# ---- block 1 ----
File: src/rtl/bru_pkg.sv
// Shared types and constants for the branch resolution unit.
package bru_pkg;

    localparam int unsigned BRU_XLEN = 32;
    localparam int unsigned BRU_PC_W = BRU_XLEN - 2;

    localparam logic [1:0] BT_COND = 2'b00;
    localparam logic [1:0] BT_CALL = 2'b01;
    localparam logic [1:0] BT_JUMP = 2'b10;
    localparam logic [1:0] BT_RET  = 2'b11;

    localparam logic [2:0] F3_BEQ  = 3'b000;
    localparam logic [2:0] F3_BNE  = 3'b001;
    localparam logic [2:0] F3_BLT  = 3'b100;
    localparam logic [2:0] F3_BGE  = 3'b101;
    localparam logic [2:0] F3_BLTU = 3'b110;
    localparam logic [2:0] F3_BGEU = 3'b111;

    // Taken selector formed from {funct3[2], funct3[0]}
    typedef enum logic [1:0] {
        CMP_EQ = 2'b00,
        CMP_NE = 2'b01,
        CMP_LT = 2'b10,
        CMP_GE = 2'b11
    } cmp_sel_e;

    typedef struct packed {
        logic [BRU_PC_W-1:0] pc;
        logic [BRU_XLEN-1:0] target;
        logic [1:0]          cntr;
        logic [1:0]          btype;
        logic                tkn;
        logic                way;
        logic                bm_mod;
        logic                call;
        logic                ret;
    } btb_upd_t;

endpackage

File: src/rtl/branch_resolve_unit_if.sv
// Issue, writeback, completion and BTB-training bus of the branch resolution unit.
// Optional perf counter signals exist only when BRU_PERF_CNT_EN is defined.
interface branch_resolve_unit_if #(
    parameter int unsigned XLEN  = 32,
    parameter int unsigned ROB_W = 6,
    parameter int unsigned PRF_W = 6
);
    localparam int unsigned PC_W = XLEN - 2;

    logic             flush_i;
    logic             valid_i;
    logic             ready_o;
    logic [XLEN-1:0]  operand_1;
    logic [XLEN-1:0]  operand_2;
    logic [XLEN-1:0]  offset;
    logic [PC_W-1:0]  pc;
    logic             auipc;
    logic             call;
    logic             ret;
    logic             jal;
    logic             jalr;
    logic [2:0]       bnch_cond;
    logic [ROB_W-1:0] rob_id_i;
    logic [PRF_W-1:0] dest_i;
    logic [1:0]       bm_pred_i;
    logic [1:0]       btype_i;
    logic             btb_vld_i;
    logic             btb_way_i;
    logic [PC_W-1:0]  btb_target_i;

    logic [XLEN-1:0]  result_o;
    logic             wb_valid_o;
    logic [PRF_W-1:0] wb_dest_o;
    logic             res_valid_o;
    logic [ROB_W-1:0] rob_o;
    logic             rcu_excp_o;
    logic [XLEN-1:0]  redirect_pc_o;

    logic             upd_valid_o;
    logic             upd_ready_i;
    logic [PC_W-1:0]  upd_pc_o;
    logic [XLEN-1:0]  upd_target_o;
    logic [1:0]       upd_cntr_o;
    logic [1:0]       upd_type_o;
    logic             upd_tkn_o;
    logic             upd_way_o;
    logic             upd_bm_mod_o;
    logic             upd_call_o;
    logic             upd_ret_o;
`ifdef BRU_PERF_CNT_EN
    logic [31:0]      perf_branches_o;
    logic [31:0]      perf_mispred_o;
`endif

    modport slave (
        input  flush_i, valid_i, operand_1, operand_2, offset, pc,
               auipc, call, ret, jal, jalr, bnch_cond, rob_id_i, dest_i,
               bm_pred_i, btype_i, btb_vld_i, btb_way_i, btb_target_i, upd_ready_i,
        output ready_o, result_o, wb_valid_o, wb_dest_o, res_valid_o, rob_o,
               rcu_excp_o, redirect_pc_o, upd_valid_o, upd_pc_o, upd_target_o,
               upd_cntr_o, upd_type_o, upd_tkn_o, upd_way_o, upd_bm_mod_o,
               upd_call_o, upd_ret_o
`ifdef BRU_PERF_CNT_EN
        , output perf_branches_o, perf_mispred_o
`endif
    );

    modport master (
        output flush_i, valid_i, operand_1, operand_2, offset, pc,
               auipc, call, ret, jal, jalr, bnch_cond, rob_id_i, dest_i,
               bm_pred_i, btype_i, btb_vld_i, btb_way_i, btb_target_i, upd_ready_i,
        input  ready_o, result_o, wb_valid_o, wb_dest_o, res_valid_o, rob_o,
               rcu_excp_o, redirect_pc_o, upd_valid_o, upd_pc_o, upd_target_o,
               upd_cntr_o, upd_type_o, upd_tkn_o, upd_way_o, upd_bm_mod_o,
               upd_call_o, upd_ret_o
`ifdef BRU_PERF_CNT_EN
        , input perf_branches_o, perf_mispred_o
`endif
    );

endinterface

File: src/rtl/bru_upd_fifo.sv
// Synchronous FIFO for BTB training records; head entry is presented straight from storage.
module bru_upd_fifo
    import bru_pkg::*;
#(
    parameter int unsigned DEPTH = 4,
    parameter type entry_t = btb_upd_t
) (
    input  logic   cpu_clock_i,
    input  logic   cpu_reset_i,
    input  logic   push,
    input  entry_t push_data,
    input  logic   pop,
    output entry_t head_c,
    output logic   full_c,
    output logic   empty_c
);
    localparam int unsigned AW = $clog2(DEPTH);

    entry_t        mem [DEPTH];
    logic [AW:0]   wr_ptr;
    logic [AW:0]   rd_ptr;

    // Extra pointer MSB distinguishes full from empty when the index bits match
    assign full_c  = (wr_ptr[AW] != rd_ptr[AW]) && (wr_ptr[AW-1:0] == rd_ptr[AW-1:0]);
    assign empty_c = (wr_ptr == rd_ptr);
    assign head_c  = mem[rd_ptr[AW-1:0]];

    always_ff @(posedge cpu_clock_i) begin
        if (cpu_reset_i) begin
            wr_ptr <= '0;
            rd_ptr <= '0;
        end else begin
            if (push && !full_c) wr_ptr <= wr_ptr + (AW+1)'(1);
            if (pop && !empty_c) rd_ptr <= rd_ptr + (AW+1)'(1);
        end
    end

    always_ff @(posedge cpu_clock_i) begin
        if (push && !full_c) mem[wr_ptr[AW-1:0]] <= push_data;
    end

endmodule

File: src/rtl/branch_resolve_unit.sv
// Branch resolution: condition evaluation, BTB prediction check, link/AUIPC writeback,
// and buffered BTB training. Define BRU_PERF_CNT_EN to add branch/mispredict counters.
module branch_resolve_unit
    import bru_pkg::*;
#(
    parameter int unsigned XLEN       = BRU_XLEN,
    parameter int unsigned ROB_W      = 6,
    parameter int unsigned PRF_W      = 6,
    parameter int unsigned UPDQ_DEPTH = 4
) (
    input logic                   cpu_clock_i,
    input logic                   cpu_reset_i,
    branch_resolve_unit_if.slave  bus
);
    localparam int unsigned PC_W = XLEN - 2;

    logic            accept_c;
    logic            push_c;
    logic            queue_full_c;
    logic            queue_empty_c;
    logic            jump_c;
    logic            eq_c;
    logic            gt_c;
    logic            lt_c;
    logic            cond_taken_c;
    logic            taken_c;
    logic            tgt_miss_c;
    logic            type_miss_c;
    logic            dir_miss_c;
    logic            mispred_c;
    logic [1:0]      btype_c;
    logic [XLEN-1:0] pc_byte_c;
    logic [XLEN-1:0] base_c;
    logic [XLEN-1:0] next_pc_c;
    logic [XLEN-1:0] result_c;
    btb_upd_t        push_entry_c;
    btb_upd_t        head_c;

    // Resolve direction, target and prediction outcome of the incoming op
    always_comb begin
        cond_taken_c = 1'b0;
        btype_c      = BT_COND;
        push_entry_c = '0;

        jump_c = bus.jal | bus.jalr;
        eq_c   = (bus.operand_1 == bus.operand_2);
        gt_c   = bus.bnch_cond[1] ? (bus.operand_1 > bus.operand_2)
                                  : ($signed(bus.operand_1) > $signed(bus.operand_2));
        lt_c   = !(gt_c | eq_c);

        case ({bus.bnch_cond[2], bus.bnch_cond[0]})
            CMP_EQ:  cond_taken_c = eq_c;
            CMP_NE:  cond_taken_c = !eq_c;
            CMP_LT:  cond_taken_c = lt_c;
            CMP_GE:  cond_taken_c = !lt_c;
            default: cond_taken_c = 1'b0;
        endcase
        taken_c = jump_c | (!bus.auipc & cond_taken_c);

        if (bus.call)      btype_c = BT_CALL;
        else if (bus.ret)  btype_c = BT_RET;
        else if (jump_c)   btype_c = BT_JUMP;

        pc_byte_c = {bus.pc, 2'b00};
        base_c    = bus.jalr ? bus.operand_1 : pc_byte_c;
        next_pc_c = base_c + ((taken_c & !bus.auipc) ? bus.offset : XLEN'(4));
        result_c  = bus.auipc ? (pc_byte_c + bus.offset) : (pc_byte_c + XLEN'(4));

        tgt_miss_c  = (bus.btb_target_i != next_pc_c[XLEN-1:2]);
        type_miss_c = (bus.btype_i != btype_c);
        dir_miss_c  = (btype_c == BT_COND) & (taken_c != bus.bm_pred_i[1]);
        mispred_c   = !bus.auipc & (bus.btb_vld_i ? (tgt_miss_c | type_miss_c | dir_miss_c)
                                                  : taken_c);

        accept_c = bus.valid_i & !queue_full_c & !bus.flush_i;
        push_c   = accept_c & !bus.auipc & (taken_c | bus.btb_vld_i);

        push_entry_c.pc     = bus.pc;
        push_entry_c.target = next_pc_c;
        push_entry_c.cntr   = bus.bm_pred_i;
        push_entry_c.btype  = btype_c;
        push_entry_c.tkn    = taken_c;
        push_entry_c.way    = bus.btb_way_i;
        push_entry_c.bm_mod = bus.btb_vld_i & !mispred_c & !bus.call & !bus.ret;
        push_entry_c.call   = bus.call & !mispred_c;
        push_entry_c.ret    = bus.ret & !mispred_c;
    end

    // Stage-1 result registers
    always_ff @(posedge cpu_clock_i) begin
        if (cpu_reset_i) begin
            bus.res_valid_o   <= 1'b0;
            bus.wb_valid_o    <= 1'b0;
            bus.rcu_excp_o    <= 1'b0;
            bus.result_o      <= '0;
            bus.redirect_pc_o <= '0;
            bus.wb_dest_o     <= '0;
            bus.rob_o         <= '0;
        end else begin
            bus.res_valid_o <= accept_c;
            bus.wb_valid_o  <= accept_c & (bus.auipc | jump_c) & (bus.dest_i != '0);
            bus.rcu_excp_o  <= accept_c & mispred_c;
            if (accept_c) begin
                bus.result_o      <= result_c;
                bus.redirect_pc_o <= next_pc_c;
                bus.wb_dest_o     <= bus.dest_i;
                bus.rob_o         <= bus.rob_id_i;
            end
        end
    end

    bru_upd_fifo #(
        .DEPTH   (UPDQ_DEPTH),
        .entry_t (btb_upd_t)
    ) u_upd_fifo (
        .cpu_clock_i (cpu_clock_i),
        .cpu_reset_i (cpu_reset_i),
        .push        (push_c),
        .push_data   (push_entry_c),
        .pop         (bus.upd_valid_o & bus.upd_ready_i),
        .head_c      (head_c),
        .full_c      (queue_full_c),
        .empty_c     (queue_empty_c)
    );

    assign bus.ready_o      = !queue_full_c;
    assign bus.upd_valid_o  = !queue_empty_c;
    assign bus.upd_pc_o     = head_c.pc;
    assign bus.upd_target_o = head_c.target;
    assign bus.upd_cntr_o   = head_c.cntr;
    assign bus.upd_type_o   = head_c.btype;
    assign bus.upd_tkn_o    = head_c.tkn;
    assign bus.upd_way_o    = head_c.way;
    assign bus.upd_bm_mod_o = head_c.bm_mod;
    assign bus.upd_call_o   = head_c.call;
    assign bus.upd_ret_o    = head_c.ret;

`ifdef BRU_PERF_CNT_EN
    // Mispredicts are counted on the same edge that raises rcu_excp_o
    always_ff @(posedge cpu_clock_i) begin
        if (cpu_reset_i) begin
            bus.perf_branches_o <= '0;
            bus.perf_mispred_o  <= '0;
        end else begin
            if (accept_c & !bus.auipc) bus.perf_branches_o <= bus.perf_branches_o + 32'(1);
            if (accept_c & mispred_c)  bus.perf_mispred_o  <= bus.perf_mispred_o + 32'(1);
        end
    end
`endif

endmodule

File: src/flat_wrapper.sv
// flat-port wrapper written by rule: the top's interface ports become plain ports
module branch_resolve_unit_flat import bru_pkg::*;
#(
    parameter int unsigned XLEN       = BRU_XLEN,
    parameter int unsigned ROB_W      = 6,
    parameter int unsigned PRF_W      = 6,
    parameter int unsigned UPDQ_DEPTH = 4
)
  (cpu_clock_i, cpu_reset_i, bus_flush_i, bus_valid_i, bus_operand_1, bus_operand_2, bus_offset, bus_pc, bus_auipc, bus_call, bus_ret, bus_jal, bus_jalr, bus_bnch_cond, bus_rob_id_i, bus_dest_i, bus_bm_pred_i, bus_btype_i, bus_btb_vld_i, bus_btb_way_i, bus_btb_target_i, bus_upd_ready_i, bus_ready_o, bus_result_o, bus_wb_valid_o, bus_wb_dest_o, bus_res_valid_o, bus_rob_o, bus_rcu_excp_o, bus_redirect_pc_o, bus_upd_valid_o, bus_upd_pc_o, bus_upd_target_o, bus_upd_cntr_o, bus_upd_type_o, bus_upd_tkn_o, bus_upd_way_o, bus_upd_bm_mod_o, bus_upd_call_o, bus_upd_ret_o);
  branch_resolve_unit_if #(.XLEN(XLEN), .ROB_W(ROB_W), .PRF_W(PRF_W)) bus_i ();
  input logic cpu_clock_i;
  input logic cpu_reset_i;
  input wire logic [$bits(bus_i.flush_i)-1:0] bus_flush_i;
  input wire logic [$bits(bus_i.valid_i)-1:0] bus_valid_i;
  input wire logic [$bits(bus_i.operand_1)-1:0] bus_operand_1;
  input wire logic [$bits(bus_i.operand_2)-1:0] bus_operand_2;
  input wire logic [$bits(bus_i.offset)-1:0] bus_offset;
  input wire logic [$bits(bus_i.pc)-1:0] bus_pc;
  input wire logic [$bits(bus_i.auipc)-1:0] bus_auipc;
  input wire logic [$bits(bus_i.call)-1:0] bus_call;
  input wire logic [$bits(bus_i.ret)-1:0] bus_ret;
  input wire logic [$bits(bus_i.jal)-1:0] bus_jal;
  input wire logic [$bits(bus_i.jalr)-1:0] bus_jalr;
  input wire logic [$bits(bus_i.bnch_cond)-1:0] bus_bnch_cond;
  input wire logic [$bits(bus_i.rob_id_i)-1:0] bus_rob_id_i;
  input wire logic [$bits(bus_i.dest_i)-1:0] bus_dest_i;
  input wire logic [$bits(bus_i.bm_pred_i)-1:0] bus_bm_pred_i;
  input wire logic [$bits(bus_i.btype_i)-1:0] bus_btype_i;
  input wire logic [$bits(bus_i.btb_vld_i)-1:0] bus_btb_vld_i;
  input wire logic [$bits(bus_i.btb_way_i)-1:0] bus_btb_way_i;
  input wire logic [$bits(bus_i.btb_target_i)-1:0] bus_btb_target_i;
  input wire logic [$bits(bus_i.upd_ready_i)-1:0] bus_upd_ready_i;
  output wire logic [$bits(bus_i.ready_o)-1:0] bus_ready_o;
  output wire logic [$bits(bus_i.result_o)-1:0] bus_result_o;
  output wire logic [$bits(bus_i.wb_valid_o)-1:0] bus_wb_valid_o;
  output wire logic [$bits(bus_i.wb_dest_o)-1:0] bus_wb_dest_o;
  output wire logic [$bits(bus_i.res_valid_o)-1:0] bus_res_valid_o;
  output wire logic [$bits(bus_i.rob_o)-1:0] bus_rob_o;
  output wire logic [$bits(bus_i.rcu_excp_o)-1:0] bus_rcu_excp_o;
  output wire logic [$bits(bus_i.redirect_pc_o)-1:0] bus_redirect_pc_o;
  output wire logic [$bits(bus_i.upd_valid_o)-1:0] bus_upd_valid_o;
  output wire logic [$bits(bus_i.upd_pc_o)-1:0] bus_upd_pc_o;
  output wire logic [$bits(bus_i.upd_target_o)-1:0] bus_upd_target_o;
  output wire logic [$bits(bus_i.upd_cntr_o)-1:0] bus_upd_cntr_o;
  output wire logic [$bits(bus_i.upd_type_o)-1:0] bus_upd_type_o;
  output wire logic [$bits(bus_i.upd_tkn_o)-1:0] bus_upd_tkn_o;
  output wire logic [$bits(bus_i.upd_way_o)-1:0] bus_upd_way_o;
  output wire logic [$bits(bus_i.upd_bm_mod_o)-1:0] bus_upd_bm_mod_o;
  output wire logic [$bits(bus_i.upd_call_o)-1:0] bus_upd_call_o;
  output wire logic [$bits(bus_i.upd_ret_o)-1:0] bus_upd_ret_o;
  assign bus_i.flush_i = bus_flush_i;
  assign bus_i.valid_i = bus_valid_i;
  assign bus_i.operand_1 = bus_operand_1;
  assign bus_i.operand_2 = bus_operand_2;
  assign bus_i.offset = bus_offset;
  assign bus_i.pc = bus_pc;
  assign bus_i.auipc = bus_auipc;
  assign bus_i.call = bus_call;
  assign bus_i.ret = bus_ret;
  assign bus_i.jal = bus_jal;
  assign bus_i.jalr = bus_jalr;
  assign bus_i.bnch_cond = bus_bnch_cond;
  assign bus_i.rob_id_i = bus_rob_id_i;
  assign bus_i.dest_i = bus_dest_i;
  assign bus_i.bm_pred_i = bus_bm_pred_i;
  assign bus_i.btype_i = bus_btype_i;
  assign bus_i.btb_vld_i = bus_btb_vld_i;
  assign bus_i.btb_way_i = bus_btb_way_i;
  assign bus_i.btb_target_i = bus_btb_target_i;
  assign bus_i.upd_ready_i = bus_upd_ready_i;
  assign bus_ready_o = bus_i.ready_o;
  assign bus_result_o = bus_i.result_o;
  assign bus_wb_valid_o = bus_i.wb_valid_o;
  assign bus_wb_dest_o = bus_i.wb_dest_o;
  assign bus_res_valid_o = bus_i.res_valid_o;
  assign bus_rob_o = bus_i.rob_o;
  assign bus_rcu_excp_o = bus_i.rcu_excp_o;
  assign bus_redirect_pc_o = bus_i.redirect_pc_o;
  assign bus_upd_valid_o = bus_i.upd_valid_o;
  assign bus_upd_pc_o = bus_i.upd_pc_o;
  assign bus_upd_target_o = bus_i.upd_target_o;
  assign bus_upd_cntr_o = bus_i.upd_cntr_o;
  assign bus_upd_type_o = bus_i.upd_type_o;
  assign bus_upd_tkn_o = bus_i.upd_tkn_o;
  assign bus_upd_way_o = bus_i.upd_way_o;
  assign bus_upd_bm_mod_o = bus_i.upd_bm_mod_o;
  assign bus_upd_call_o = bus_i.upd_call_o;
  assign bus_upd_ret_o = bus_i.upd_ret_o;
  branch_resolve_unit #(.XLEN(XLEN), .ROB_W(ROB_W), .PRF_W(PRF_W), .UPDQ_DEPTH(UPDQ_DEPTH)) u_core (.cpu_clock_i(cpu_clock_i), .cpu_reset_i(cpu_reset_i), .bus(bus_i));
endmodule
File: config.mk
export PLATFORM = sky130hd
export DESIGN_NAME = branch_resolve_unit_flat
export DESIGN_NICKNAME = d
export VERILOG_FILES = /design/src/rtl/bru_pkg.sv /design/src/rtl/branch_resolve_unit_if.sv /design/src/rtl/bru_upd_fifo.sv /design/src/rtl/branch_resolve_unit.sv /design/src/flat_wrapper.sv
export SDC_FILE = /design/constraint.sdc
export NUM_CORES = 1
export LEC_CHECK = 0
export CAP_MARGIN = 20
export CORE_MARGIN = 2
export CORE_UTILIZATION = 42
export CTS_CLUSTER_DIAMETER = 60
export DETAILED_ROUTE_END_ITERATION = 10
export GPL_TIMING_DRIVEN = 0
export PLACE_DENSITY = 0.69
export REMOVE_ABC_BUFFERS = 1
export SYNTH_ARGS = -nofsm -noshare
export SYNTH_HDL_FRONTEND = slang
export SYNTH_SLANG_ARGS = --single-unit
File: constraint.sdc
create_clock -name cpu_clock_i -period 13.3 [get_ports cpu_clock_i]
set_input_delay 2.66 -clock cpu_clock_i [delete_from_list [all_inputs] [get_ports cpu_clock_i]]
set_output_delay 2.66 -clock cpu_clock_i [all_outputs]
set_load 0.01 [all_outputs]
Figure 1. Cell outlines without signal wires (block 1).
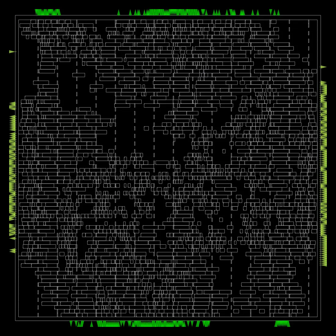
Rows: 78
registers: 371
Non-Filler Instances: 2540
core area: 45300 um2
Final Util: 54.7%

Figure 2. Cell classes on the final placement (block 1).
Drawn at 1 px/um.
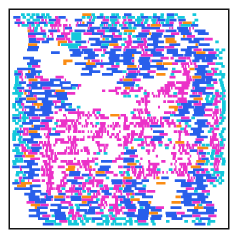
| color | class | cells | share of their area |
|---|---|---|---|
| magenta | combinational and other logic | 1139 | 36% |
| cyan | remaining buffers and delay cells | 351 | 15% |
| orange | clock drivers and dummy loads | 76 | 5.6% |
| blue | sequential cells | 371 | 43% |

==> flow_metrics.env <==
# physical design summary
export IMPL_status="finished, final reports clean"
export IMPL_yosys_warnings=0
export IMPL_period_needed_ps=10940
export IMPL_common_cells="edfxtp_1 (284), nand2_1 (184), a21oi_1 (138)"
export IMPL_cts_root_buffer="clkbuf_16"
export IMPL_slew_violations=0
export IMPL_top_layer_used="met5"
export IMPL_setup_tns_ps=0
export IMPL_drt_pass1_iterations=5
export IMPL_path_cells="clkdlybuf4s50_1, ha_1, nand4_1, or3_1, o22ai_1, o41ai_1, a2111oi_0, a211oi_4, buf_16, and2_1, ha_1, inv_1, fa_1, nand2b_1, a211oi_2, o211ai_1, o31ai_1, xor3_1, nor4b_1, o311ai_0, nor4_1, nand3_1, o41ai_1"
export IMPL_synth_most_common_cell="edfxtp_1"
export IMPL_fp_dieH_um=218
export IMPL_grt_overflow_total=0
export IMPL_regToRegStartpoint="u_core.u_upd_fifo.wr_ptr[0]$_SDFFE_PP0P_"
export IMPL_path_depth=23
export IMPL_syn_to_final_growth_pct=28.6
export IMPL_fp_dieArea_um2=47600
export IMPL_setup_slack_ps=2360
export IMPL_synth_top_flop_cell="edfxtp_1"
export IMPL_finish_instance_area_um2=24800
export IMPL_cp_arrival_ps=11220
export IMPL_grt_max_degree=53
export IMPL_vias=14205
export IMPL_max_freq_mhz=91.4
export IMPL_largest_reg_flops=284
export IMPL_io_buffers=338
export IMPL_wl_um=57800
export IMPL_final_cell_mix="clkdlybuf4s50_1 (335), edfxtp_1 (284), nand2_1 (184), a21oi_1 (138), ha_1 (97)"
export IMPL_cts_htree_levels=2
export IMPL_met1_length_um=24900
export IMPL_dpl_cell_count=2461
export IMPL_cts_resized=0
export IMPL_tightest_slew_ps=994
export IMPL_irDropWorstVdd_mv=0.156
export IMPL_cap_violations=0
export IMPL_critPathMaxFanout=17
export IMPL_critPathTopFamily="AND-OR/OR-AND gates"
export IMPL_synth_seq_area_share_pct=53.3
## where the power goes
part	leakage [nW]	internal (W)	total, W	switching, W
logic	4.96	0.000325	0.000678	0.000353
clock network	0.648	0.000663	0.00113	0.000466
registers	3.28	0.00131	0.00133	0.0000271
total	8.89	0.00229	0.00314	0.000846
## layout make-up
cell class / instances / area share, %
antenna: 3 / 0.0303
clock buffer: 58 / 4.60
clock inverter: 18 / 0.813
inverter: 64 / 0.970
multi-input combinational: 1075 / 34.2
sequential: 371 / 41.5
tap: 600 / 3.03
timing repair buffer: 351 / 14.8

# ---- block 2 ----
Figure 3. Port wiring (block 2).
Drawn at 4 px/um.
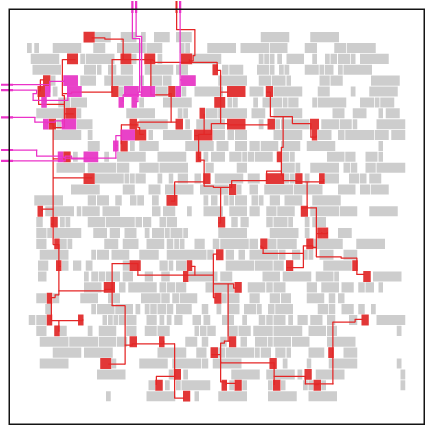
--- src/rtl/ram_block_mover.sv ---
`default_nettype none
// ============================================================================
// Module   : ram_block_mover
// Desc     : COPY / FILL / CHECK block engine for a dual-port RAM.
//            Port 1 only reads, port 2 only writes.
// Revision : 1.0 - initial release
// ============================================================================
module ram_block_mover #(
  parameter int AW = 6,
  parameter int DW = 8
) (
  input  logic          clk,
  input  logic          rst,
  input  logic          start,
  input  logic [1:0]    mode,
  input  logic [AW-1:0] src_addr,
  input  logic [AW-1:0] dst_addr,
  input  logic [AW:0]   len,
  input  logic [DW-1:0] fill_data,
  output logic          busy,
  output logic          done,
  output logic          bad_mode,
  output logic [AW:0]   err_count,
  output logic [AW-1:0] first_err_addr,
  output logic [AW-1:0] ram_addr1,
  output logic          ram_wen1,
  output logic [DW-1:0] ram_data1,
  input  logic [DW-1:0] ram_q1,
  output logic [AW-1:0] ram_addr2,
  output logic          ram_wen2,
  output logic [DW-1:0] ram_data2
);

  localparam logic [1:0]  c_mode_copy  = 2'b00;
  localparam logic [1:0]  c_mode_fill  = 2'b01;
  localparam logic [1:0]  c_mode_bad   = 2'b11;
  localparam logic [AW:0] c_depth      = {1'b1, {AW{1'b0}}};
  localparam logic [AW:0] c_one        = {{AW{1'b0}}, 1'b1};

  typedef enum logic [1:0] {
    S_IDLE  = 2'd0,
    S_RUN   = 2'd1,
    S_DRAIN = 2'd2,
    S_FIN   = 2'd3
  } state_t;

  state_t        r_state;
  logic [1:0]    r_mode;
  logic [AW-1:0] r_src;
  logic [AW-1:0] r_dst;
  logic [AW:0]   r_len;
  logic [DW-1:0] r_fill;
  logic [AW:0]   r_idx;
  logic          r_s1_vld;
  logic [AW-1:0] r_s1_idx;
  logic          r_s2_vld;
  logic [AW-1:0] r_s2_idx;
  logic          r_busy;
  logic          r_done;
  logic          r_bad_mode;
  logic [AW:0]   r_err_count;
  logic [AW-1:0] r_first_err;
  logic [AW-1:0] r_addr1;
  logic [AW-1:0] r_addr2;
  logic          r_wen2;
  logic [DW-1:0] r_data2;
  logic          r_copy_wr;

  logic [AW:0]   w_len_clamped;
  logic [AW-1:0] w_idx_lo;

  assign w_len_clamped = (len > c_depth) ? c_depth : len;
  assign w_idx_lo      = r_idx[AW-1:0];

  always_ff @(posedge clk) begin
    if (rst) begin
      r_state     <= S_IDLE;
      r_mode      <= '0;
      r_src       <= '0;
      r_dst       <= '0;
      r_len       <= '0;
      r_fill      <= '0;
      r_idx       <= '0;
      r_s1_vld    <= 1'b0;
      r_s1_idx    <= '0;
      r_s2_vld    <= 1'b0;
      r_s2_idx    <= '0;
      r_busy      <= 1'b0;
      r_done      <= 1'b0;
      r_bad_mode  <= 1'b0;
      r_err_count <= '0;
      r_first_err <= '0;
      r_addr1     <= '0;
      r_addr2     <= '0;
      r_wen2      <= 1'b0;
      r_data2     <= '0;
      r_copy_wr   <= 1'b0;
    end else begin
      r_done    <= 1'b0;
      r_wen2    <= 1'b0;
      r_copy_wr <= 1'b0;
      r_s1_vld  <= 1'b0;
      r_s2_vld  <= 1'b0;

      // Second pipeline stage: the read presented this cycle returns next cycle
      if (r_s1_vld) begin
        if (r_mode == c_mode_copy) begin
          r_wen2    <= 1'b1;
          r_addr2   <= r_dst + r_s1_idx;
          r_copy_wr <= 1'b1;
        end else begin
          r_s2_vld <= 1'b1;
          r_s2_idx <= r_s1_idx;
        end
      end

      if (r_s2_vld && (ram_q1 != r_fill)) begin
        r_err_count <= r_err_count + c_one;
        if (r_err_count == '0) begin
          r_first_err <= r_src + r_s2_idx;
        end
      end

      case (r_state)
        S_IDLE: begin
          if (start) begin
            r_mode      <= mode;
            r_src       <= src_addr;
            r_dst       <= dst_addr;
            r_len       <= w_len_clamped;
            r_fill      <= fill_data;
            r_err_count <= '0;
            r_first_err <= '0;
            r_bad_mode  <= (mode == c_mode_bad);
            r_idx       <= c_one;
            if ((mode == c_mode_bad) || (w_len_clamped == '0)) begin
              r_done  <= 1'b1;
              r_state <= S_FIN;
            end else begin
              r_busy  <= 1'b1;
              r_state <= S_RUN;
              if (mode == c_mode_fill) begin
                r_wen2  <= 1'b1;
                r_addr2 <= dst_addr;
                r_data2 <= fill_data;
              end else begin
                r_addr1  <= src_addr;
                r_s1_vld <= 1'b1;
                r_s1_idx <= '0;
              end
            end
          end
        end

        S_RUN: begin
          if (r_idx < r_len) begin
            r_idx <= r_idx + c_one;
            if (r_mode == c_mode_fill) begin
              r_wen2  <= 1'b1;
              r_addr2 <= r_dst + w_idx_lo;
              r_data2 <= r_fill;
            end else begin
              r_addr1  <= r_src + w_idx_lo;
              r_s1_vld <= 1'b1;
              r_s1_idx <= w_idx_lo;
            end
          end else if (r_mode == c_mode_fill) begin
            r_busy  <= 1'b0;
            r_done  <= 1'b1;
            r_state <= S_FIN;
          end else begin
            r_state <= S_DRAIN;
          end
        end

        S_DRAIN: begin
          r_busy  <= 1'b0;
          r_done  <= 1'b1;
          r_state <= S_FIN;
        end

        S_FIN: begin
          r_state <= S_IDLE;
        end

        default: begin
          r_state <= S_IDLE;
        end
      endcase
    end
  end

  assign busy           = r_busy;
  assign done           = r_done;
  assign bad_mode       = r_bad_mode;
  assign err_count      = r_err_count;
  assign first_err_addr = r_first_err;
  assign ram_addr1      = r_addr1;
  assign ram_wen1       = 1'b0;
  assign ram_data1      = '0;
  assign ram_addr2      = r_addr2;
  assign ram_wen2       = r_wen2;
  // Copy data arrives on ram_q1 in the very cycle it is written, so it bypasses r_data2
  assign ram_data2      = r_copy_wr ? ram_q1 : r_data2;

endmodule
`default_nettype wire

--- config.mk ---
export PLATFORM = sky130hd
export DESIGN_NAME = ram_block_mover
export DESIGN_NICKNAME = d
export VERILOG_FILES = /design/src/rtl/ram_block_mover.sv
export SDC_FILE = /design/constraint.sdc
export NUM_CORES = 1
export LEC_CHECK = 0
export CAP_MARGIN = 5
export CORE_MARGIN = 4
export CORE_UTILIZATION = 55
export DETAILED_ROUTE_END_ITERATION = 6
export DONT_BUFFER_PORTS = 1
export GPL_ROUTABILITY_DRIVEN = 0
export PLACE_DENSITY = 0.7
export SETUP_SLACK_MARGIN = 0.15
export SYNTH_ARGS = -nofsm -noshare
export SYNTH_HDL_FRONTEND = slang
export SYNTH_SLANG_ARGS = --single-unit
--- constraint.sdc ---
create_clock -name clk -period 7.3 [get_ports clk]
set_input_delay 0.73 -clock clk [delete_from_list [all_inputs] [get_ports clk]]
set_output_delay 0.73 -clock clk [all_outputs]
set_load 0.02 [all_outputs]
==> flow_metrics.env <==
# physical design summary
export IMPL_top_layer_used="met4"
export IMPL_hold_violations=0
export IMPL_switchingPower_w=0.000657
export IMPL_place_ws_ps=4260
export IMPL_clkPwrFrac_pct=20.2
export IMPL_rows=34
export IMPL_clk_latency_ps=360
export IMPL_p_seq_w=0.000670
export IMPL_synth_top_flop_cell="dfxtp_1"
export IMPL_tightest_slew_ps=1010
export IMPL_power_leader="sequential cells"
export IMPL_post_route_util_pct=59.3
export IMPL_cts_buffers=9
export IMPL_reg_top3="r_data2: 8 flops, r_fill: 8 flops"
export IMPL_placed_area_um2=5010
export IMPL_finish_instance_area_um2=5190
export IMPL_critical_path_slowest_cell="a211oi_2"
export IMPL_antenna_found_initial=0
export IMPL_cts_hold_buf=0
export IMPL_status="finished, final reports clean"
export IMPL_irDropWorstVdd_mv=0.172
export IMPL_layout_top_cell="dfxtp_1"
export IMPL_clk_pin_slew_worst_paths_ps=100
export IMPL_yosys_warnings=0
## Picture notes: Figure 3
| color | port | bits | direction | end cells | buffers | wire |
|---|---|---|---|---|---|---|
| red | rst | 1 | input | 75 | 0 | 699 um |
| magenta | fill_data | 8 | input | 16 | 0 | 184 um |
I/O Pins: 86
Port-buffer cells: 0

-- how the worst min path moves through the flow --
stage	slack [ps]	cells past startpoint	to	startpoint
after global routing	410	1	r_data2[1]$_SDFFE_PP0P_	rst
after CTS	410	1	ram_addr1[3]$_SDFFE_PP0P_	rst
final	440	1	ram_addr1[4]$_SDFFE_PP0P_	rst
after detailed placement	440	2	r_len[6]$_SDFFE_PP0P_	r_len[6]$_SDFFE_PP0P_
after global placement	440	2	r_len[6]$_SDFFE_PP0P_	r_len[6]$_SDFFE_PP0P_
after floorplan	440	2	r_len[6]$_SDFFE_PP0P_	r_len[6]$_SDFFE_PP0P_

# ---- block 3 ----
Figure 4. Sequential cells grouped by signal name (block 3).
Drawn at 2 px/um. Other sequential cells in the stronger gray, the rest of the logic in the fainter gray.
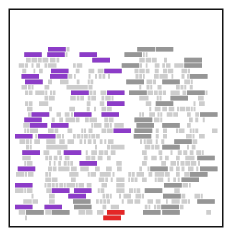
Figure 5. Cell classes on the final placement (block 3).
Drawn at 2 px/um.
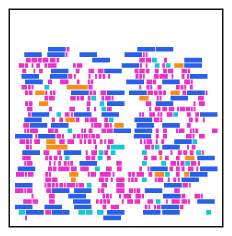
==> src/rtl/button_pulse_gen.sv <==
// Push-button front end: synchronizes and debounces a raw button pin, then
// emits a one-cycle flag on each accepted press plus auto-repeat flags while held.
module button_pulse_gen #(
   parameter int unsigned DEBOUNCE_CYCLES = 50000,
   parameter int unsigned REPEAT_DELAY    = 25000000,
   parameter int unsigned REPEAT_PERIOD   = 5000000,
   parameter bit          REPEAT_ENABLE   = 1'b1,
   parameter bit          ACTIVE_LOW      = 1'b1
) (
   input  logic clock,
   input  logic reset,
   input  logic button_signal,
   output logic button_flag,
   output logic button_state,
   output logic button_repeat
);

   localparam logic [1:0] IDLE   = 2'd0;
   localparam logic [1:0] HOLD   = 2'd1;
   localparam logic [1:0] REPEAT = 2'd2;

   localparam logic [31:0] DB_LAST    = 32'(DEBOUNCE_CYCLES - 1);
   localparam logic [31:0] DELAY_LAST = 32'(REPEAT_DELAY - 1);
   localparam logic [31:0] PERIOD_LAST = 32'(REPEAT_PERIOD - 1);

   logic        pressed_raw;
   logic        sync_q1, sync_q2;
   logic [31:0] count_q, count_d;
   logic [31:0] timer_q, timer_d;
   logic [1:0]  fsm_q, fsm_d;
   logic        state_d, flag_d, repeat_d;
   logic        accept, press_acc, rel_acc;

   // 1 = pressed, regardless of the pin polarity
   assign pressed_raw = button_signal ^ ACTIVE_LOW;

   assign accept    = (sync_q2 != button_state) && (count_q == DB_LAST);
   assign press_acc = accept && !button_state;
   assign rel_acc   = accept && button_state;

   // Debounce: count consecutive samples that disagree with the accepted level
   always_comb begin
      count_d = 32'd0;
      state_d = button_state;
      if (sync_q2 != button_state) begin
         if (count_q == DB_LAST) begin
            state_d = ~button_state;
         end else begin
            count_d = count_q + 32'd1;
         end
      end
   end

   // Pulse FSM: initial press pulse, delayed first repeat, then periodic repeats
   always_comb begin
      fsm_d    = fsm_q;
      timer_d  = timer_q;
      flag_d   = 1'b0;
      repeat_d = 1'b0;
      case (fsm_q)
         IDLE: begin
            if (press_acc) begin
               flag_d  = 1'b1;
               timer_d = 32'd0;
               fsm_d   = HOLD;
            end
         end
         HOLD: begin
            if (rel_acc) begin
               fsm_d = IDLE;
            end else if (REPEAT_ENABLE && (timer_q == DELAY_LAST)) begin
               flag_d   = 1'b1;
               repeat_d = 1'b1;
               timer_d  = 32'd0;
               fsm_d    = REPEAT;
            end else if (timer_q != 32'hFFFF_FFFF) begin
               // saturate so a long hold without repeat never wraps
               timer_d = timer_q + 32'd1;
            end
         end
         REPEAT: begin
            if (rel_acc) begin
               fsm_d = IDLE;
            end else if (timer_q == PERIOD_LAST) begin
               flag_d   = 1'b1;
               repeat_d = 1'b1;
               timer_d  = 32'd0;
            end else begin
               timer_d = timer_q + 32'd1;
            end
         end
         default: begin
            fsm_d   = IDLE;
            timer_d = 32'd0;
         end
      endcase
   end

   // All state, including the registered output pulses
   always_ff @(posedge clock or negedge reset) begin
      if (!reset) begin
         sync_q1       <= 1'b0;
         sync_q2       <= 1'b0;
         count_q       <= 32'd0;
         timer_q       <= 32'd0;
         fsm_q         <= IDLE;
         button_state  <= 1'b0;
         button_flag   <= 1'b0;
         button_repeat <= 1'b0;
      end else begin
         sync_q1       <= pressed_raw;
         sync_q2       <= sync_q1;
         count_q       <= count_d;
         timer_q       <= timer_d;
         fsm_q         <= fsm_d;
         button_state  <= state_d;
         button_flag   <= flag_d;
         button_repeat <= repeat_d;
      end
   end

endmodule
==> config.mk <==
export PLATFORM = sky130hd
export DESIGN_NAME = button_pulse_gen
export DESIGN_NICKNAME = d
export VERILOG_FILES = /design/src/rtl/button_pulse_gen.sv
export SDC_FILE = /design/constraint.sdc
export NUM_CORES = 1
export LEC_CHECK = 0
export CORE_AREA = 2 2 104 106
export DETAILED_ROUTE_END_ITERATION = 12
export DIE_AREA = 0 0 106 108
export HOLD_SLACK_MARGIN = 0.05
export PLACE_DENSITY = 0.55
export SETUP_SLACK_MARGIN = 0.1
export SLEW_MARGIN = 20
export SYNTH_ARGS = -nofsm -noshare
export SYNTH_HDL_FRONTEND = slang
export SYNTH_SLANG_ARGS = --single-unit
==> constraint.sdc <==
create_clock -name clock -period 2.8 [get_ports clock]
set_input_delay 0.56 -clock clock [delete_from_list [all_inputs] [get_ports clock]]
set_output_delay 0.56 -clock clock [all_outputs]
set_load 0.005 [all_outputs]
==> flow_metrics.env <==
# physical design summary
export IMPL_inv_count=15
export IMPL_synth_flops=71
export IMPL_p_seq_share_pct=51.0
export IMPL_nFillCells=989
export IMPL_vias_per_cell=5.62
export IMPL_slew_headroom_pct=39.3
export IMPL_grtUsageTotal_pct=18.9
export IMPL_yosysTopAreaCellShare_pct=44.1
export IMPL_pin_count=6
export IMPL_comb_power_w=0.0000384
export IMPL_common_cells="dfrtp_1 (71), nor2_1 (48), nand2_1 (39)"
export IMPL_status="finished, final reports clean"
export IMPL_drive_gt1_share_pct=13.3
export IMPL_finalClockPeriodUsage_pct=92.1
export IMPL_max_stage_delay_ps=410
export IMPL_hp_class="input pin to async pin"
export IMPL_log_warning_count=30
export IMPL_cap_violations=0
export IMPL_critical_path_slowest_cell="dfrtp_1"
export IMPL_cts_resized=1
export IMPL_fp_dieH_um=108
export IMPL_synth_top_flop_cell="dfrtp_1"
export IMPL_irDropWorstVdd_mv=0.274
export IMPL_wl_met2_um=4720
export IMPL_async_reset_ff_share_pct=100
export IMPL_cellPowerDensity_nw_per_um2=438
export IMPL_setup_slack_ps=222
export IMPL_grt_overflow_total=0
export IMPL_synth_most_common_cell="dfrtp_1"
export IMPL_skew_ps=9.45
export IMPL_cts_path_max_buffers=2
export IMPL_yosys_warnings=0
export IMPL_pwr_share_comb_pct=1.9
export IMPL_timing_rr_end="timer_q[31]$_DFFE_PN0P_"
export IMPL_clk_pin_slew_worst_paths_ps=80
export IMPL_layout_top_cell="dfrtp_1"
export IMPL_cts_setup_buffers=0
export IMPL_cts_sinks=71
export IMPL_switchingPower_w=0.000439
export IMPL_wl_met3_um=297
export IMPL_cts_buffers=9
export IMPL_path_cells="nor4_1, nand4b_1, o41a_1, a211o_1, or2_1, buf_12, o41ai_1"
export IMPL_worst_ep_required_time_ps=3050
export IMPL_hold_violations=0
export IMPL_clkPwrFrac_pct=47.1
export IMPL_fp_dieArea_um2=11400
export IMPL_regToRegStartpoint="count_q[13]$_DFF_PN0_"
export IMPL_synthesis_instances=438
export IMPL_reg2reg_slack_ps=220
## Picture notes: Figure 4
| color | netlist name | placed flops |
|---|---|---|
| red | fsm_q | 2 |
| purple | timer_q | 32 |
not colored: 37
Final Util: 45.2%
Power Sequential: 0.00103 W
Seq area share: 38.5%
flip-flop and latch area: 1780 um2

## Picture notes: Figure 5
| color | class | cells | share of their area |
|---|---|---|---|
| cyan | remaining buffers and delay cells | 33 | 6.1% |
| orange | clock drivers and dummy loads | 16 | 5.2% |
| magenta | combinational and other logic | 347 | 49% |
| blue | sequential cells | 71 | 40% |

## cell families (layout without fill, tap and decap cells)
group                      Yosys count  in the layout  synth area share [%]
adders and majority gates            6              6                  1.86
AOI/OAI and AO/OA                   89             89                  17.1
xor gates and xnor gates            29             29                  6.31
DFF                                 71             71                  44.1
buffers and inverters               35             64                  3.98
and+or+nand+nor                    208            208                  26.6
## registers in the layout, summed over array words and instances, names as in the netlist
signal	flops
timer_q	32
count_q	32
sync_q1	1
fsm_q	2
button_flag	1
button_state	1
button_repeat	1
sync_q2	1

# ---- block 4 ----
Figure 6. Sequential cells grouped by signal name (block 4).
Drawn at 4 px/um. Other sequential cells in the stronger gray, the rest of the logic in the fainter gray.
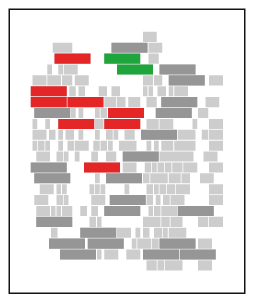
Figure 7. Cell classes on the final placement (block 4).
Drawn at 4 px/um.
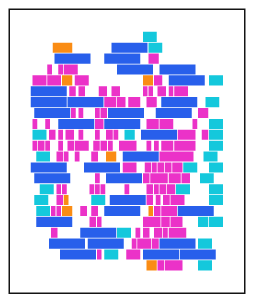
===== config.mk =====
export PLATFORM = sky130hd
export DESIGN_NAME = looped_nand_monitor
export DESIGN_NICKNAME = d
export VERILOG_FILES = /design/src/rtl/looped_nand_pkg.sv /design/src/rtl/looped_nand_model.sv /design/src/rtl/looped_nand_monitor.sv
export SDC_FILE = /design/constraint.sdc
export NUM_CORES = 1
export LEC_CHECK = 0
export CORE_ASPECT_RATIO = 1.25
export CORE_MARGIN = 5
export CORE_UTILIZATION = 51
export CTS_CLUSTER_SIZE = 28
export DETAILED_ROUTE_END_ITERATION = 6
export HOLD_SLACK_MARGIN = 0.03
export PLACE_DENSITY = 0.86
export SLEW_MARGIN = 20
export SYNTH_ARGS = -nofsm -noshare
export SYNTH_HDL_FRONTEND = slang
export SYNTH_SLANG_ARGS = --single-unit

===== constraint.sdc =====
create_clock -name clk -period 2 [get_ports clk]
set_input_delay 0.2 -clock clk [delete_from_list [all_inputs] [get_ports clk]]
set_output_delay 0.2 -clock clk [all_outputs]
set_load 0.02 [all_outputs]

===== src/rtl/looped_nand_pkg.sv =====
// Shared types and the looped-NAND transfer function used by the monitor and its reference model.
package looped_nand_pkg;

    typedef enum logic [1:0] {
        IDLE  = 2'd0,
        CHECK = 2'd1,
        DONE  = 2'd2
    } mon_state_e;

    function automatic logic nand_next(input logic in_bit, input logic reg_bit);
        return ~(in_bit & reg_bit);
    endfunction

endpackage


===== src/rtl/looped_nand_model.sv =====
// Reference copy of the looped-NAND: one state bit fed back through a NAND with the stimulus.
module looped_nand_model
    import looped_nand_pkg::*;
(
    input  logic clk,
    input  logic rst,
    input  logic load,
    input  logic step,
    input  logic resync,
    input  logic in_bit,
    input  logic obs_bit,
    output logic exp_bit
);

    logic model_r;

    assign exp_bit = nand_next(in_bit, model_r);

    // Model state: cleared at run start, advanced on every comparison.
    always_ff @(posedge clk or negedge rst) begin
        if (!rst) begin
            model_r <= 1'b0;
        end else if (load) begin
            model_r <= 1'b0;
        end else if (step) begin
            model_r <= resync ? obs_bit : exp_bit;
        end else begin
            model_r <= model_r;
        end
    end

endmodule


===== src/rtl/looped_nand_monitor.sv =====
// Cycle-by-cycle checker for a looped-NAND DUT; counts mismatches and records the first one.
// Optional LOOPED_NAND_MON_RESYNC_EN: on a mismatch the model adopts the DUT output.
module looped_nand_monitor
    import looped_nand_pkg::*;
#(
    parameter int NUM_CHECKS = 12,
    parameter int CNT_W      = 8,
    parameter int ERR_W      = 8
) (
    input  logic             clk,
    input  logic             rst,
    input  logic             start,
    input  logic             input1,
    input  logic             output1,
    output logic             busy,
    output logic             done,
    output logic             pass,
    output logic             mismatch,
    output logic [ERR_W-1:0] err_count,
    output logic [CNT_W-1:0] first_err_idx,
    output logic             first_err_vld
);

    localparam logic [CNT_W-1:0] LAST_IDX = CNT_W'(NUM_CHECKS - 1);

    mon_state_e       state_r, state_nxt_s;
    logic             load_s, step_s, cmp_s, exp_s, resync_s, last_s;
    logic             busy_r, done_r, pass_r, mismatch_r, first_vld_r;
    logic [CNT_W-1:0] idx_r, first_idx_r;
    logic [ERR_W-1:0] err_r;

    looped_nand_model u_model (
        .clk     (clk),
        .rst     (rst),
        .load    (load_s),
        .step    (step_s),
        .resync  (resync_s),
        .in_bit  (input1),
        .obs_bit (output1),
        .exp_bit (exp_s)
    );

    assign last_s = (idx_r == LAST_IDX);

    // Compare written so an unknown on either side takes the mismatch branch.
    always_comb begin
        cmp_s = 1'b1;
        if ((output1 ^ exp_s) == 1'b0) begin
            cmp_s = 1'b0;
        end else begin
            cmp_s = 1'b1;
        end
    end

`ifdef LOOPED_NAND_MON_RESYNC_EN
    assign resync_s = cmp_s;
`else
    assign resync_s = 1'b0;
`endif

    // Next-state and control decode.
    always_comb begin
        state_nxt_s = state_r;
        load_s      = 1'b0;
        step_s      = 1'b0;
        case (state_r)
            IDLE: begin
                if (start) begin
                    state_nxt_s = CHECK;
                    load_s      = 1'b1;
                end else begin
                    state_nxt_s = IDLE;
                end
            end
            CHECK: begin
                step_s = 1'b1;
                if (last_s) begin
                    state_nxt_s = DONE;
                end else begin
                    state_nxt_s = CHECK;
                end
            end
            DONE:    state_nxt_s = IDLE;
            default: state_nxt_s = IDLE;
        endcase
    end

    // State register, counters, capture registers and registered outputs.
    always_ff @(posedge clk or negedge rst) begin
        if (!rst) begin
            state_r     <= IDLE;
            busy_r      <= 1'b0;
            done_r      <= 1'b0;
            pass_r      <= 1'b0;
            mismatch_r  <= 1'b0;
            idx_r       <= {CNT_W{1'b0}};
            err_r       <= {ERR_W{1'b0}};
            first_idx_r <= {CNT_W{1'b0}};
            first_vld_r <= 1'b0;
        end else begin
            state_r    <= state_nxt_s;
            busy_r     <= (state_nxt_s == CHECK);
            done_r     <= (state_r == DONE);
            mismatch_r <= step_s & cmp_s;
            if (load_s) begin
                idx_r       <= {CNT_W{1'b0}};
                err_r       <= {ERR_W{1'b0}};
                first_idx_r <= {CNT_W{1'b0}};
                first_vld_r <= 1'b0;
                pass_r      <= 1'b0;
            end else if (step_s) begin
                idx_r <= idx_r + {{(CNT_W-1){1'b0}}, 1'b1};
                if (cmp_s) begin
                    if (err_r != {ERR_W{1'b1}}) begin
                        err_r <= err_r + {{(ERR_W-1){1'b0}}, 1'b1};
                    end
                    if (!first_vld_r) begin
                        first_idx_r <= idx_r;
                        first_vld_r <= 1'b1;
                    end
                end
            end else if (state_r == DONE) begin
                pass_r <= (err_r == {ERR_W{1'b0}});
            end
        end
    end

    assign busy          = busy_r;
    assign done          = done_r;
    assign pass          = pass_r;
    assign mismatch      = mismatch_r;
    assign err_count     = err_r;
    assign first_err_idx = first_idx_r;
    assign first_err_vld = first_vld_r;

endmodule


==> flow_metrics.env <==
# physical design summary
export IMPL_logic_family="simple AND/OR/NAND/NOR gates"
export IMPL_status="finished, final reports clean"
export IMPL_fp_dieArea_um2=4130
export IMPL_startpoint="err_count[7]$_DFFE_PN0P_"
export IMPL_synth_most_common_cell="nand2_1"
export IMPL_yosys_top_cells_area="dfrtp_1 (53%), nand2_1 (8.8%), mux2i_1 (6.7%)"
export IMPL_fin_cells=213
export IMPL_path_depth=1
export IMPL_path_cells="clkdlybuf4s50_1"
export IMPL_tightest_slew_ps=619
export IMPL_grtUsageTotal_pct=18.1
export IMPL_comb_share_pct=35.9
export IMPL_synth_top_flop_cell="dfrtp_1"
export IMPL_reg2reg_slack_ps=350
export IMPL_grt_max_degree=33
export IMPL_top_layer_used="met4"
export IMPL_clk_latency_ps=330
export IMPL_critical_path_slowest_cell="clkdlybuf4s50_1"
export IMPL_gp_congestion=0.837
export IMPL_cts_hold_buf=0
export IMPL_hp_class="input pin to async pin"
export IMPL_finalClockPeriodUsage_pct=82.9
export IMPL_critPathTopFamily="buffers and inverters"
export IMPL_cts_setup_buffers=0
## Picture notes: Figure 6
| color | netlist name | placed flops |
|---|---|---|
| red | idx_r | 8 |
| green | state_r | 2 |
not colored: 22

## Picture notes: Figure 7
| color | class | cells | share of their area |
|---|---|---|---|
| magenta | combinational and other logic | 110 | 38% |
| orange | clock drivers and dummy loads | 8 | 3.3% |
| cyan | remaining buffers and delay cells | 27 | 15% |
| blue | sequential cells | 32 | 44% |
Rows: 22
final instance area: 1850 um2
core area: 2890 um2
Seq area share: 43.2%

-- state kept, by name, indices dropped and copies added (netlist names) --
signal           cells
busy                 1
mismatch             1
state_r              2
err_count            8
idx_r                8
pass                 1
first_err_vld        1
u_model.model_r      1
first_err_idx        8
done                 1
-- kinds of logic (layout without fill, tap and decap cells) --
| kind of cell | after synthesis | after routing |
|---|---|---|
| multiplexers | 10 | 10 |
| buffers and inverters | 6 | 38 |
| AND-OR/OR-AND | 26 | 26 |
| AND/OR/NAND/NOR | 68 | 68 |
| flip-flops | 32 | 32 |
| adder cells (fa/ha/maj) | 3 | 3 |

# ---- block 5 ----
Figure 8. Cell outlines without signal wires (block 5).
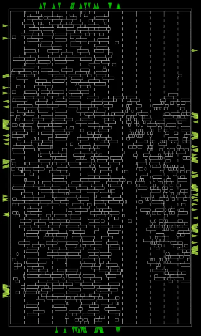
[src/rtl/out_stream_controller.sv]
// rtl/out_stream_controller.sv - CPU output port to valid/ready stream bridge with FIFO, stall and run counting
module out_stream_controller #(
    parameter int WIDTH       = 36,
    parameter int DEPTH       = 8,
    parameter int ADDRW       = 3,
    parameter int COUNTWIDTH  = 16,
    parameter int STALLMARGIN = 3
) (
    input  logic                  clock,
    input  logic                  reset,
    input  logic                  start,
    input  logic [COUNTWIDTH-1:0] expected,
    input  logic                  outFlag,
    input  logic [WIDTH-1:0]      out,
    output logic                  cpuStall,
    output logic                  outValid,
    output logic [WIDTH-1:0]      outData,
    input  logic                  outReady,
    output logic [COUNTWIDTH-1:0] wordCount,
    output logic                  busy,
    output logic                  done,
    output logic                  overflow
);

    typedef enum logic [1:0] {IDLE, RUN, DRAIN, DONE} state_t;

    localparam logic [ADDRW:0] FULL      = (ADDRW+1)'(DEPTH);
    localparam logic [ADDRW:0] STALL_LVL = (ADDRW+1)'(DEPTH - STALLMARGIN);

    state_t                  state;
    logic [WIDTH-1:0]        mem [DEPTH];
    logic [ADDRW-1:0]        wr_ptr;
    logic [ADDRW-1:0]        rd_ptr;
    logic [ADDRW:0]          occ;
    logic [ADDRW:0]          occ_next;
    logic [COUNTWIDTH-1:0]   exp_q;
    logic [COUNTWIDTH-1:0]   wc_inc;
    logic                    push_try;
    logic                    push_ok;
    logic                    pop;

    assign outValid = (occ != '0);
    assign outData  = outValid ? mem[rd_ptr] : '0;
    assign pop      = outValid && outReady;
    assign push_try = (state == RUN) && outFlag;
    // A full FIFO still takes a word when the head leaves in the same cycle.
    assign push_ok  = push_try && ((occ != FULL) || pop);
    assign wc_inc   = (wordCount == '1) ? wordCount : wordCount + COUNTWIDTH'(1);
    assign cpuStall = (state == RUN) && (occ >= STALL_LVL);
    assign busy     = (state == RUN) || (state == DRAIN);
    assign done     = (state == DONE);

    always_comb begin
        occ_next = occ;
        if (push_ok && !pop) begin
            occ_next = occ + (ADDRW+1)'(1);
        end else if (pop && !push_ok) begin
            occ_next = occ - (ADDRW+1)'(1);
        end
    end

    always_ff @(posedge clock) begin
        if (push_ok) begin
            mem[wr_ptr] <= out;
        end
    end

    always_ff @(posedge clock or negedge reset) begin
        if (!reset) begin
            state     <= IDLE;
            wr_ptr    <= '0;
            rd_ptr    <= '0;
            occ       <= '0;
            wordCount <= '0;
            overflow  <= 1'b0;
            exp_q     <= '0;
        end else begin
            occ <= occ_next;
            if (push_ok) begin
                wr_ptr <= wr_ptr + ADDRW'(1);
            end
            if (pop) begin
                rd_ptr <= rd_ptr + ADDRW'(1);
            end
            case (state)
                IDLE, DONE: begin
                    if (start) begin
                        exp_q     <= expected;
                        wordCount <= '0;
                        overflow  <= 1'b0;
                        state     <= (expected == '0) ? DONE : RUN;
                    end
                end
                RUN: begin
                    if (push_ok) begin
                        wordCount <= wc_inc;
                        if (wc_inc == exp_q) begin
                            state <= DRAIN;
                        end
                    end else if (push_try) begin
                        overflow <= 1'b1;
                    end
                end
                DRAIN: begin
                    if (occ_next == '0) begin
                        state <= DONE;
                    end
                end
                default: state <= IDLE;
            endcase
        end
    end

endmodule

[config.mk]
export PLATFORM = sky130hd
export DESIGN_NAME = out_stream_controller
export DESIGN_NICKNAME = d
export VERILOG_FILES = /design/src/rtl/out_stream_controller.sv
export SDC_FILE = /design/constraint.sdc
export NUM_CORES = 1
export LEC_CHECK = 0
export CAP_MARGIN = 20
export CORE_ASPECT_RATIO = 1.75
export CORE_UTILIZATION = 25
export DETAILED_ROUTE_END_ITERATION = 6
export MAX_ROUTING_LAYER = met4
export PLACE_DENSITY = 0.39
export SLEW_MARGIN = 0
export SYNTH_ARGS = -nofsm -noshare
export SYNTH_HDL_FRONTEND = slang
export SYNTH_SLANG_ARGS = --single-unit
[constraint.sdc]
create_clock -name clock -period 6.3 [get_ports clock]
set_input_delay 0.63 -clock clock [delete_from_list [all_inputs] [get_ports clock]]
set_output_delay 0.63 -clock clock [all_outputs]
set_load 0.1 [all_outputs]
==> flow_metrics.env <==
# physical design summary
export IMPL_cap_violations=0
export IMPL_yosysTopAreaCellShare_pct=61.8
export IMPL_cp_arrival_ps=3760
export IMPL_p_seq_share_pct=33.5
export IMPL_critPathCapture="outData[9]"
export IMPL_pin_count=114
export IMPL_logic_family="multiplexers"
export IMPL_timing_rr_end="mem[7][31]$_DFFE_PP_"
export IMPL_antenna_found_initial=1
export IMPL_synth_seq_area_share_pct=69.8
export IMPL_cp_num_buf_inv=2
export IMPL_top_layer_used="met4"
export IMPL_final_cell_mix="edfxtp_1 (288), clkdlybuf4s50_1 (112), mux4_2 (72), nor2_1 (51)"
export IMPL_cts_buffers=37
export IMPL_cts_sinks=333
export IMPL_fp_util_pct=25.4
export IMPL_nNetsFinal=983
export IMPL_seq_area_share_pct=57.2
export IMPL_clkCellAreaFrac_pct=6.52
export IMPL_clkbuf_count=47
export IMPL_setup_tns_ps=0
export IMPL_critical_path_slowest_cell="dfrtp_4"
export IMPL_n_all_buffers=130
export IMPL_p_total_w=0.00922
export IMPL_fp_dieArea_um2=57000
export IMPL_buffer_area_share_pct=7.40
export IMPL_pwr_share_comb_pct=44.6
export IMPL_yosys_area_um2=14000
export IMPL_synth_flops=333
export IMPL_critPathMaxFanout=40
export IMPL_grt_util_met3_pct=2.31
export IMPL_irDropWorstVdd_mv=0.317
export IMPL_met1_usage_pct=14.3
export IMPL_status="finished, final reports clean"
export IMPL_synth_edff_count=288
export IMPL_synthesis_instances=794
export IMPL_async_reset_ff_share_pct=13.5
export IMPL_startpoint="rd_ptr[0]$_DFFE_PN0P_"
export IMPL_syn_cell_area_um2=14000
export IMPL_grtUsageMet2_pct=24.8
export IMPL_crit_path_end_kind="output port"
export IMPL_tap_cells=696
export IMPL_top_register="mem"
export IMPL_p_leak_nw=5.69
export IMPL_log_warning_count=30
export IMPL_worst_ep_required_time_ps=5670
export IMPL_top_usage_layer="met2"
export IMPL_wl_met3_um=1430
export IMPL_critPathTopFamily="buffers and inverters"
export IMPL_drt_pass1_iterations=4
export IMPL_skew_ps=27.5
export IMPL_largest_reg_flops=288
export IMPL_vias_per_cell=4.64
export IMPL_wl_um=36500
export IMPL_cts_path_max_buffers=3
export IMPL_cts_resized=0
export IMPL_tightest_slew_ps=1070
export IMPL_worstRegToRegCells=8
export IMPL_fp_dieH_um=315
export IMPL_reg_top3="mem: 288 flops, exp_q: 16 flops, wordCount: 16 flops"
export IMPL_switching_share_pct=44.7
export IMPL_syn_to_final_growth_pct=22.2
export IMPL_grt_pass1_vias=8282
export IMPL_slew_headroom_pct=28.6
export IMPL_layout_top_cell="edfxtp_1"
export IMPL_common_cells="edfxtp_1 (288), mux4_2 (72), nor2_1 (54)"
export IMPL_crit_type="register to output port"
export IMPL_clk_pin_slew_worst_paths_ps=60
export IMPL_core_um2=55200
export IMPL_clkPwrFrac_pct=21.9
About Figure 8:
Fillers: 5397
Rows: 114
registers: 333

==> power groups by stage <==
stage	Combinational, W	Sequential (W)	Clock [W]
after floorplan	0.00324	0.00292	0
after global placement	0.00420	0.00315	0
after detailed placement	0.00419	0.00316	0
after CTS	0.00420	0.00311	0.00211
after global routing	0.00433	0.00315	0.00217
final	0.00411	0.00309	0.00202
==> metrics by stage <==
step                util [%]  setup slack (ps)  std cells  cell area [um2]
floorplan                  -              1450        794            14000
global placement        29.0              2310       1574            16000
detailed placement      29.0              2340       1574            16000
CTS                     31.0              1770       1641            17100
global route            31.0              1650       1642            17100
finish                  31.0              1910       1642            17100

# ---- block 6 ----
Figure 9. Cell outlines without signal wires (block 6).
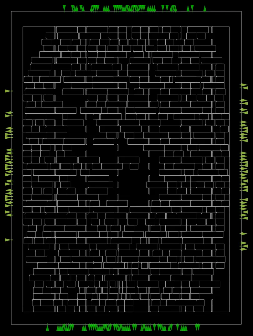
Figure 10. Port wiring (block 6).
Drawn at 3 px/um.
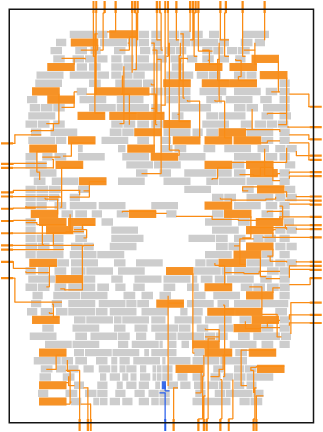
Figure 11. Sequential cells grouped by signal name (block 6).
Drawn at 2 px/um. Other sequential cells in the stronger gray, the rest of the logic in the fainter gray.
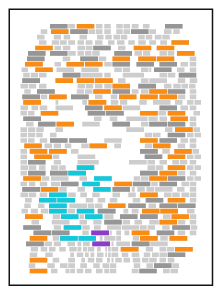
`src/rtl/pipe_stage_elastic.sv`:
```
`default_nettype none
// ============================================================================
// Module   : pipe_stage_elastic
// Brief    : Elastic DEPTH-stage pipeline register carrying a control and a
//            data bundle with valid/ready handshakes, enable and flush.
// Revision : 1.0 - initial release
// ============================================================================
module pipe_stage_elastic #(
    parameter int DATA_WIDTH          = 64,
    parameter int CTRL_WIDTH          = 8,
    parameter int DEPTH               = 2,
    parameter int ZERO_CTRL_ON_BUBBLE = 1,
    parameter int COUNT_WIDTH         = $clog2(DEPTH + 1)
) (
    input  logic                   i_clk,
    input  logic                   i_reset,
    input  logic                   i_enable,
    input  logic                   i_flush,
    input  logic                   i_valid,
    output logic                   o_ready,
    input  logic [CTRL_WIDTH-1:0]  i_ctrl,
    input  logic [DATA_WIDTH-1:0]  i_data,
    output logic                   o_valid,
    input  logic                   i_ready,
    output logic [CTRL_WIDTH-1:0]  o_ctrl,
    output logic [DATA_WIDTH-1:0]  o_data,
    output logic [COUNT_WIDTH-1:0] o_count
);

    logic [DEPTH-1:0]       r_valid;
    logic [CTRL_WIDTH-1:0]  r_ctrl [DEPTH];
    logic [DATA_WIDTH-1:0]  r_data [DEPTH];
    logic [COUNT_WIDTH-1:0] r_count;

    logic [DEPTH-1:0]       w_rdy;
    logic                   w_acc;
    logic [DEPTH-1:0]       w_src_valid;
    logic [CTRL_WIDTH-1:0]  w_src_ctrl [DEPTH];
    logic [DATA_WIDTH-1:0]  w_src_data [DEPTH];
    logic [DEPTH-1:0]       w_advance;
    logic [DEPTH-1:0]       w_valid_next;
    logic [DEPTH-1:0]       w_load;
    logic [COUNT_WIDTH-1:0] w_count_next;

    // Stage k's source is the stage below it; stage 0 is fed from upstream.
    for (genvar k = 0; k < DEPTH; k++) begin : g_src
        if (k == 0) begin : g_input
            assign w_src_valid[k] = i_valid;
            assign w_src_ctrl[k]  = i_ctrl;
            assign w_src_data[k]  = i_data;
        end else begin : g_chain
            assign w_src_valid[k] = r_valid[k-1];
            assign w_src_ctrl[k]  = r_ctrl[k-1];
            assign w_src_data[k]  = r_data[k-1];
        end
    end

    // Ready ripples from the downstream side; a bubble anywhere above a
    // stage lets that stage move, which gives full throughput.
    always_comb begin
        w_rdy = '0;
        w_acc = i_ready;
        for (int k = DEPTH - 1; k >= 0; k--) begin
            w_acc    = ~r_valid[k] | w_acc;
            w_rdy[k] = w_acc;
        end
    end

    always_comb begin
        w_advance    = '0;
        w_valid_next = '0;
        w_load       = '0;
        w_count_next = '0;
        for (int k = 0; k < DEPTH; k++) begin
            w_advance[k]    = i_enable & ~i_flush & w_rdy[k];
            w_valid_next[k] = i_flush ? 1'b0
                            : (w_advance[k] ? w_src_valid[k] : r_valid[k]);
            w_load[k]       = w_advance[k] & w_src_valid[k];
            w_count_next    = w_count_next + COUNT_WIDTH'(w_valid_next[k]);
        end
    end

    always_ff @(posedge i_clk or negedge i_reset) begin
        if (!i_reset) begin
            r_valid <= '0;
            r_count <= '0;
            for (int k = 0; k < DEPTH; k++) begin
                r_ctrl[k] <= '0;
                r_data[k] <= '0;
            end
        end else begin
            r_valid <= w_valid_next;
            r_count <= w_count_next;
            // Payload only moves with a real beat so bubbles keep the last value.
            for (int k = 0; k < DEPTH; k++) begin
                if (w_load[k]) begin
                    r_ctrl[k] <= w_src_ctrl[k];
                    r_data[k] <= w_src_data[k];
                end
            end
        end
    end

    assign o_valid = r_valid[DEPTH-1] & i_enable;
    assign o_ready = i_reset & ((w_rdy[0] & i_enable) | i_flush);
    assign o_ctrl  = ((ZERO_CTRL_ON_BUBBLE != 0) && !o_valid) ? '0 : r_ctrl[DEPTH-1];
    assign o_data  = r_data[DEPTH-1];
    assign o_count = r_count;

endmodule
`default_nettype wire

```
`config.mk`:
```
export PLATFORM = sky130hd
export DESIGN_NAME = pipe_stage_elastic
export DESIGN_NICKNAME = d
export VERILOG_FILES = /design/src/rtl/pipe_stage_elastic.sv
export SDC_FILE = /design/constraint.sdc
export NUM_CORES = 1
export LEC_CHECK = 0
export CAP_MARGIN = 20
export CORE_ASPECT_RATIO = 1.4
export CORE_MARGIN = 5
export CORE_UTILIZATION = 53
export DETAILED_ROUTE_END_ITERATION = 12
export PLACE_DENSITY = 0.85
export SETUP_SLACK_MARGIN = 0.2
export SLEW_MARGIN = 20
export SYNTH_ARGS = -nofsm -noshare
export SYNTH_HDL_FRONTEND = slang
export SYNTH_SLANG_ARGS = --single-unit
```
`constraint.sdc`:
```
create_clock -name i_clk -period 3.3 [get_ports i_clk]
set_input_delay 0.495 -clock i_clk [delete_from_list [all_inputs] [get_ports i_clk]]
set_output_delay 0.495 -clock i_clk [all_outputs]
set_load 0.02 [all_outputs]
```
==> flow_metrics.env <==
# physical design summary
export IMPL_status="finished, final reports clean"
export IMPL_p_total_w=0.00623
export IMPL_syn_avg_cell_area_um2=15.5
export IMPL_cts_htree_levels=4
export IMPL_cellPowerDensity_nw_per_um2=790
export IMPL_synth_seq_area_share_pct=60.4
export IMPL_synth_edff_count=0
export IMPL_tightest_slew_ps=842
export IMPL_largestClassByArea="flip-flops and latches"
export IMPL_irDropWorstVdd_mv=0.453
export IMPL_p_seq_w=0.00259
export IMPL_crit_path_end_kind="output port"
export IMPL_max_stage_delay_ps=680
export IMPL_switching_share_pct=26.7
export IMPL_synth_most_common_cell="dfrtp_1"
export IMPL_vias_per_cell=5.04
export IMPL_synthesis_instances=395
export IMPL_max_freq_mhz=381
export IMPL_yosysUniqueCellTypes=17
export IMPL_hold_ws_ps=274
export IMPL_cts_resized=0
export IMPL_area_combinational_um2=1780
export IMPL_hp_class="input pin to async pin"
export IMPL_grt_max_degree=82
export IMPL_n_all_buffers=159
export IMPL_syn_cell_area_um2=6140
export IMPL_cts_sinks=148
export IMPL_drt_iter0_drc=60
export IMPL_drive_gt1_share_pct=33.9
export IMPL_grt_util_met3_pct=4.71
export IMPL_yosys_area_top_type="dfrtp_1"
export IMPL_cts_tree="done"
export IMPL_core_um2=11300
export IMPL_grt_overflow_total=0
export IMPL_cp_num_buf_inv=3
export IMPL_pwr_share_comb_pct=26.4
export IMPL_routedWlPerCell_um=18.1
export IMPL_layout_top_cell="clkdlybuf4s50_1"
export IMPL_path_depth=5
export IMPL_fp_dieW_um=101
export IMPL_clkPwrFrac_pct=32.0
export IMPL_period_needed_ps=2630
export IMPL_comb_cells=166
export IMPL_cts_setup_buffers=0
export IMPL_grtUsageTotal_pct=17.7
export IMPL_nNetsFinal=572
export IMPL_yosys_stat_cells=395
export IMPL_wl_um=11700
export IMPL_yosys_area_um2=6140
export IMPL_cts_root_buffer="clkbuf_16"
export IMPL_cap_violations=0
export IMPL_yosysTopAreaCellShare_pct=60.4
export IMPL_switchingPower_w=0.00166
export IMPL_drt_pass1_iterations=4
export IMPL_tap_cells=144
export IMPL_clkbuf_count=21
export IMPL_met1_usage_pct=18.7
export IMPL_drc=0
export IMPL_cp_common_cell="clkdlybuf4s50_1"
export IMPL_setup_violations_final=0
export IMPL_ant_nets=0
export IMPL_clk_pin_slew_worst_paths_ps=50
export IMPL_timing_rr_end="o_data[28]$_DFFE_PN0P_"
export IMPL_slew_violations=0
export IMPL_yosys_warnings=0
export IMPL_cts_hold_buf=0
export IMPL_gp_congestion=0.756
export IMPL_reg2reg_slack_ps=1370
export IMPL_grtUsageMet2_pct=32.4
About Figure 9:
Non-Filler Instances: 648
Fillers: 814
Rows: 46

About Figure 10:
| color | port | bits | direction | end cells | buffers | wire |
|---|---|---|---|---|---|---|
| orange | o_data | 64 | output | 64 | 64 | 2160 um |
| blue | i_valid | 1 | input | 1 | 1 | 14.3 um |
Port-buffer cells: 153
I/O Pins: 154

About Figure 11:
| color | netlist name | placed flops |
|---|---|---|
| cyan | r_ctrl | 16 |
| orange | o_data | 64 |
| purple | r_valid | 2 |
not colored: 66
Final Util: 69.6%
Seq area share: 47.0%

==> sequential cells by signal, indices dropped and copies added, names as in the netlist <==
name     count
o_data      64
o_count      2
r_valid      2
r_ctrl      16
r_data      64
==> metrics by stage <==
step	instances	area, um2	worst slack (ps)
after floorplan	395	6140	1600
after global placement	618	7260	748
after detailed placement	618	7260	672
after CTS	648	7880	680
after global routing	648	7890	539
final	648	7890	674
==> metal layers <==
| layer | wire length [um] | up-vias |
|---|---|---|
| met5 | 0 | - |
| met4 | 275 | 0 |
| met3 | 634 | 15 |
| met2 | 6500 | 92 |
| met1 | 4300 | 1665 |
| li1 | - | 1497 |

# ---- block 7 ----
Figure 12. Port wiring (block 7).
Drawn at 12 px/um.
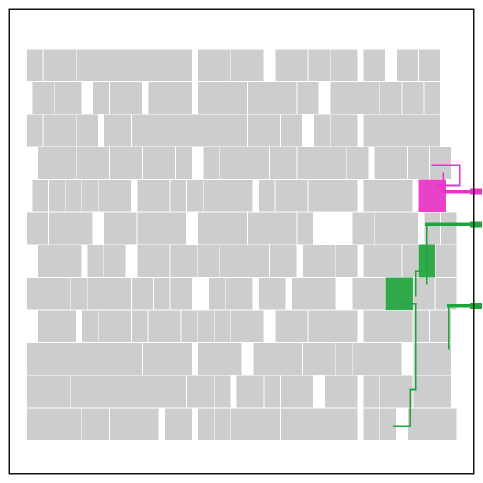
Figure 13. Routed clock nets over the placement (block 7).
Drawn at 8 px/um.
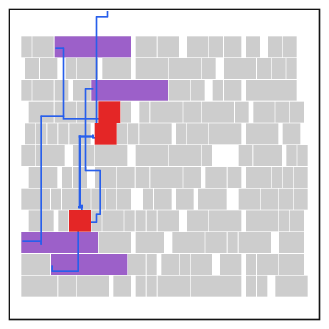
Figure 14. Cell classes on the final placement (block 7).
Drawn at 8 px/um.
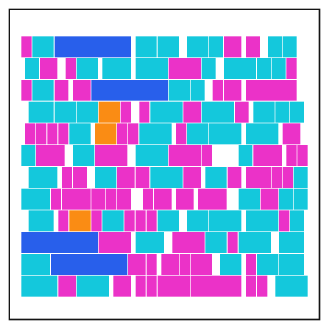
===== src/rtl/controle_multiciclo_if.sv =====
`default_nettype none
// +------------------------------------------------------------------+
// | Module      : controle_multiciclo_if                             |
// | Description : Bundle between the multicycle MIPS main control    |
// |               unit and its datapath: opcode and memory-ready in, |
// |               every datapath enable/select plus debug state out. |
// | Revision    : 1.0 - initial release                              |
// +------------------------------------------------------------------+
interface controle_multiciclo_if;
  logic [5:0] opcode;
  logic       memPronto;
  logic       PCWrite;
  logic       PCWriteCond;
  logic       IorD;
  logic       MemRead;
  logic       MemWrite;
  logic       MemtoReg;
  logic       IRWrite;
  logic       ALUSrcA;
  logic       RegWrite;
  logic       RegDst;
  logic [1:0] PCSource;
  logic [1:0] ALUSrcB;
  logic [1:0] aluOp;
  logic       opIlegal;
  logic [3:0] estado;

  // Control unit side
  modport master (
    input  opcode, memPronto,
    output PCWrite, PCWriteCond, IorD, MemRead, MemWrite, MemtoReg,
           IRWrite, ALUSrcA, RegWrite, RegDst, PCSource, ALUSrcB,
           aluOp, opIlegal, estado
  );

  // Datapath side
  modport slave (
    output opcode, memPronto,
    input  PCWrite, PCWriteCond, IorD, MemRead, MemWrite, MemtoReg,
           IRWrite, ALUSrcA, RegWrite, RegDst, PCSource, ALUSrcB,
           aluOp, opIlegal, estado
  );
endinterface
`default_nettype wire


===== src/rtl/controle_multiciclo.sv =====
`default_nettype none
// +------------------------------------------------------------------+
// | Module      : controle_multiciclo                                |
// | Description : Moore main control FSM for the multicycle MIPS     |
// |               datapath (fetch/decode/exec/mem/writeback) with    |
// |               memory wait states via memPronto.                  |
// |               Optional macro MIPS_ADDI_EN enables addi decoding. |
// | Revision    : 1.0 - initial release                              |
// +------------------------------------------------------------------+
module controle_multiciclo (
  input  logic                  clock,
  input  logic                  reset,
  controle_multiciclo_if.master bus
);

  localparam logic [3:0] INIT   = 4'd15;
  localparam logic [3:0] FETCH  = 4'd0;
  localparam logic [3:0] DECODE = 4'd1;
  localparam logic [3:0] MEMADR = 4'd2;
  localparam logic [3:0] MEMRD  = 4'd3;
  localparam logic [3:0] MEMWB  = 4'd4;
  localparam logic [3:0] MEMWR  = 4'd5;
  localparam logic [3:0] EXEC   = 4'd6;
  localparam logic [3:0] ALUWB  = 4'd7;
  localparam logic [3:0] BRANCH = 4'd8;
  localparam logic [3:0] JUMP   = 4'd9;
`ifdef MIPS_ADDI_EN
  localparam logic [3:0] ADDIEX = 4'd10;
  localparam logic [3:0] ADDIWB = 4'd11;
  localparam logic [5:0] OP_ADDI = 6'b001000;
`endif

  localparam logic [5:0] OP_RTYPE = 6'b000000;
  localparam logic [5:0] OP_LW    = 6'b100011;
  localparam logic [5:0] OP_SW    = 6'b101011;
  localparam logic [5:0] OP_BEQ   = 6'b000100;
  localparam logic [5:0] OP_J     = 6'b000010;

  logic [3:0] state;
  logic [3:0] next_state;
  logic       op_legal;

  // Flags opcodes this control unit knows how to sequence
  always_comb begin
    op_legal = 1'b0;
    case (bus.opcode)
      OP_RTYPE, OP_LW, OP_SW, OP_BEQ, OP_J: op_legal = 1'b1;
`ifdef MIPS_ADDI_EN
      OP_ADDI:                              op_legal = 1'b1;
`endif
      default:                              op_legal = 1'b0;
    endcase
  end

  // State register; reset drops to INIT at once, even mid-instruction
  always_ff @(posedge clock or negedge reset) begin
    if (!reset) state <= INIT;
    else        state <= next_state;
  end

  // Next-state logic; memPronto only gates the three memory-access states
  always_comb begin
    next_state = FETCH;
    case (state)
      INIT:   next_state = FETCH;
      FETCH:  next_state = bus.memPronto ? DECODE : FETCH;
      DECODE: begin
        case (bus.opcode)
          OP_LW, OP_SW: next_state = MEMADR;
          OP_RTYPE:     next_state = EXEC;
          OP_BEQ:       next_state = BRANCH;
          OP_J:         next_state = JUMP;
`ifdef MIPS_ADDI_EN
          OP_ADDI:      next_state = ADDIEX;
`endif
          default:      next_state = FETCH;
        endcase
      end
      MEMADR: begin
        if (bus.opcode == OP_LW)      next_state = MEMRD;
        else if (bus.opcode == OP_SW) next_state = MEMWR;
        else                          next_state = FETCH;
      end
      MEMRD:  next_state = bus.memPronto ? MEMWB : MEMRD;
      MEMWR:  next_state = bus.memPronto ? FETCH : MEMWR;
      EXEC:   next_state = ALUWB;
`ifdef MIPS_ADDI_EN
      ADDIEX: next_state = ADDIWB;
`endif
      // MEMWB, ALUWB, BRANCH, JUMP, ADDIWB and unused codes return to fetch
      default: next_state = FETCH;
    endcase
  end

  // Output decode; only IRWrite/PCWrite in FETCH look at memPronto
  always_comb begin
    bus.PCWrite     = 1'b0;
    bus.PCWriteCond = 1'b0;
    bus.IorD        = 1'b0;
    bus.MemRead     = 1'b0;
    bus.MemWrite    = 1'b0;
    bus.MemtoReg    = 1'b0;
    bus.IRWrite     = 1'b0;
    bus.ALUSrcA     = 1'b0;
    bus.RegWrite    = 1'b0;
    bus.RegDst      = 1'b0;
    bus.PCSource    = 2'b00;
    bus.ALUSrcB     = 2'b00;
    bus.aluOp       = 2'b00;
    bus.opIlegal    = 1'b0;
    case (state)
      FETCH: begin
        bus.MemRead = 1'b1;
        bus.ALUSrcB = 2'b01;
        bus.IRWrite = bus.memPronto;
        bus.PCWrite = bus.memPronto;
      end
      DECODE: begin
        bus.ALUSrcB  = 2'b11;
        bus.opIlegal = ~op_legal;
      end
      MEMADR: begin
        bus.ALUSrcA = 1'b1;
        bus.ALUSrcB = 2'b10;
      end
      MEMRD: begin
        bus.MemRead = 1'b1;
        bus.IorD    = 1'b1;
      end
      MEMWB: begin
        bus.MemtoReg = 1'b1;
        bus.RegWrite = 1'b1;
      end
      MEMWR: begin
        bus.MemWrite = 1'b1;
        bus.IorD     = 1'b1;
      end
      EXEC: begin
        bus.ALUSrcA = 1'b1;
        bus.aluOp   = 2'b10;
      end
      ALUWB: begin
        bus.RegDst   = 1'b1;
        bus.RegWrite = 1'b1;
      end
      BRANCH: begin
        bus.ALUSrcA     = 1'b1;
        bus.aluOp       = 2'b01;
        bus.PCWriteCond = 1'b1;
        bus.PCSource    = 2'b01;
      end
      JUMP: begin
        bus.PCWrite  = 1'b1;
        bus.PCSource = 2'b10;
      end
`ifdef MIPS_ADDI_EN
      ADDIEX: begin
        bus.ALUSrcA = 1'b1;
        bus.ALUSrcB = 2'b10;
      end
      ADDIWB: begin
        bus.RegWrite = 1'b1;
      end
`endif
      default: ;
    endcase
  end

  assign bus.estado = state;

endmodule
`default_nettype wire


===== src/flat_wrapper.sv =====
// flat-port wrapper written by rule: the top's interface ports become plain ports
module controle_multiciclo_flat 
  (clock, reset, bus_opcode, bus_memPronto, bus_PCWrite, bus_PCWriteCond, bus_IorD, bus_MemRead, bus_MemWrite, bus_MemtoReg, bus_IRWrite, bus_ALUSrcA, bus_RegWrite, bus_RegDst, bus_PCSource, bus_ALUSrcB, bus_aluOp, bus_opIlegal, bus_estado);
  controle_multiciclo_if bus_i ();
  input  logic clock;
  input  logic reset;
  input wire logic [$bits(bus_i.opcode)-1:0] bus_opcode;
  input wire logic [$bits(bus_i.memPronto)-1:0] bus_memPronto;
  output wire logic [$bits(bus_i.PCWrite)-1:0] bus_PCWrite;
  output wire logic [$bits(bus_i.PCWriteCond)-1:0] bus_PCWriteCond;
  output wire logic [$bits(bus_i.IorD)-1:0] bus_IorD;
  output wire logic [$bits(bus_i.MemRead)-1:0] bus_MemRead;
  output wire logic [$bits(bus_i.MemWrite)-1:0] bus_MemWrite;
  output wire logic [$bits(bus_i.MemtoReg)-1:0] bus_MemtoReg;
  output wire logic [$bits(bus_i.IRWrite)-1:0] bus_IRWrite;
  output wire logic [$bits(bus_i.ALUSrcA)-1:0] bus_ALUSrcA;
  output wire logic [$bits(bus_i.RegWrite)-1:0] bus_RegWrite;
  output wire logic [$bits(bus_i.RegDst)-1:0] bus_RegDst;
  output wire logic [$bits(bus_i.PCSource)-1:0] bus_PCSource;
  output wire logic [$bits(bus_i.ALUSrcB)-1:0] bus_ALUSrcB;
  output wire logic [$bits(bus_i.aluOp)-1:0] bus_aluOp;
  output wire logic [$bits(bus_i.opIlegal)-1:0] bus_opIlegal;
  output wire logic [$bits(bus_i.estado)-1:0] bus_estado;
  assign bus_i.opcode = bus_opcode;
  assign bus_i.memPronto = bus_memPronto;
  assign bus_PCWrite = bus_i.PCWrite;
  assign bus_PCWriteCond = bus_i.PCWriteCond;
  assign bus_IorD = bus_i.IorD;
  assign bus_MemRead = bus_i.MemRead;
  assign bus_MemWrite = bus_i.MemWrite;
  assign bus_MemtoReg = bus_i.MemtoReg;
  assign bus_IRWrite = bus_i.IRWrite;
  assign bus_ALUSrcA = bus_i.ALUSrcA;
  assign bus_RegWrite = bus_i.RegWrite;
  assign bus_RegDst = bus_i.RegDst;
  assign bus_PCSource = bus_i.PCSource;
  assign bus_ALUSrcB = bus_i.ALUSrcB;
  assign bus_aluOp = bus_i.aluOp;
  assign bus_opIlegal = bus_i.opIlegal;
  assign bus_estado = bus_i.estado;
  controle_multiciclo u_core (.clock(clock), .reset(reset), .bus(bus_i));
endmodule

===== config.mk =====
export PLATFORM = sky130hd
export DESIGN_NAME = controle_multiciclo_flat
export DESIGN_NICKNAME = d
export VERILOG_FILES = /design/src/rtl/controle_multiciclo_if.sv /design/src/rtl/controle_multiciclo.sv /design/src/flat_wrapper.sv
export SDC_FILE = /design/constraint.sdc
export NUM_CORES = 1
export LEC_CHECK = 0
export ABC_AREA = 1
export ABC_CLOCK_PERIOD_IN_PS = 1400
export CORE_UTILIZATION = 34
export CTS_CLUSTER_SIZE = 20
export DETAILED_ROUTE_END_ITERATION = 10
export MAX_ROUTING_LAYER = met4
export PLACE_DENSITY = 0.77
export SLEW_MARGIN = 10
export SYNTH_ARGS = -nofsm -noshare
export SYNTH_HDL_FRONTEND = slang
export SYNTH_SLANG_ARGS = --single-unit

===== constraint.sdc =====
create_clock -name clock -period 1.4 [get_ports clock]
set_input_delay 0.28 -clock clock [delete_from_list [all_inputs] [get_ports clock]]
set_output_delay 0.28 -clock clock [all_outputs]
set_load 0.01 [all_outputs]

==> flow_metrics.env <==
# physical design summary
export IMPL_status="finished with violations"
export IMPL_violations="setup timing"
export IMPL_critPathMaxFanout=5
export IMPL_worst_ep_required_time_ps=1120
export IMPL_dp_hpwl_um=1250
export IMPL_cts_sinks=4
export IMPL_finalClockPeriodUsage_pct=122
export IMPL_drt_pass1_iterations=4
export IMPL_switching_share_pct=36.4
export IMPL_synth_top_flop_cell="dfstp_2"
export IMPL_ys_sh_mux_pct=0
export IMPL_setup_violations_final=20
export IMPL_yosys_warnings=0
export IMPL_syn_cell_area_um2=455
export IMPL_setup_slack_ps=-301
export IMPL_ant_nets=0
export IMPL_synthesis_instances=80
export IMPL_grt_pass1_wl_um=2990
export IMPL_drive_gt1_share_pct=63.6
export IMPL_fp_dieH_um=38.6
export IMPL_p_seq_w=0.000134
export IMPL_cts_hold_buf=0
export IMPL_cts_tree="done"
export IMPL_dpl_cell_count=136
export IMPL_crit_path_end_kind="output port"
export IMPL_startpoint="u_core.bus.estado[1]$_DFF_PN1_"
export IMPL_p_total_w=0.000524
export IMPL_clkbuf_count=3
export IMPL_max_freq_mhz=588
export IMPL_log_warning_count=28
export IMPL_fin_cells=157
export IMPL_setup_tns_ps=-3910
export IMPL_p_clk_w=0.000158
export IMPL_comb_power_w=0.000232
export IMPL_tightest_slew_ps=228
Notes on Figure 12 above:
| color | port | bits | direction | end cells | buffers | wire |
|---|---|---|---|---|---|---|
| green | bus_PCSource | 2 | output | 2 | 2 | 29.0 um |
| magenta | bus_MemWrite | 1 | output | 1 | 1 | 9.40 um |

Notes on Figure 13 above:
[purple] flip-flops | count: 4
[red] clock drivers | count: 3
[blue] clock wires | length: 101 um
routed clock nets: 4

Notes on Figure 14 above:
| color | class | cells | share of their area |
|---|---|---|---|
| cyan | remaining buffers and delay cells | 62 | 47% |
| orange | clock drivers | 3 | 2.1% |
| blue | sequential cells | 4 | 9.9% |
| magenta | combinational and other logic | 74 | 41% |
Final Util: 92.0%
final instance area: 1080 um2
core area: 1170 um2
Rows: 12

critical path, stage by stage, from the launching register on:
cell and delay, ps:
dfstp_2 600, buf_6 130, buf_6 100, nand3_4 80, nand2_1 120, buf_2 150
placed cells by master (no fill, tap or decap), types with 5 or more instances in the layout:
cell type / synthesis / final
nor2_4: 1 / 5
nand2_1: 16 / 12
inv_2: 2 / 6
nor2_1: 21 / 14
clkdlybuf4s50_1: 0 / 5
nor2_2: 4 / 7
buf_2: 0 / 16
inv_1: 10 / 5
buf_6: 1 / 14
buf_4: 1 / 22

# ---- block 8 ----
<file path="src/rtl/seg_pkg.sv">
// Shared definitions for the seven-segment frame reader: segment patterns,
// blank code, FSM state encoding and default debounce length.
package seg_pkg;

    localparam int unsigned STABLE_CYCLES_DEFAULT = 4;

    localparam logic [6:0] SEG_BLANK = 7'b0000000;

    // Index into this table is the hex value the pattern represents (bit6=a .. bit0=g).
    localparam logic [6:0] SEG_PATTERNS [16] = '{
        7'b1111110, 7'b0110000, 7'b1101101, 7'b1111001,
        7'b0110011, 7'b1011011, 7'b1011111, 7'b1110000,
        7'b1111111, 7'b1111011, 7'b1110111, 7'b0011111,
        7'b1001110, 7'b0111101, 7'b1001111, 7'b1000111
    };

    typedef enum logic [1:0] {
        ST_IDLE    = 2'd0,
        ST_COLLECT = 2'd1,
        ST_DONE    = 2'd2
    } seg_state_t;

endpackage

</file>
<file path="src/rtl/seg_pattern_decode.sv">
// Combinational seven-segment pattern to hex nibble decoder with legality
// and blank flags.
module seg_pattern_decode
    import seg_pkg::*;
(
    input  logic [6:0] seg,
    output logic [3:0] nibble,
    output logic       legal,
    output logic       blank
);

    always_comb begin
        nibble = '0;
        legal  = 1'b0;
        for (int unsigned i = 0; i < 16; i++) begin
            if (seg == SEG_PATTERNS[i]) begin
                nibble = 4'(i);
                legal  = 1'b1;
            end
        end
    end

    assign blank = (seg == SEG_BLANK);

endmodule

</file>
<file path="src/rtl/seven_segment_reader.sv">
// Reads a multiplexed four-digit seven-segment display: debounces each
// (seg, an) pair, decodes digits and publishes complete 16-bit frames.
module seven_segment_reader
    import seg_pkg::*;
#(
    parameter int unsigned STABLE_CYCLES = STABLE_CYCLES_DEFAULT
) (
    input  logic        clk,
    input  logic        rst_n,
    input  logic [6:0]  seg,
    input  logic [3:0]  an,
    output logic [15:0] value,
    output logic        value_valid,
    output logic        err,
    output logic        busy
);

    localparam int unsigned CW = $clog2(STABLE_CYCLES + 1);
    localparam logic [CW-1:0] CNT_MAX  = CW'(STABLE_CYCLES);
    localparam logic [CW-1:0] CNT_LAST = CW'(STABLE_CYCLES - 1);
    localparam logic [CW-1:0] CNT_ONE  = CW'(1);

    logic [6:0]    seg_q;
    logic [3:0]    an_q;
    logic [CW-1:0] cnt;
    logic          strobe;
    logic          pair_same;

    seg_state_t    state, state_n;
    logic [3:0]    mask, mask_n;
    logic [15:0]   shadow, shadow_n;
    logic [15:0]   value_n;
    logic          load, err_n;

    logic [3:0]    dec_nibble;
    logic          dec_legal, dec_blank;
    logic          an_onehot;

    assign pair_same = (seg == seg_q) && (an == an_q);

    // Strobe is registered on the edge the counter reaches STABLE_CYCLES, so the
    // capture acts one edge later on the still-registered stable pair.
    always_ff @(posedge clk or negedge rst_n) begin
        if (!rst_n) begin
            seg_q  <= '0;
            an_q   <= '0;
            cnt    <= '0;
            strobe <= 1'b0;
        end else begin
            seg_q  <= seg;
            an_q   <= an;
            strobe <= pair_same && (cnt == CNT_LAST);
            if (!pair_same)
                cnt <= '0;
            else if (cnt != CNT_MAX)
                cnt <= cnt + CNT_ONE;
        end
    end

    seg_pattern_decode u_decode (
        .seg    (seg_q),
        .nibble (dec_nibble),
        .legal  (dec_legal),
        .blank  (dec_blank)
    );

    always_comb begin
        case (an_q)
            4'b0001, 4'b0010, 4'b0100, 4'b1000: an_onehot = 1'b1;
            default:                            an_onehot = 1'b0;
        endcase
    end

    always_comb begin
        state_n  = state;
        mask_n   = mask;
        shadow_n = shadow;
        value_n  = value;
        load     = 1'b0;
        err_n    = 1'b0;

        // Mask is already cleared on DONE entry, so a capture here opens a new frame.
        if (state == ST_DONE)
            state_n = ST_IDLE;

        if (strobe && an_onehot && !dec_blank) begin
            if (dec_legal) begin
                for (int unsigned i = 0; i < 4; i++) begin
                    if (an_q[i])
                        shadow_n[i*4 +: 4] = dec_nibble;
                end
                mask_n = mask | an_q;
                if (mask_n == 4'hF) begin
                    value_n  = shadow_n;
                    load     = 1'b1;
                    mask_n   = '0;
                    shadow_n = '0;
                    state_n  = ST_DONE;
                end else begin
                    state_n  = ST_COLLECT;
                end
            end else begin
                err_n    = 1'b1;
                mask_n   = '0;
                shadow_n = '0;
                state_n  = ST_IDLE;
            end
        end
    end

    always_ff @(posedge clk or negedge rst_n) begin
        if (!rst_n) begin
            state  <= ST_IDLE;
            mask   <= '0;
            shadow <= '0;
            value  <= '0;
            err    <= 1'b0;
        end else begin
            state  <= state_n;
            mask   <= mask_n;
            shadow <= shadow_n;
            err    <= err_n;
            if (load)
                value <= value_n;
        end
    end

    assign value_valid = (state == ST_DONE);
    assign busy        = |mask;

endmodule

</file>
<file path="config.mk">
export PLATFORM = sky130hd
export DESIGN_NAME = seven_segment_reader
export DESIGN_NICKNAME = d
export VERILOG_FILES = /design/src/rtl/seg_pkg.sv /design/src/rtl/seg_pattern_decode.sv /design/src/rtl/seven_segment_reader.sv
export SDC_FILE = /design/constraint.sdc
export NUM_CORES = 1
export LEC_CHECK = 0
export ABC_AREA = 1
export CORE_UTILIZATION = 55
export DETAILED_ROUTE_END_ITERATION = 8
export PLACE_DENSITY = 0.79
export SETUP_SLACK_MARGIN = 0.15
export SKIP_CTS_REPAIR_TIMING = 1
export SLEW_MARGIN = 20
export SYNTH_ARGS = -nofsm -noshare
export SYNTH_HDL_FRONTEND = slang
export SYNTH_SLANG_ARGS = --single-unit
</file>
<file path="constraint.sdc">
create_clock -name clk -period 1.85 [get_ports clk]
set_input_delay 0.37 -clock clk [delete_from_list [all_inputs] [get_ports clk]]
set_output_delay 0.37 -clock clk [all_outputs]
set_load 0.02 [all_outputs]
</file>
Figure 15. Port wiring (block 8).
Drawn at 6 px/um.
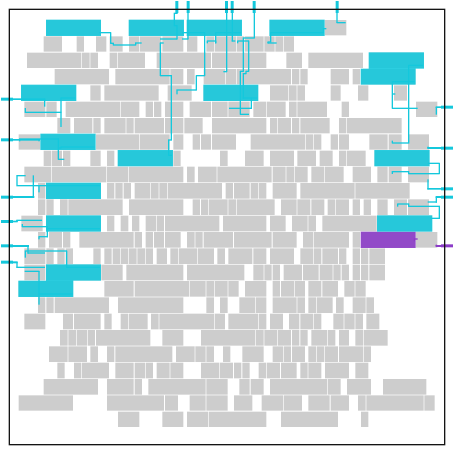
| color | port | bits | direction | end cells | buffers | wire |
|---|---|---|---|---|---|---|
| cyan | value | 16 | output | 16 | 16 | 341 um |
| purple | err | 1 | output | 1 | 1 | 1.80 um |
I/O Pins: 32
Port-buffer cells: 31

==> flow_metrics.env <==
# physical design summary
export IMPL_dpl_cell_count=420
export IMPL_timing_rr_end="value[11]$_DFFE_PN0P_"
export IMPL_power_leader="sequential cells"
export IMPL_p_clk_w=0.000851
export IMPL_grt_pass1_wl_um=9560
export IMPL_hold_violations=0
export IMPL_synthesis_instances=321
export IMPL_skew_ps=10.2
export IMPL_yosysUniqueCellTypes=36
export IMPL_synth_seq_area_share_pct=49.7
export IMPL_final_cell_mix="nand2_1 (84), dfrtp_1 (45), clkdlybuf4s50_1 (27), nor2_1 (19)"
export IMPL_reg2reg_slack_ps=80
export IMPL_yosysTopAreaCellShare_pct=49.7
export IMPL_status="finished, final reports clean"
export IMPL_yosys_area_um2=2720
export IMPL_placed_area_um2=3160
export IMPL_cap_violations=0
export IMPL_fp_nets=337
export IMPL_async_reset_ff_share_pct=100
export IMPL_syn_cell_area_um2=2720
export IMPL_log_warning_count=28
export IMPL_slew_violations=0
export IMPL_flops=54
export IMPL_synth_xor_xnor_area_share_pct=1.93
export IMPL_syn_to_final_growth_pct=31.4
export IMPL_startpoint="seg_q[1]$_DFF_PN0_"
export IMPL_grt_pass1_vias=2121
export IMPL_yosys_stat_cells=321
export IMPL_cts_path_max_buffers=2
export IMPL_yosys_warnings=0
export IMPL_clk_pin_slew_worst_paths_ps=100
export IMPL_finalClockPeriodUsage_pct=95.9
export IMPL_fp_util_pct=57.2
export IMPL_synth_edff_count=0
export IMPL_largestClassByArea="flip-flops and latches"
export IMPL_antenna_found_initial=0
export IMPL_cts_tree="done"
export IMPL_nFillCells=332
export IMPL_slew_headroom_pct=75.6
export IMPL_p_total_w=0.00229
export IMPL_comb_power_w=0.000220
export IMPL_cts_sinks=54
export IMPL_vias=2331
export IMPL_drive_gt1_share_pct=31.0
export IMPL_clkCellAreaFrac_pct=3.40
export IMPL_finish_instance_area_um2=3570
export IMPL_worst_ep_required_time_ps=2050
export IMPL_pwr_share_comb_pct=9.6
export IMPL_nNetsFinal=389
export IMPL_fp_dieArea_um2=5230
export IMPL_core_um2=4750
export IMPL_comb_share_pct=36.8
export IMPL_compound_area_share_pct=10.2
Figure 16. Cell outlines without signal wires (block 8).
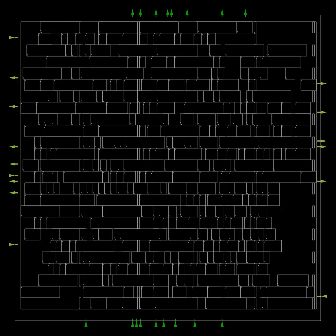
Rows: 25
Final Util: 75.1%
tap cells: 67

[critical path: stages, from the launching register on]
cell and delay (ps):
dfrtp_2 470, nand2_4 110, inv_1 60, o211ai_1 100, nand2_2 100, nor3_4 260, buf_4 170, buf_4 100
nand2_1 70, o21ai_2 100, o21ai_1 120
[metal layers]
metal	wire length [um]	part of all wire, %	GRT usage (%)	up-vias
met5	0	0	0	-
met4	67	1.0	9.37	0
met3	227	3.5	6.25	6
met2	3220	50	36.2	44
met1	2950	46	33.0	1139
li1	-	-	-	1142

# ---- block 9 ----
Figure 17. Routed clock nets over the placement (block 9).
Drawn at 3 px/um.
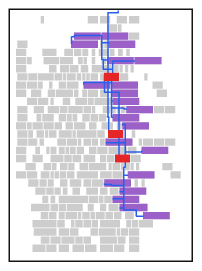
[src/rtl/decode_arb_ctrl.sv]
`default_nettype none
// ============================================================================
//  Module      : decode_arb_ctrl
//  Description : Round-robin arbiter over NUM_HARTS instruction sources feeding
//                a single-entry registered RV32I control decoder with a
//                valid/ready output handshake.
//                Optional feature macro: DECODE_ARB_ILLEGAL_TRAP_EN enables
//                illegal-instruction detection (illegal output, side-effect
//                controls suppressed).
//  Revision    : 1.0 - initial release
// ============================================================================
module decode_arb_ctrl #(
    parameter int NUM_HARTS = 2,
    localparam int HID_W    = (NUM_HARTS > 1) ? $clog2(NUM_HARTS) : 1
) (
    input  logic                    clk,
    input  logic                    reset,
    input  logic [NUM_HARTS-1:0]    in_valid,
    input  logic [32*NUM_HARTS-1:0] in_instr,
    output logic [NUM_HARTS-1:0]    in_ready,
    output logic                    out_valid,
    input  logic                    out_ready,
    output logic [HID_W-1:0]        out_hart,
    output logic [3:0]              alu_op,
    output logic [2:0]              mask,
    output logic [2:0]              br_type,
    output logic [1:0]              wb_sel,
    output logic                    reg_wr,
    output logic                    sel_A,
    output logic                    sel_B,
    output logic                    rd_en,
    output logic                    wr_en,
    output logic                    jump,
    output logic                    illegal
);

    localparam logic [6:0] c_OP_RTYPE = 7'b0110011;
    localparam logic [6:0] c_OP_IALU  = 7'b0010011;
    localparam logic [6:0] c_OP_LOAD  = 7'b0000011;
    localparam logic [6:0] c_OP_STORE = 7'b0100011;
    localparam logic [6:0] c_OP_BR    = 7'b1100011;
    localparam logic [6:0] c_OP_LUI   = 7'b0110111;
    localparam logic [6:0] c_OP_AUIPC = 7'b0010111;
    localparam logic [6:0] c_OP_JAL   = 7'b1101111;
    localparam logic [6:0] c_OP_JALR  = 7'b1100111;

    typedef struct packed {
        logic [3:0] alu_op;
        logic [2:0] mask;
        logic [2:0] br_type;
        logic [1:0] wb_sel;
        logic       reg_wr;
        logic       sel_A;
        logic       sel_B;
        logic       rd_en;
        logic       wr_en;
        logic       jump;
        logic       illegal;
    } ctrl_t;

    logic [HID_W-1:0]     r_last_grant;
    logic                 r_out_valid;
    logic [HID_W-1:0]     r_out_hart;
    ctrl_t                r_bundle;

    logic                 w_stage_accept;
    logic                 w_grant_found;
    logic [HID_W-1:0]     w_grant_idx;
    logic [HID_W:0]       w_rr_sum;
    logic [NUM_HARTS-1:0] w_grant_onehot;
    logic                 w_xfer;
    logic [31:0]          w_sel_instr;
    logic [6:0]           w_opcode;
    logic [2:0]           w_func3;
    logic [6:0]           w_func7;
    logic                 w_alt;
    logic [3:0]           w_alu_r;
    logic [3:0]           w_alu_i;
    ctrl_t                w_dec;
    logic                 w_unused_instr_bits;

    // The single output register can take a new bundle when empty or retiring.
    assign w_stage_accept = !r_out_valid || out_ready;
    assign w_xfer         = w_grant_found && w_stage_accept;
    assign w_grant_onehot = NUM_HARTS'(1) << w_grant_idx;
    assign in_ready       = (w_xfer && !reset) ? w_grant_onehot : '0;

    // Round-robin search starting one past the last accepted hart, with wrap.
    always_comb begin
        w_grant_found = 1'b0;
        w_grant_idx   = '0;
        w_rr_sum      = '0;
        for (int k = 1; k <= NUM_HARTS; k++) begin
            w_rr_sum = {1'b0, r_last_grant} + (HID_W+1)'(k);
            if (w_rr_sum >= (HID_W+1)'(NUM_HARTS)) begin
                w_rr_sum = w_rr_sum - (HID_W+1)'(NUM_HARTS);
            end
            if (!w_grant_found && in_valid[w_rr_sum[HID_W-1:0]]) begin
                w_grant_found = 1'b1;
                w_grant_idx   = w_rr_sum[HID_W-1:0];
            end
        end
    end

    // Mux the granted hart's instruction word into the decoder.
    always_comb begin
        w_sel_instr = '0;
        for (int h = 0; h < NUM_HARTS; h++) begin
            if (w_grant_idx == HID_W'(h)) begin
                w_sel_instr = in_instr[32*h +: 32];
            end
        end
    end

    assign w_opcode            = w_sel_instr[6:0];
    assign w_func3             = w_sel_instr[14:12];
    assign w_func7             = w_sel_instr[31:25];
    assign w_alt               = (w_func7 == 7'b0100000);
    assign w_unused_instr_bits = ^{w_sel_instr[24:15], w_sel_instr[11:7]};

    // ALU operation table; func7 alternate selects sub (R-type only) and sra.
    always_comb begin
        w_alu_r = 4'd0;
        case (w_func3)
            3'b000:  w_alu_r = w_alt ? 4'd9 : 4'd0;
            3'b001:  w_alu_r = 4'd1;
            3'b010:  w_alu_r = 4'd2;
            3'b011:  w_alu_r = 4'd3;
            3'b100:  w_alu_r = 4'd4;
            3'b101:  w_alu_r = w_alt ? 4'd6 : 4'd5;
            3'b110:  w_alu_r = 4'd7;
            default: w_alu_r = 4'd8;
        endcase
        // Immediate ALU ops have no subtract; func3 000 is always add.
        w_alu_i = (w_func3 == 3'b000) ? 4'd0 : w_alu_r;
    end

    // Opcode decode into the control bundle; unknown opcodes leave all zero.
    always_comb begin
        w_dec = '0;
        case (w_opcode)
            c_OP_RTYPE: begin
                w_dec.reg_wr = 1'b1;
                w_dec.sel_A  = 1'b1;
                w_dec.alu_op = w_alu_r;
            end
            c_OP_IALU: begin
                w_dec.reg_wr = 1'b1;
                w_dec.sel_A  = 1'b1;
                w_dec.sel_B  = 1'b1;
                w_dec.alu_op = w_alu_i;
            end
            c_OP_LOAD: begin
                w_dec.reg_wr = 1'b1;
                w_dec.sel_A  = 1'b1;
                w_dec.sel_B  = 1'b1;
                w_dec.rd_en  = 1'b1;
                w_dec.wb_sel = 2'd1;
                w_dec.mask   = w_func3;
            end
            c_OP_STORE: begin
                w_dec.sel_A  = 1'b1;
                w_dec.sel_B  = 1'b1;
                w_dec.wr_en  = 1'b1;
                w_dec.mask   = w_func3;
            end
            c_OP_BR: begin
                w_dec.sel_B   = 1'b1;
                w_dec.br_type = w_func3;
            end
            c_OP_LUI: begin
                w_dec.reg_wr = 1'b1;
                w_dec.sel_A  = 1'b1;
                w_dec.sel_B  = 1'b1;
                w_dec.alu_op = 4'd10;
            end
            c_OP_AUIPC: begin
                w_dec.reg_wr = 1'b1;
                w_dec.sel_B  = 1'b1;
            end
            c_OP_JAL: begin
                w_dec.reg_wr = 1'b1;
                w_dec.sel_B  = 1'b1;
                w_dec.wb_sel = 2'd2;
                w_dec.jump   = 1'b1;
            end
            c_OP_JALR: begin
                w_dec.reg_wr = 1'b1;
                w_dec.sel_A  = 1'b1;
                w_dec.sel_B  = 1'b1;
                w_dec.wb_sel = 2'd2;
                w_dec.jump   = 1'b1;
            end
            default: w_dec = '0;
        endcase

`ifdef DECODE_ARB_ILLEGAL_TRAP_EN
        case (w_opcode)
            c_OP_RTYPE: w_dec.illegal = !((w_func7 == 7'b0000000) || w_alt);
            c_OP_BR:    w_dec.illegal = (w_func3 == 3'b010) || (w_func3 == 3'b011);
            c_OP_LOAD:  w_dec.illegal = (w_func3 == 3'b011) || (w_func3 == 3'b110) ||
                                        (w_func3 == 3'b111);
            c_OP_STORE: w_dec.illegal = (w_func3 >= 3'b011);
            c_OP_IALU, c_OP_LUI, c_OP_AUIPC, c_OP_JAL, c_OP_JALR:
                        w_dec.illegal = 1'b0;
            default:    w_dec.illegal = 1'b1;
        endcase
        // An illegal instruction must not cause any architectural side effect.
        if (w_dec.illegal) begin
            w_dec.reg_wr = 1'b0;
            w_dec.rd_en  = 1'b0;
            w_dec.wr_en  = 1'b0;
            w_dec.jump   = 1'b0;
        end
`else
        w_dec.illegal = 1'b0;
`endif
    end

    // Output register and round-robin pointer; both move only on a transfer.
    always_ff @(posedge clk or posedge reset) begin
        if (reset) begin
            r_out_valid  <= 1'b0;
            r_out_hart   <= '0;
            r_bundle     <= '0;
            r_last_grant <= HID_W'(NUM_HARTS - 1);
        end else if (w_xfer) begin
            r_out_valid  <= 1'b1;
            r_out_hart   <= w_grant_idx;
            r_bundle     <= w_dec;
            r_last_grant <= w_grant_idx;
        end else if (out_ready) begin
            r_out_valid  <= 1'b0;
        end
    end

    assign out_valid = r_out_valid;
    assign out_hart  = r_out_hart;
    assign alu_op    = r_bundle.alu_op;
    assign mask      = r_bundle.mask;
    assign br_type   = r_bundle.br_type;
    assign wb_sel    = r_bundle.wb_sel;
    assign reg_wr    = r_bundle.reg_wr;
    assign sel_A     = r_bundle.sel_A;
    assign sel_B     = r_bundle.sel_B;
    assign rd_en     = r_bundle.rd_en;
    assign wr_en     = r_bundle.wr_en;
    assign jump      = r_bundle.jump;
    assign illegal   = r_bundle.illegal;

endmodule
`default_nettype wire
[config.mk]
export PLATFORM = sky130hd
export DESIGN_NAME = decode_arb_ctrl
export DESIGN_NICKNAME = d
export VERILOG_FILES = /design/src/rtl/decode_arb_ctrl.sv
export SDC_FILE = /design/constraint.sdc
export NUM_CORES = 1
export LEC_CHECK = 0
export CORE_ASPECT_RATIO = 1.4
export CORE_MARGIN = 1.5
export CORE_UTILIZATION = 30
export DETAILED_ROUTE_END_ITERATION = 8
export PLACE_DENSITY = 0.84
export SLEW_MARGIN = 20
export SYNTH_ARGS = -nofsm -noshare
export SYNTH_HDL_FRONTEND = slang
export SYNTH_SLANG_ARGS = --single-unit
[constraint.sdc]
create_clock -name clk -period 1.75 [get_ports clk]
set_input_delay 0.35 -clock clk [delete_from_list [all_inputs] [get_ports clk]]
set_output_delay 0.35 -clock clk [all_outputs]
set_load 0.01 [all_outputs]
==> flow_metrics.env <==
# physical design summary
export IMPL_status="finished with violations"
export IMPL_violations="setup timing"
export IMPL_log_warning_count=59
export IMPL_wl_met2_um=2800
export IMPL_io_buffers=60
export IMPL_clk_latency_ps=260
export IMPL_cts_sinks=21
export IMPL_startpoint="r_last_grant$_DFFE_PP1P_"
export IMPL_setup_violations_final=11
export IMPL_hold_ws_ps=477
export IMPL_common_cells="nand2_1 (28), dfrtp_1 (20), o21ai_1 (11)"
export IMPL_critPathTopFamily="flip-flops"
export IMPL_grt_pass1_wl_um=8200
export IMPL_grt_pass1_vias=1809
export IMPL_cap_violations=0
export IMPL_fp_dieArea_um2=5050
export IMPL_max_freq_mhz=516
export IMPL_fp_nets=232
export IMPL_max_stage_delay_ps=600
export IMPL_synth_xor_xnor_area_share_pct=1.26
export IMPL_antenna_found_initial=0
export IMPL_comb_cells=132
export IMPL_reg2reg_slack_ps=-190
export IMPL_synthesis_instances=163
export IMPL_hold_violations=0
export IMPL_async_reset_ff_share_pct=100
export IMPL_syn_avg_cell_area_um2=8.52
export IMPL_cp_arrival_ps=2090
export IMPL_cellPowerDensity_nw_per_um2=526
export IMPL_yosys_area_um2=1390
export IMPL_whs_path_depth=2
export IMPL_nNetsFinal=346
export IMPL_dpl_cell_count=323
export IMPL_syn_cell_area_um2=1390
export IMPL_critPathMaxFanout=7
export IMPL_cts_resized=36
export IMPL_drt_pass1_iterations=4
export IMPL_clkCellAreaFrac_pct=1.68
export IMPL_largestClassByArea="non-clock buffers"
export IMPL_yosys_warnings=0
export IMPL_top_usage_layer="met2"
export IMPL_layout_top_cell="clkdlybuf4s50_1"
export IMPL_fp_dieH_um=83.5
export IMPL_synth_most_common_cell="nand2_1"
export IMPL_irDropWorstVdd_mv=0.232
export IMPL_buffer_area_share_pct=38.2
export IMPL_p_clk_w=0.000311
export IMPL_vias_per_cell=5.51
export IMPL_yosys_top_cells_area="dfrtp_1 (36%), nand2_1 (7.6%), o21ai_1 (4.0%)"
export IMPL_ys_sh_mux_pct=6.40
export IMPL_slew_violations=0
export IMPL_setup_tns_ps=-1140
export IMPL_setup_slack_ps=-190
export IMPL_grtUsageTotal_pct=20.7
export IMPL_synth_top_flop_cell="dfrtp_1"
## Picture notes: Figure 17
[purple] flip-flops | count: 21
[blue] clock wires | length: 225 um
[red] clock drivers | count: 3
routed clock nets: 4

==> stage by stage <==
step                      worst slack [ps]  area (um2)
after floorplan                       -110        1390
after global placement                -573        2380
after detailed placement              -652        2380
after CTS                             -128        2600
after global routing                  -268        2750
final                                 -190        2750
==> registers in the layout, summed over array words and instances (netlist names), 2 cells and up <==
name,count
alu_op,4
br_type,3
mask,3
wb_sel,2
==> worst reg2reg max path, cell delays in order, from the launching register on <==
cell and delay [ps]:
dfstp_2 600, a21bo_4 210, buf_6 130, buf_6 100, mux2i_4 300, buf_6 150, a31oi_1 50, o32a_1 290

# ---- block 10 ----
Figure 18. Cell classes on the final placement (block 10).
Drawn at 6 px/um.
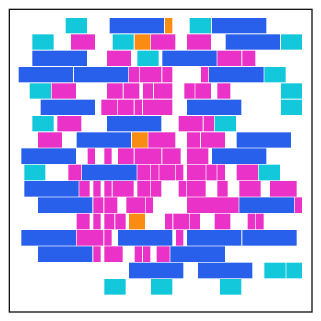
Figure 19. Routed clock nets over the placement (block 10).
Drawn at 6 px/um.
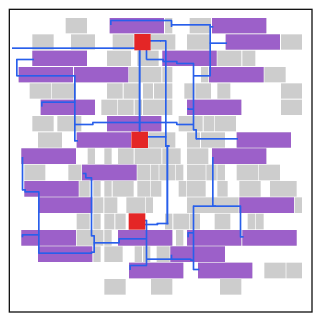
## src/rtl/comb_lock_pkg.sv

```systemverilog
// Shared definitions for the A/B/C/D combination lock and its code sender:
// button symbol encoding, the sender state type, and the lock's state codes.
package comb_lock_pkg;

    // Button symbols as carried in the 2-bit code fields.
    localparam logic [1:0] BTN_A = 2'd0;
    localparam logic [1:0] BTN_B = 2'd1;
    localparam logic [1:0] BTN_C = 2'd2;
    localparam logic [1:0] BTN_D = 2'd3;

    // combination_sender sequencing states.
    typedef enum logic [2:0] {
        IDLE      = 3'd0,
        PRESS     = 3'd1,
        GAP       = 3'd2,
        WAIT_RESP = 3'd3,
        FINISH    = 3'd4
    } sender_state_t;

    // Lock FSM state codes: number of correct symbols seen so far, then open.
    localparam logic [2:0] LOCK_IDLE = 3'd0;
    localparam logic [2:0] LOCK_GOT1 = 3'd1;
    localparam logic [2:0] LOCK_GOT2 = 3'd2;
    localparam logic [2:0] LOCK_GOT3 = 3'd3;
    localparam logic [2:0] LOCK_OPEN = 3'd4;

endpackage

```

## src/rtl/btn_onehot_dec.sv

```systemverilog
// Symbol-to-button decoder: turns a 2-bit button symbol into the {D,C,B,A}
// one-hot press vector, or all zeros when not enabled. Purely combinational.
module btn_onehot_dec
    import comb_lock_pkg::*;
(
    input  logic [1:0] sym,
    input  logic       en,
    output logic [3:0] btn
);

    // Decode the symbol; a disabled decoder drives no button at all.
    always_comb begin
        // NOTE: default assigned first so every path drives btn and no latch is inferred.
        btn = 4'b0000;
        if (en) begin
            unique case (sym)
                BTN_A: btn = 4'b0001;
                BTN_B: btn = 4'b0010;
                BTN_C: btn = 4'b0100;
                BTN_D: btn = 4'b1000;
            endcase
        end
    end

endmodule

```

## src/rtl/combination_sender.sv

```systemverilog
// Combination sender: replays a stored A/B/C/D code into the lock as
// single-cycle one-hot presses separated by idle gaps, then waits a bounded
// time for the lock's unlock output and reports done/success.
// Optional build macro COMBINATION_SENDER_RETRY_EN: on timeout, replay the
// code up to RETRIES more times before reporting failure; adds 'attempts'.
module combination_sender
    import comb_lock_pkg::*;
#(
    parameter int CODE_LEN   = 4,
    parameter int GAP_CYCLES = 2,
    parameter int TIMEOUT    = 8,
    parameter int RETRIES    = 2
) (
    input  logic                  clk,
    input  logic                  rst,
    input  logic                  start,
    input  logic [2*CODE_LEN-1:0] code,
    input  logic                  unlock,
    output logic                  A,
    output logic                  B,
    output logic                  C,
    output logic                  D,
    output logic                  busy,
    output logic                  done,
    output logic                  success
`ifdef COMBINATION_SENDER_RETRY_EN
    ,
    output logic [$clog2(RETRIES+2)-1:0] attempts
`endif
);

    localparam int IDX_W  = $clog2(CODE_LEN + 1);
    localparam int GAP_W  = (GAP_CYCLES > 0) ? $clog2(GAP_CYCLES + 1) : 1;
    localparam int WAIT_W = $clog2(TIMEOUT + 1);

    localparam logic [IDX_W-1:0]  LAST_IDX  = IDX_W'(CODE_LEN - 1);
    localparam logic [GAP_W-1:0]  GAP_LAST  = GAP_W'((GAP_CYCLES > 0) ? GAP_CYCLES - 1 : 0);
    localparam logic [WAIT_W-1:0] WAIT_LAST = WAIT_W'(TIMEOUT - 1);

    // Reject parameter values the sequencing cannot honour.
    if (CODE_LEN < 1 || TIMEOUT < 1 || GAP_CYCLES < 0 || RETRIES < 0) begin : g_bad_params
        $error("combination_sender: illegal parameter value");
    end

    sender_state_t         state_q, next_state;
    logic [2*CODE_LEN-1:0] code_q;
    logic [2*CODE_LEN-1:0] sym_src;
    logic [IDX_W-1:0]      idx_q, idx_d;
    logic [GAP_W-1:0]      gap_cnt_q;
    logic [WAIT_W-1:0]     wait_cnt_q;
    logic                  success_d;
    logic [1:0]            next_sym;
    logic [3:0]            next_btn;
    logic [3:0]            btn_q;
    logic                  busy_q, done_q, success_q;
    logic                  accept;
    logic                  retry;

`ifdef COMBINATION_SENDER_RETRY_EN
    localparam int ATT_W = $clog2(RETRIES + 2);
    logic [ATT_W-1:0] attempts_q;
    logic             retry_left;
    assign retry_left = (attempts_q < ATT_W'(RETRIES + 1));
`endif

    // Symbol idx of a packed code word; out-of-range indices fall back to A.
    function automatic logic [1:0] pick_sym(input logic [2*CODE_LEN-1:0] c,
                                            input logic [IDX_W-1:0]      i);
        pick_sym = BTN_A;
        for (int k = 0; k < CODE_LEN; k++) begin
            if (i == IDX_W'(k)) pick_sym = c[2*k +: 2];
        end
    endfunction

    // Next-state, next symbol index and next result.
    always_comb begin
        next_state = state_q;
        idx_d      = idx_q;
        success_d  = success_q;
        sym_src    = code_q;
        accept     = 1'b0;
        retry      = 1'b0;
        unique case (state_q)
            IDLE: begin
                if (start) begin
                    accept     = 1'b1;
                    next_state = PRESS;
                    idx_d      = '0;
                    success_d  = 1'b0;
                    // The code register loads on this same edge, so the first
                    // press decodes straight from the input.
                    sym_src    = code;
                end
            end
            PRESS: begin
                if (idx_q == LAST_IDX) begin
                    next_state = WAIT_RESP;
                end else begin
                    idx_d      = idx_q + 1'b1;
                    next_state = (GAP_CYCLES == 0) ? PRESS : GAP;
                end
            end
            GAP: begin
                if (gap_cnt_q == GAP_LAST) next_state = PRESS;
            end
            WAIT_RESP: begin
                if (unlock) begin
                    success_d  = 1'b1;
                    next_state = FINISH;
                end else if (wait_cnt_q == WAIT_LAST) begin
                    success_d  = 1'b0;
                    next_state = FINISH;
`ifdef COMBINATION_SENDER_RETRY_EN
                    if (retry_left) begin
                        retry      = 1'b1;
                        idx_d      = '0;
                        next_state = (GAP_CYCLES == 0) ? PRESS : GAP;
                    end
`endif
                end
            end
            FINISH: next_state = IDLE;
            default: next_state = IDLE;
        endcase
        next_sym = pick_sym(sym_src, idx_d);
    end

    // Buttons are registered from the next state so a press lines up with PRESS.
    btn_onehot_dec u_dec (
        .sym (next_sym),
        .en  (next_state == PRESS),
        .btn (next_btn)
    );

    // State, counters, latched code and registered outputs.
    always_ff @(posedge clk or negedge rst) begin
        if (!rst) begin
            state_q    <= IDLE;
            code_q     <= '0;
            idx_q      <= '0;
            gap_cnt_q  <= '0;
            wait_cnt_q <= '0;
            btn_q      <= 4'b0000;
            busy_q     <= 1'b0;
            done_q     <= 1'b0;
            success_q  <= 1'b0;
        end else begin
            // NOTE: non-blocking so every register samples pre-edge values of the others.
            state_q    <= next_state;
            idx_q      <= idx_d;
            success_q  <= success_d;
            btn_q      <= next_btn;
            busy_q     <= (next_state == PRESS) || (next_state == GAP) ||
                          (next_state == WAIT_RESP);
            done_q     <= (next_state == FINISH);
            gap_cnt_q  <= (state_q == GAP && next_state == GAP) ? gap_cnt_q + 1'b1 : '0;
            wait_cnt_q <= (state_q == WAIT_RESP && next_state == WAIT_RESP) ?
                          wait_cnt_q + 1'b1 : '0;
            if (accept) code_q <= code;
        end
    end

`ifdef COMBINATION_SENDER_RETRY_EN
    // Attempt counter: 1 on an accepted start, +1 on every replay.
    always_ff @(posedge clk or negedge rst) begin
        if (!rst) begin
            attempts_q <= '0;
        end else if (accept) begin
            attempts_q <= ATT_W'(1);
        end else if (retry) begin
            attempts_q <= attempts_q + 1'b1;
        end
    end
    assign attempts = attempts_q;
`else
    logic unused_retry;
    assign unused_retry = retry;
`endif

    assign {D, C, B, A} = btn_q;
    assign busy         = busy_q;
    assign done         = done_q;
    assign success      = success_q;

endmodule
```

## config.mk

```make
export PLATFORM = sky130hd
export DESIGN_NAME = combination_sender
export DESIGN_NICKNAME = d
export VERILOG_FILES = /design/src/rtl/comb_lock_pkg.sv /design/src/rtl/btn_onehot_dec.sv /design/src/rtl/combination_sender.sv
export SDC_FILE = /design/constraint.sdc
export NUM_CORES = 1
export LEC_CHECK = 0
export CAP_MARGIN = 20
export CORE_UTILIZATION = 55
export DETAILED_ROUTE_END_ITERATION = 6
export GPL_ROUTABILITY_DRIVEN = 1
export PLACE_DENSITY = 0.81
export SLEW_MARGIN = 20
export SYNTH_ARGS = -nofsm -noshare
export SYNTH_HDL_FRONTEND = slang
export SYNTH_SLANG_ARGS = --single-unit
export TNS_END_PERCENT = 30
```

## constraint.sdc

```tcl
create_clock -name clk -period 4 [get_ports clk]
set_clock_uncertainty 0.15 [all_clocks]
set_input_delay 1 -clock clk [delete_from_list [all_inputs] [get_ports clk]]
set_output_delay 1 -clock clk [all_outputs]
set_load 0.05 [all_outputs]
```

==> flow_metrics.env <==
# physical design summary
export IMPL_worst_ep_required_time_ps=4080
export IMPL_hp_start="gap_cnt_q[0]$_DFF_PN0_"
export IMPL_n_all_buffers=19
export IMPL_period_needed_ps=3150
export IMPL_drt_iter0_drc=25
export IMPL_dpl_cell_count=153
export IMPL_switchingPower_w=0.000446
export IMPL_syn_to_final_growth_pct=16.9
export IMPL_finalClockPeriodUsage_pct=78.8
export IMPL_cp_num_buf_inv=1
export IMPL_fp_dieH_um=50.2
export IMPL_grt_overflow_total=0
export IMPL_synth_edff_count=0
export IMPL_hold_violations=0
export IMPL_drive_gt1_share_pct=18.6
export IMPL_grt_max_degree=28
export IMPL_status="finished, final reports clean"
export IMPL_insertedDiodeCount=0
export IMPL_critPathTopFamily="simple AND/OR/NAND/NOR gates"
export IMPL_cts_root_buffer="clkbuf_4"
export IMPL_io_buffers=18
export IMPL_p_int_w=0.000651
export IMPL_slew_violations=0
export IMPL_common_cells="dfrtp_1 (27), nor2_1 (10), mux2_2 (9)"
export IMPL_crit_path_start_kind="input pin"
export IMPL_rows=17
export IMPL_cp_arrival_ps=3240
export IMPL_p_total_w=0.00110
export IMPL_power_leader="combinational logic"
export IMPL_p_seq_w=0.000429
export IMPL_cts_tree="done"
export IMPL_cts_path_max_buffers=2
export IMPL_clk_pin_slew_worst_paths_ps=140
export IMPL_grt_pass1_wl_um=3760
export IMPL_whs_path_depth=1
export IMPL_ant_nets=0
Notes on Figure 18 above:
| color | class | cells | share of their area |
|---|---|---|---|
| magenta | combinational and other logic | 79 | 39% |
| orange | clock drivers and dummy loads | 4 | 1.8% |
| blue | sequential cells | 27 | 46% |
| cyan | remaining buffers and delay cells | 19 | 13% |

Notes on Figure 19 above:
[red] clock drivers | count: 3
[blue] clock wires | length: 311 um
[purple] flip-flops | count: 27
flops lie: all over the die

-- per-layer routing --
metal  up-vias  GRT usage (%)
li1        428              -
met1       425           26.1
met2        29           33.3
met3         4           3.64
met4         0           8.57
met5         -              0
-- sequential cells by signal, indices dropped and copies added, names as in the netlist --
| register | count |
|---|---|
| busy | 1 |
| state_q | 3 |
| idx_q | 3 |
| wait_cnt_q | 4 |
| gap_cnt_q | 2 |
| btn_q | 4 |
| success | 1 |
| code_q | 8 |
| done | 1 |

# ---- block 11 ----
Figure 20. Routed clock nets over the placement (block 11).
Drawn at 2 px/um.
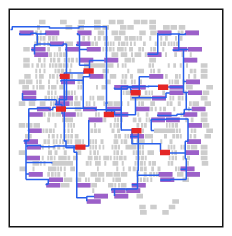
Figure 21. Cell classes on the final placement (block 11).
Drawn at 2 px/um.
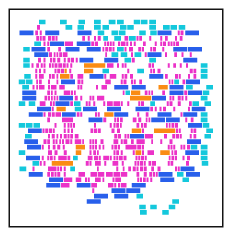
Figure 22. Port wiring (block 11).
Drawn at 4 px/um.
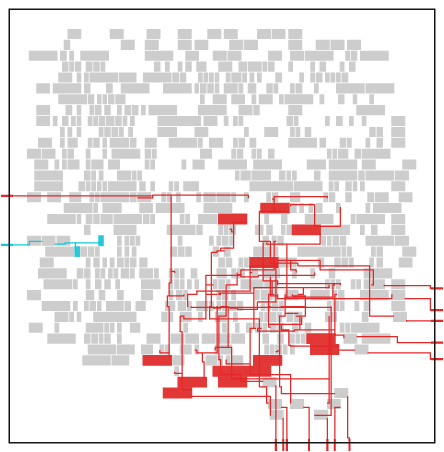
### src/rtl/bf_pkg.sv
// Shared constants and FSM state encoding for the bellmanford result path.
package bf_pkg;

    localparam int ADDR_W = 13;
    localparam int DATA_W = 16;
    localparam int DEPTH  = 8192;
    localparam logic [15:0] INF = 16'hFFFF;

    typedef enum logic [1:0] {
        IDLE  = 2'd0,
        DRAIN = 2'd1,
        NEG   = 2'd2
    } state_t;

endpackage

### src/rtl/result_drain_rise_detect.sv
// Registered rising-edge detector; the history register tracks the input every
// cycle (including during reset), so a level already high at reset release is not an edge.
module rise_detect (
    input  logic clock,
    input  logic level,
    output logic rise
);

    logic prev;

    always_ff @(posedge clock) begin
        prev <= level;
    end

    assign rise = level & ~prev;

endmodule

### src/rtl/result_drain.sv
// Drains the bellmanford output memory onto a valid/ready stream on Finish,
// or emits a single negative-cycle status word on NegCycle.
module result_drain
    import bf_pkg::*;
#(
    parameter int              ADDR_W = bf_pkg::ADDR_W,
    parameter int              DATA_W = bf_pkg::DATA_W,
    parameter int              DEPTH  = bf_pkg::DEPTH,
    parameter logic [DATA_W-1:0] INF  = bf_pkg::INF
) (
    input  logic              clock,
    input  logic              reset,
    input  logic              Finish,
    input  logic              NegCycle,
    output logic [ADDR_W-1:0] OMAR,
    input  logic [DATA_W-1:0] OMDR,
    output logic              out_valid,
    input  logic              out_ready,
    output logic [DATA_W-1:0] out_data,
    output logic [ADDR_W-1:0] out_index,
    output logic              out_unreach,
    output logic              out_neg,
    output logic              out_last,
    output logic              busy,
    output logic [ADDR_W:0]   unreach_count
);

    // rd_addr carries one extra bit so DEPTH == 2**ADDR_W cannot wrap before out_last.
    localparam logic [ADDR_W:0] LAST_ADDR = (ADDR_W+1)'(DEPTH - 1);
    localparam logic [ADDR_W:0] ONE       = (ADDR_W+1)'(1);

    state_t              state, state_n;
    logic [ADDR_W:0]     rd_addr, rd_addr_n;
    logic                valid_n, unreach_n, neg_n, last_n, busy_n;
    logic [DATA_W-1:0]   data_n;
    logic [ADDR_W-1:0]   index_n;
    logic [ADDR_W:0]     count_n;
    logic                fin_rise, neg_rise, accept;

    rise_detect u_fin_rise (
        .clock (clock),
        .level (Finish),
        .rise  (fin_rise)
    );

    rise_detect u_neg_rise (
        .clock (clock),
        .level (NegCycle),
        .rise  (neg_rise)
    );

    assign OMAR   = rd_addr[ADDR_W-1:0];
    assign accept = out_valid & out_ready;

    always_comb begin
        state_n   = state;
        rd_addr_n = rd_addr;
        valid_n   = out_valid;
        data_n    = out_data;
        index_n   = out_index;
        unreach_n = out_unreach;
        neg_n     = out_neg;
        last_n    = out_last;
        busy_n    = busy;
        count_n   = unreach_count;

        unique case (state)
            IDLE: begin
                if (neg_rise) begin
                    state_n = NEG;
                    busy_n  = 1'b1;
                end else if (fin_rise) begin
                    state_n   = DRAIN;
                    rd_addr_n = '0;
                    count_n   = '0;
                    busy_n    = 1'b1;
                end
            end
            NEG: begin
                if (!out_valid) begin
                    valid_n   = 1'b1;
                    neg_n     = 1'b1;
                    last_n    = 1'b1;
                    unreach_n = 1'b0;
                    data_n    = '0;
                    index_n   = '0;
                end else if (out_ready) begin
                    state_n = IDLE;
                    valid_n = 1'b0;
                    neg_n   = 1'b0;
                    last_n  = 1'b0;
                    busy_n  = 1'b0;
                end
            end
            DRAIN: begin
                if (accept && out_unreach) begin
                    count_n = unreach_count + ONE;
                end
                if (accept && out_last) begin
                    state_n = IDLE;
                    valid_n = 1'b0;
                    last_n  = 1'b0;
                    busy_n  = 1'b0;
                end else if ((!out_valid || accept) && rd_addr <= LAST_ADDR) begin
                    valid_n   = 1'b1;
                    data_n    = OMDR;
                    index_n   = rd_addr[ADDR_W-1:0];
                    unreach_n = (OMDR == INF);
                    last_n    = (rd_addr == LAST_ADDR);
                    rd_addr_n = rd_addr + ONE;
                end else if (accept) begin
                    valid_n = 1'b0;
                end
            end
            default: state_n = IDLE;
        endcase
    end

    always_ff @(posedge clock) begin
        if (reset) begin
            state         <= IDLE;
            rd_addr       <= '0;
            out_valid     <= 1'b0;
            out_data      <= '0;
            out_index     <= '0;
            out_unreach   <= 1'b0;
            out_neg       <= 1'b0;
            out_last      <= 1'b0;
            busy          <= 1'b0;
            unreach_count <= '0;
        end else begin
            state         <= state_n;
            rd_addr       <= rd_addr_n;
            out_valid     <= valid_n;
            out_data      <= data_n;
            out_index     <= index_n;
            out_unreach   <= unreach_n;
            out_neg       <= neg_n;
            out_last      <= last_n;
            busy          <= busy_n;
            unreach_count <= count_n;
        end
    end

endmodule

### config.mk
export PLATFORM = sky130hd
export DESIGN_NAME = result_drain
export DESIGN_NICKNAME = d
export VERILOG_FILES = /design/src/rtl/bf_pkg.sv /design/src/rtl/result_drain_rise_detect.sv /design/src/rtl/result_drain.sv
export SDC_FILE = /design/constraint.sdc
export NUM_CORES = 1
export LEC_CHECK = 0
export ABC_AREA = 1
export CAP_MARGIN = 30
export CORE_AREA = 4 4 102 104
export DETAILED_ROUTE_END_ITERATION = 12
export DIE_AREA = 0 0 106 108
export SLEW_MARGIN = 20
export SYNTH_ARGS = -nofsm -noshare
export SYNTH_HDL_FRONTEND = slang
export SYNTH_SLANG_ARGS = --single-unit
export TNS_END_PERCENT = 30
### constraint.sdc
create_clock -name clock -period 5 [get_ports clock]
set_input_delay 0.75 -clock clock [delete_from_list [all_inputs] [get_ports clock]]
set_output_delay 0.75 -clock clock [all_outputs]
set_load 0.05 [all_outputs]
==> flow_metrics.env <==
# physical design summary
export IMPL_slew_headroom_pct=40.0
export IMPL_startpoint="state[1]$_SDFFE_PP0P_"
export IMPL_async_reset_ff_share_pct=0
export IMPL_log_warning_count=30
export IMPL_syn_to_final_growth_pct=28.1
export IMPL_yosys_warnings=0
export IMPL_fa_ha_area_share_pct=2.37
export IMPL_tightest_slew_ps=897
export IMPL_status="finished, final reports clean"
export IMPL_synth_top_flop_cell="dfxtp_1"
export IMPL_p_clk_w=0.000604
export IMPL_clkPwrFrac_pct=23.8
export IMPL_clk_pin_slew_worst_paths_ps=80
export IMPL_ys_sh_mux_pct=0
export IMPL_drive_gt1_share_pct=8.10
export IMPL_p_seq_share_pct=29.1
export IMPL_cts_tree="done"
export IMPL_drc=0
export IMPL_dp_hpwl_um=6700
export IMPL_whs_endpoint="out_data[9]$_SDFFE_PP0P_"
export IMPL_switching_share_pct=44.4
export IMPL_synth_xor_xnor_area_share_pct=2.14
export IMPL_timing_rr_end="unreach_count[5]$_SDFFE_PP0P_"
export IMPL_p_total_w=0.00254
export IMPL_flops=66
export IMPL_largest_reg_flops=16
export IMPL_whs_path_depth=2
export IMPL_cts_hold_buf=0
export IMPL_syn_avg_cell_area_um2=6.78
export IMPL_finalClockPeriodUsage_pct=62.4
export IMPL_hp_class="register to register"
export IMPL_cellPowerDensity_nw_per_um2=537
export IMPL_skew_ps=11.0
export IMPL_routedWlPerCell_um=12.9
export IMPL_cts_setup_buffers=0
export IMPL_seq_area_um2=1320
export IMPL_slew_violations=0
export IMPL_path_depth=11
export IMPL_cts_buffers=9
export IMPL_p_int_w=0.00141
export IMPL_hp_start="out_data[9]$_SDFFE_PP0P_"
export IMPL_crit_type="register to register"
export IMPL_worstRegToRegCells=11
export IMPL_crit_path_end_kind="register"
export IMPL_logic_family="simple AND/OR/NAND/NOR gates"
export IMPL_largestClassByArea="logic gates"
export IMPL_area_combinational_um2=1980
export IMPL_vias=3579
export IMPL_place_ws_ps=1900
export IMPL_vias_per_cell=4.85
export IMPL_crit_path_start_kind="register"
export IMPL_buffer_area_share_pct=18.1
export IMPL_wl_um=9490
export IMPL_critPathMaxFanout=39
export IMPL_synth_seq_area_share_pct=35.8
export IMPL_cts_root_buffer="clkbuf_8"
export IMPL_grt_pass1_vias=3358
export IMPL_hold_violations=0
export IMPL_top_register="out_data"
export IMPL_tap_cells=133
Notes on Figure 20 above:
[purple] flip-flops | count: 66
[red] clock drivers | count: 9
[blue] clock wires | length: 954 um
routed clock nets: 10

Notes on Figure 21 above:
| color | class | cells | share of their area |
|---|---|---|---|
| orange | clock drivers and dummy loads | 16 | 5.8% |
| magenta | combinational and other logic | 436 | 46% |
| cyan | remaining buffers and delay cells | 87 | 19% |
| blue | sequential cells | 66 | 29% |
Rows: 36
Final Util: 49.5%
Seq area share: 28.0%
final instance area: 4720 um2
core area: 9550 um2

Notes on Figure 22 above:
| color | port | bits | direction | end cells | buffers | wire |
|---|---|---|---|---|---|---|
| cyan | out_ready | 1 | input | 2 | 1 | 22.4 um |
| red | OMAR | 13 | output | 13 | 13 | 1180 um |

layer usage:
metal | wire length [um] | share of wire (%) | GRT usage (%) | up-vias
li1 | - | - | - | 1877
met1 | 4580 | 48 | 22.4 | 1610
met2 | 4370 | 46 | 27.4 | 84
met3 | 444 | 4.7 | 4.54 | 8
met4 | 96 | 1.0 | 3.89 | 0
met5 | 0 | 0 | 0 | -
kinds of logic (layout without fill, tap and decap cells):
group / after synthesis / after routing
xor+xnor: 9 / 9
simple gates: 299 / 299
compound gates: 86 / 86
fa+ha+maj: 7 / 7
buf+inv: 77 / 138
flops: 66 / 66


## Gallery

Port wiring.
shot_01.png
Drawn at 6 px/um.
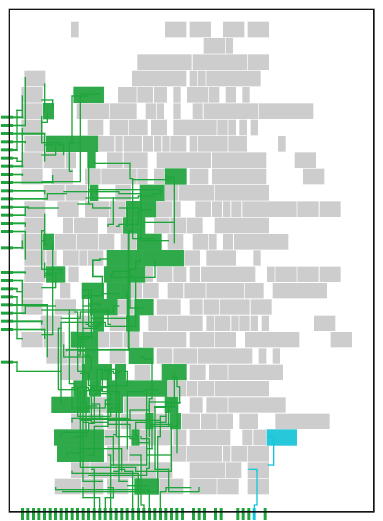
shot_02.png
Drawn at 6 px/um.
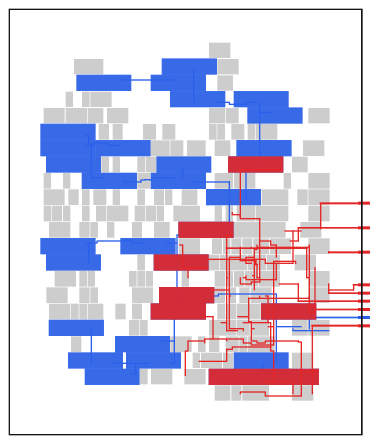
shot_03.png
Drawn at 4 px/um.
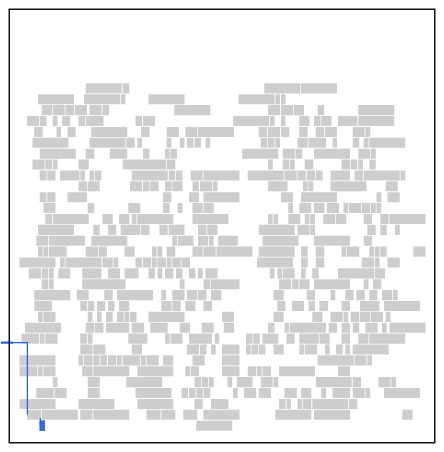
shot_04.png
Drawn at 10 px/um.
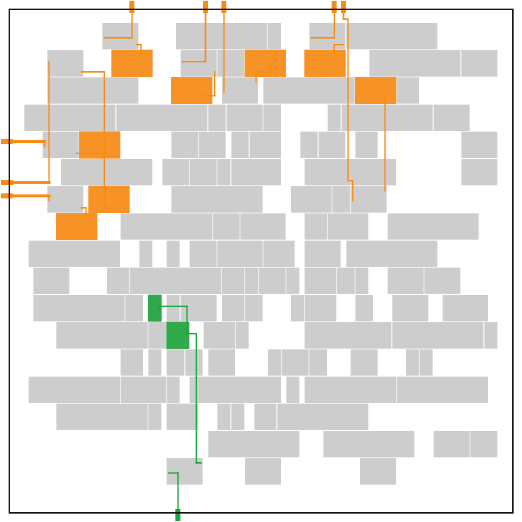
shot_05.png
Drawn at 2 px/um.
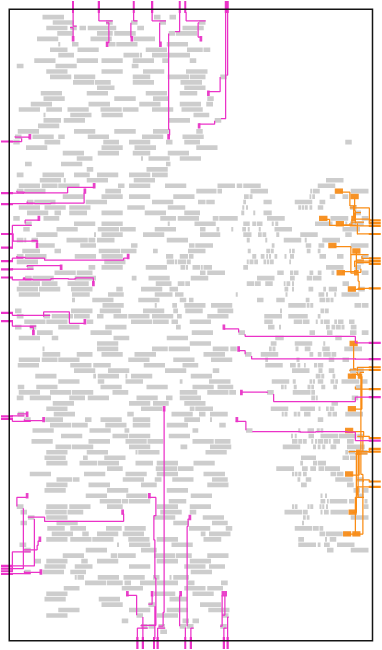
shot_06.png
Drawn at 2 px/um.
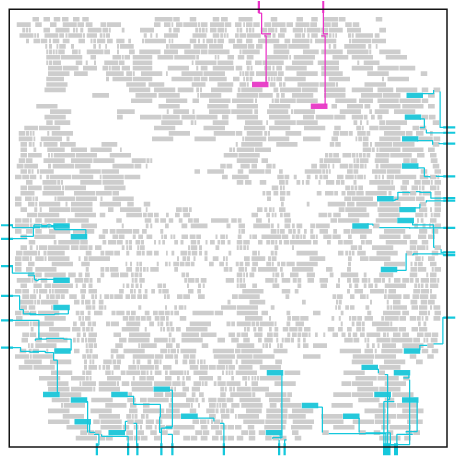
shot_06.png comes from block 1.
shot_01.png comes from block 9.
shot_02.png comes from block 4.
shot_05.png comes from block 5.
shot_03.png comes from block 3.
shot_04.png comes from block 10.

Key to shot_05.png:
| color | port | bits | direction | end cells | buffers | wire |
|---|---|---|---|---|---|---|
| orange | expected | 16 | input | 20 | 16 | 548 um |
| magenta | outData | 36 | output | 36 | 36 | 1540 um |


==> gallery <==
Sequential cells grouped by signal name.
(a)
Drawn at 2 px/um. Other sequential cells in the stronger gray, the rest of the logic in the fainter gray.
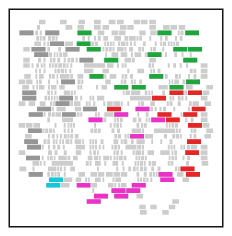
(b)
Drawn at 3 px/um. Other sequential cells in the stronger gray, the rest of the logic in the fainter gray.
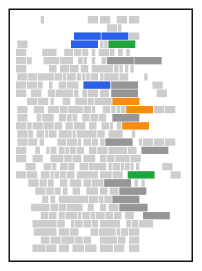
(c)
Drawn at 3 px/um. Other sequential cells in the stronger gray, the rest of the logic in the fainter gray.
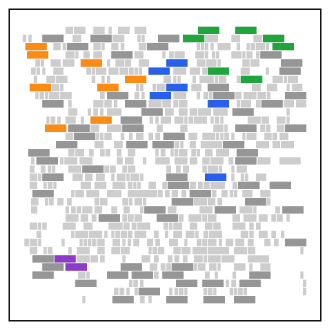
(d)
Drawn at 1 px/um. Other sequential cells in the stronger gray, the rest of the logic in the fainter gray.
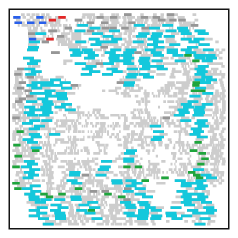
(e)
Drawn at 6 px/um. Other sequential cells in the stronger gray, the rest of the logic in the fainter gray.
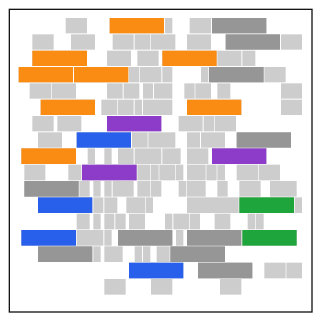
(f)
Drawn at 4 px/um. Other sequential cells in the stronger gray, the rest of the logic in the fainter gray.
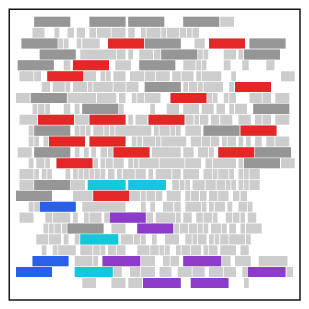
| from | picture |
|---|---|
| block 1 | (d) |
| block 11 | (a) |
| block 9 | (b) |
| block 10 | (e) |
| block 2 | (c) |
| block 8 | (f) |

Key to (a):
| color | netlist name | placed flops |
|---|---|---|
| red | out_index | 13 |
| magenta | rd_addr | 14 |
| cyan | state | 2 |
| green | out_data | 16 |
not colored: 21

Power is estimated from default activity; no workload was simulated.
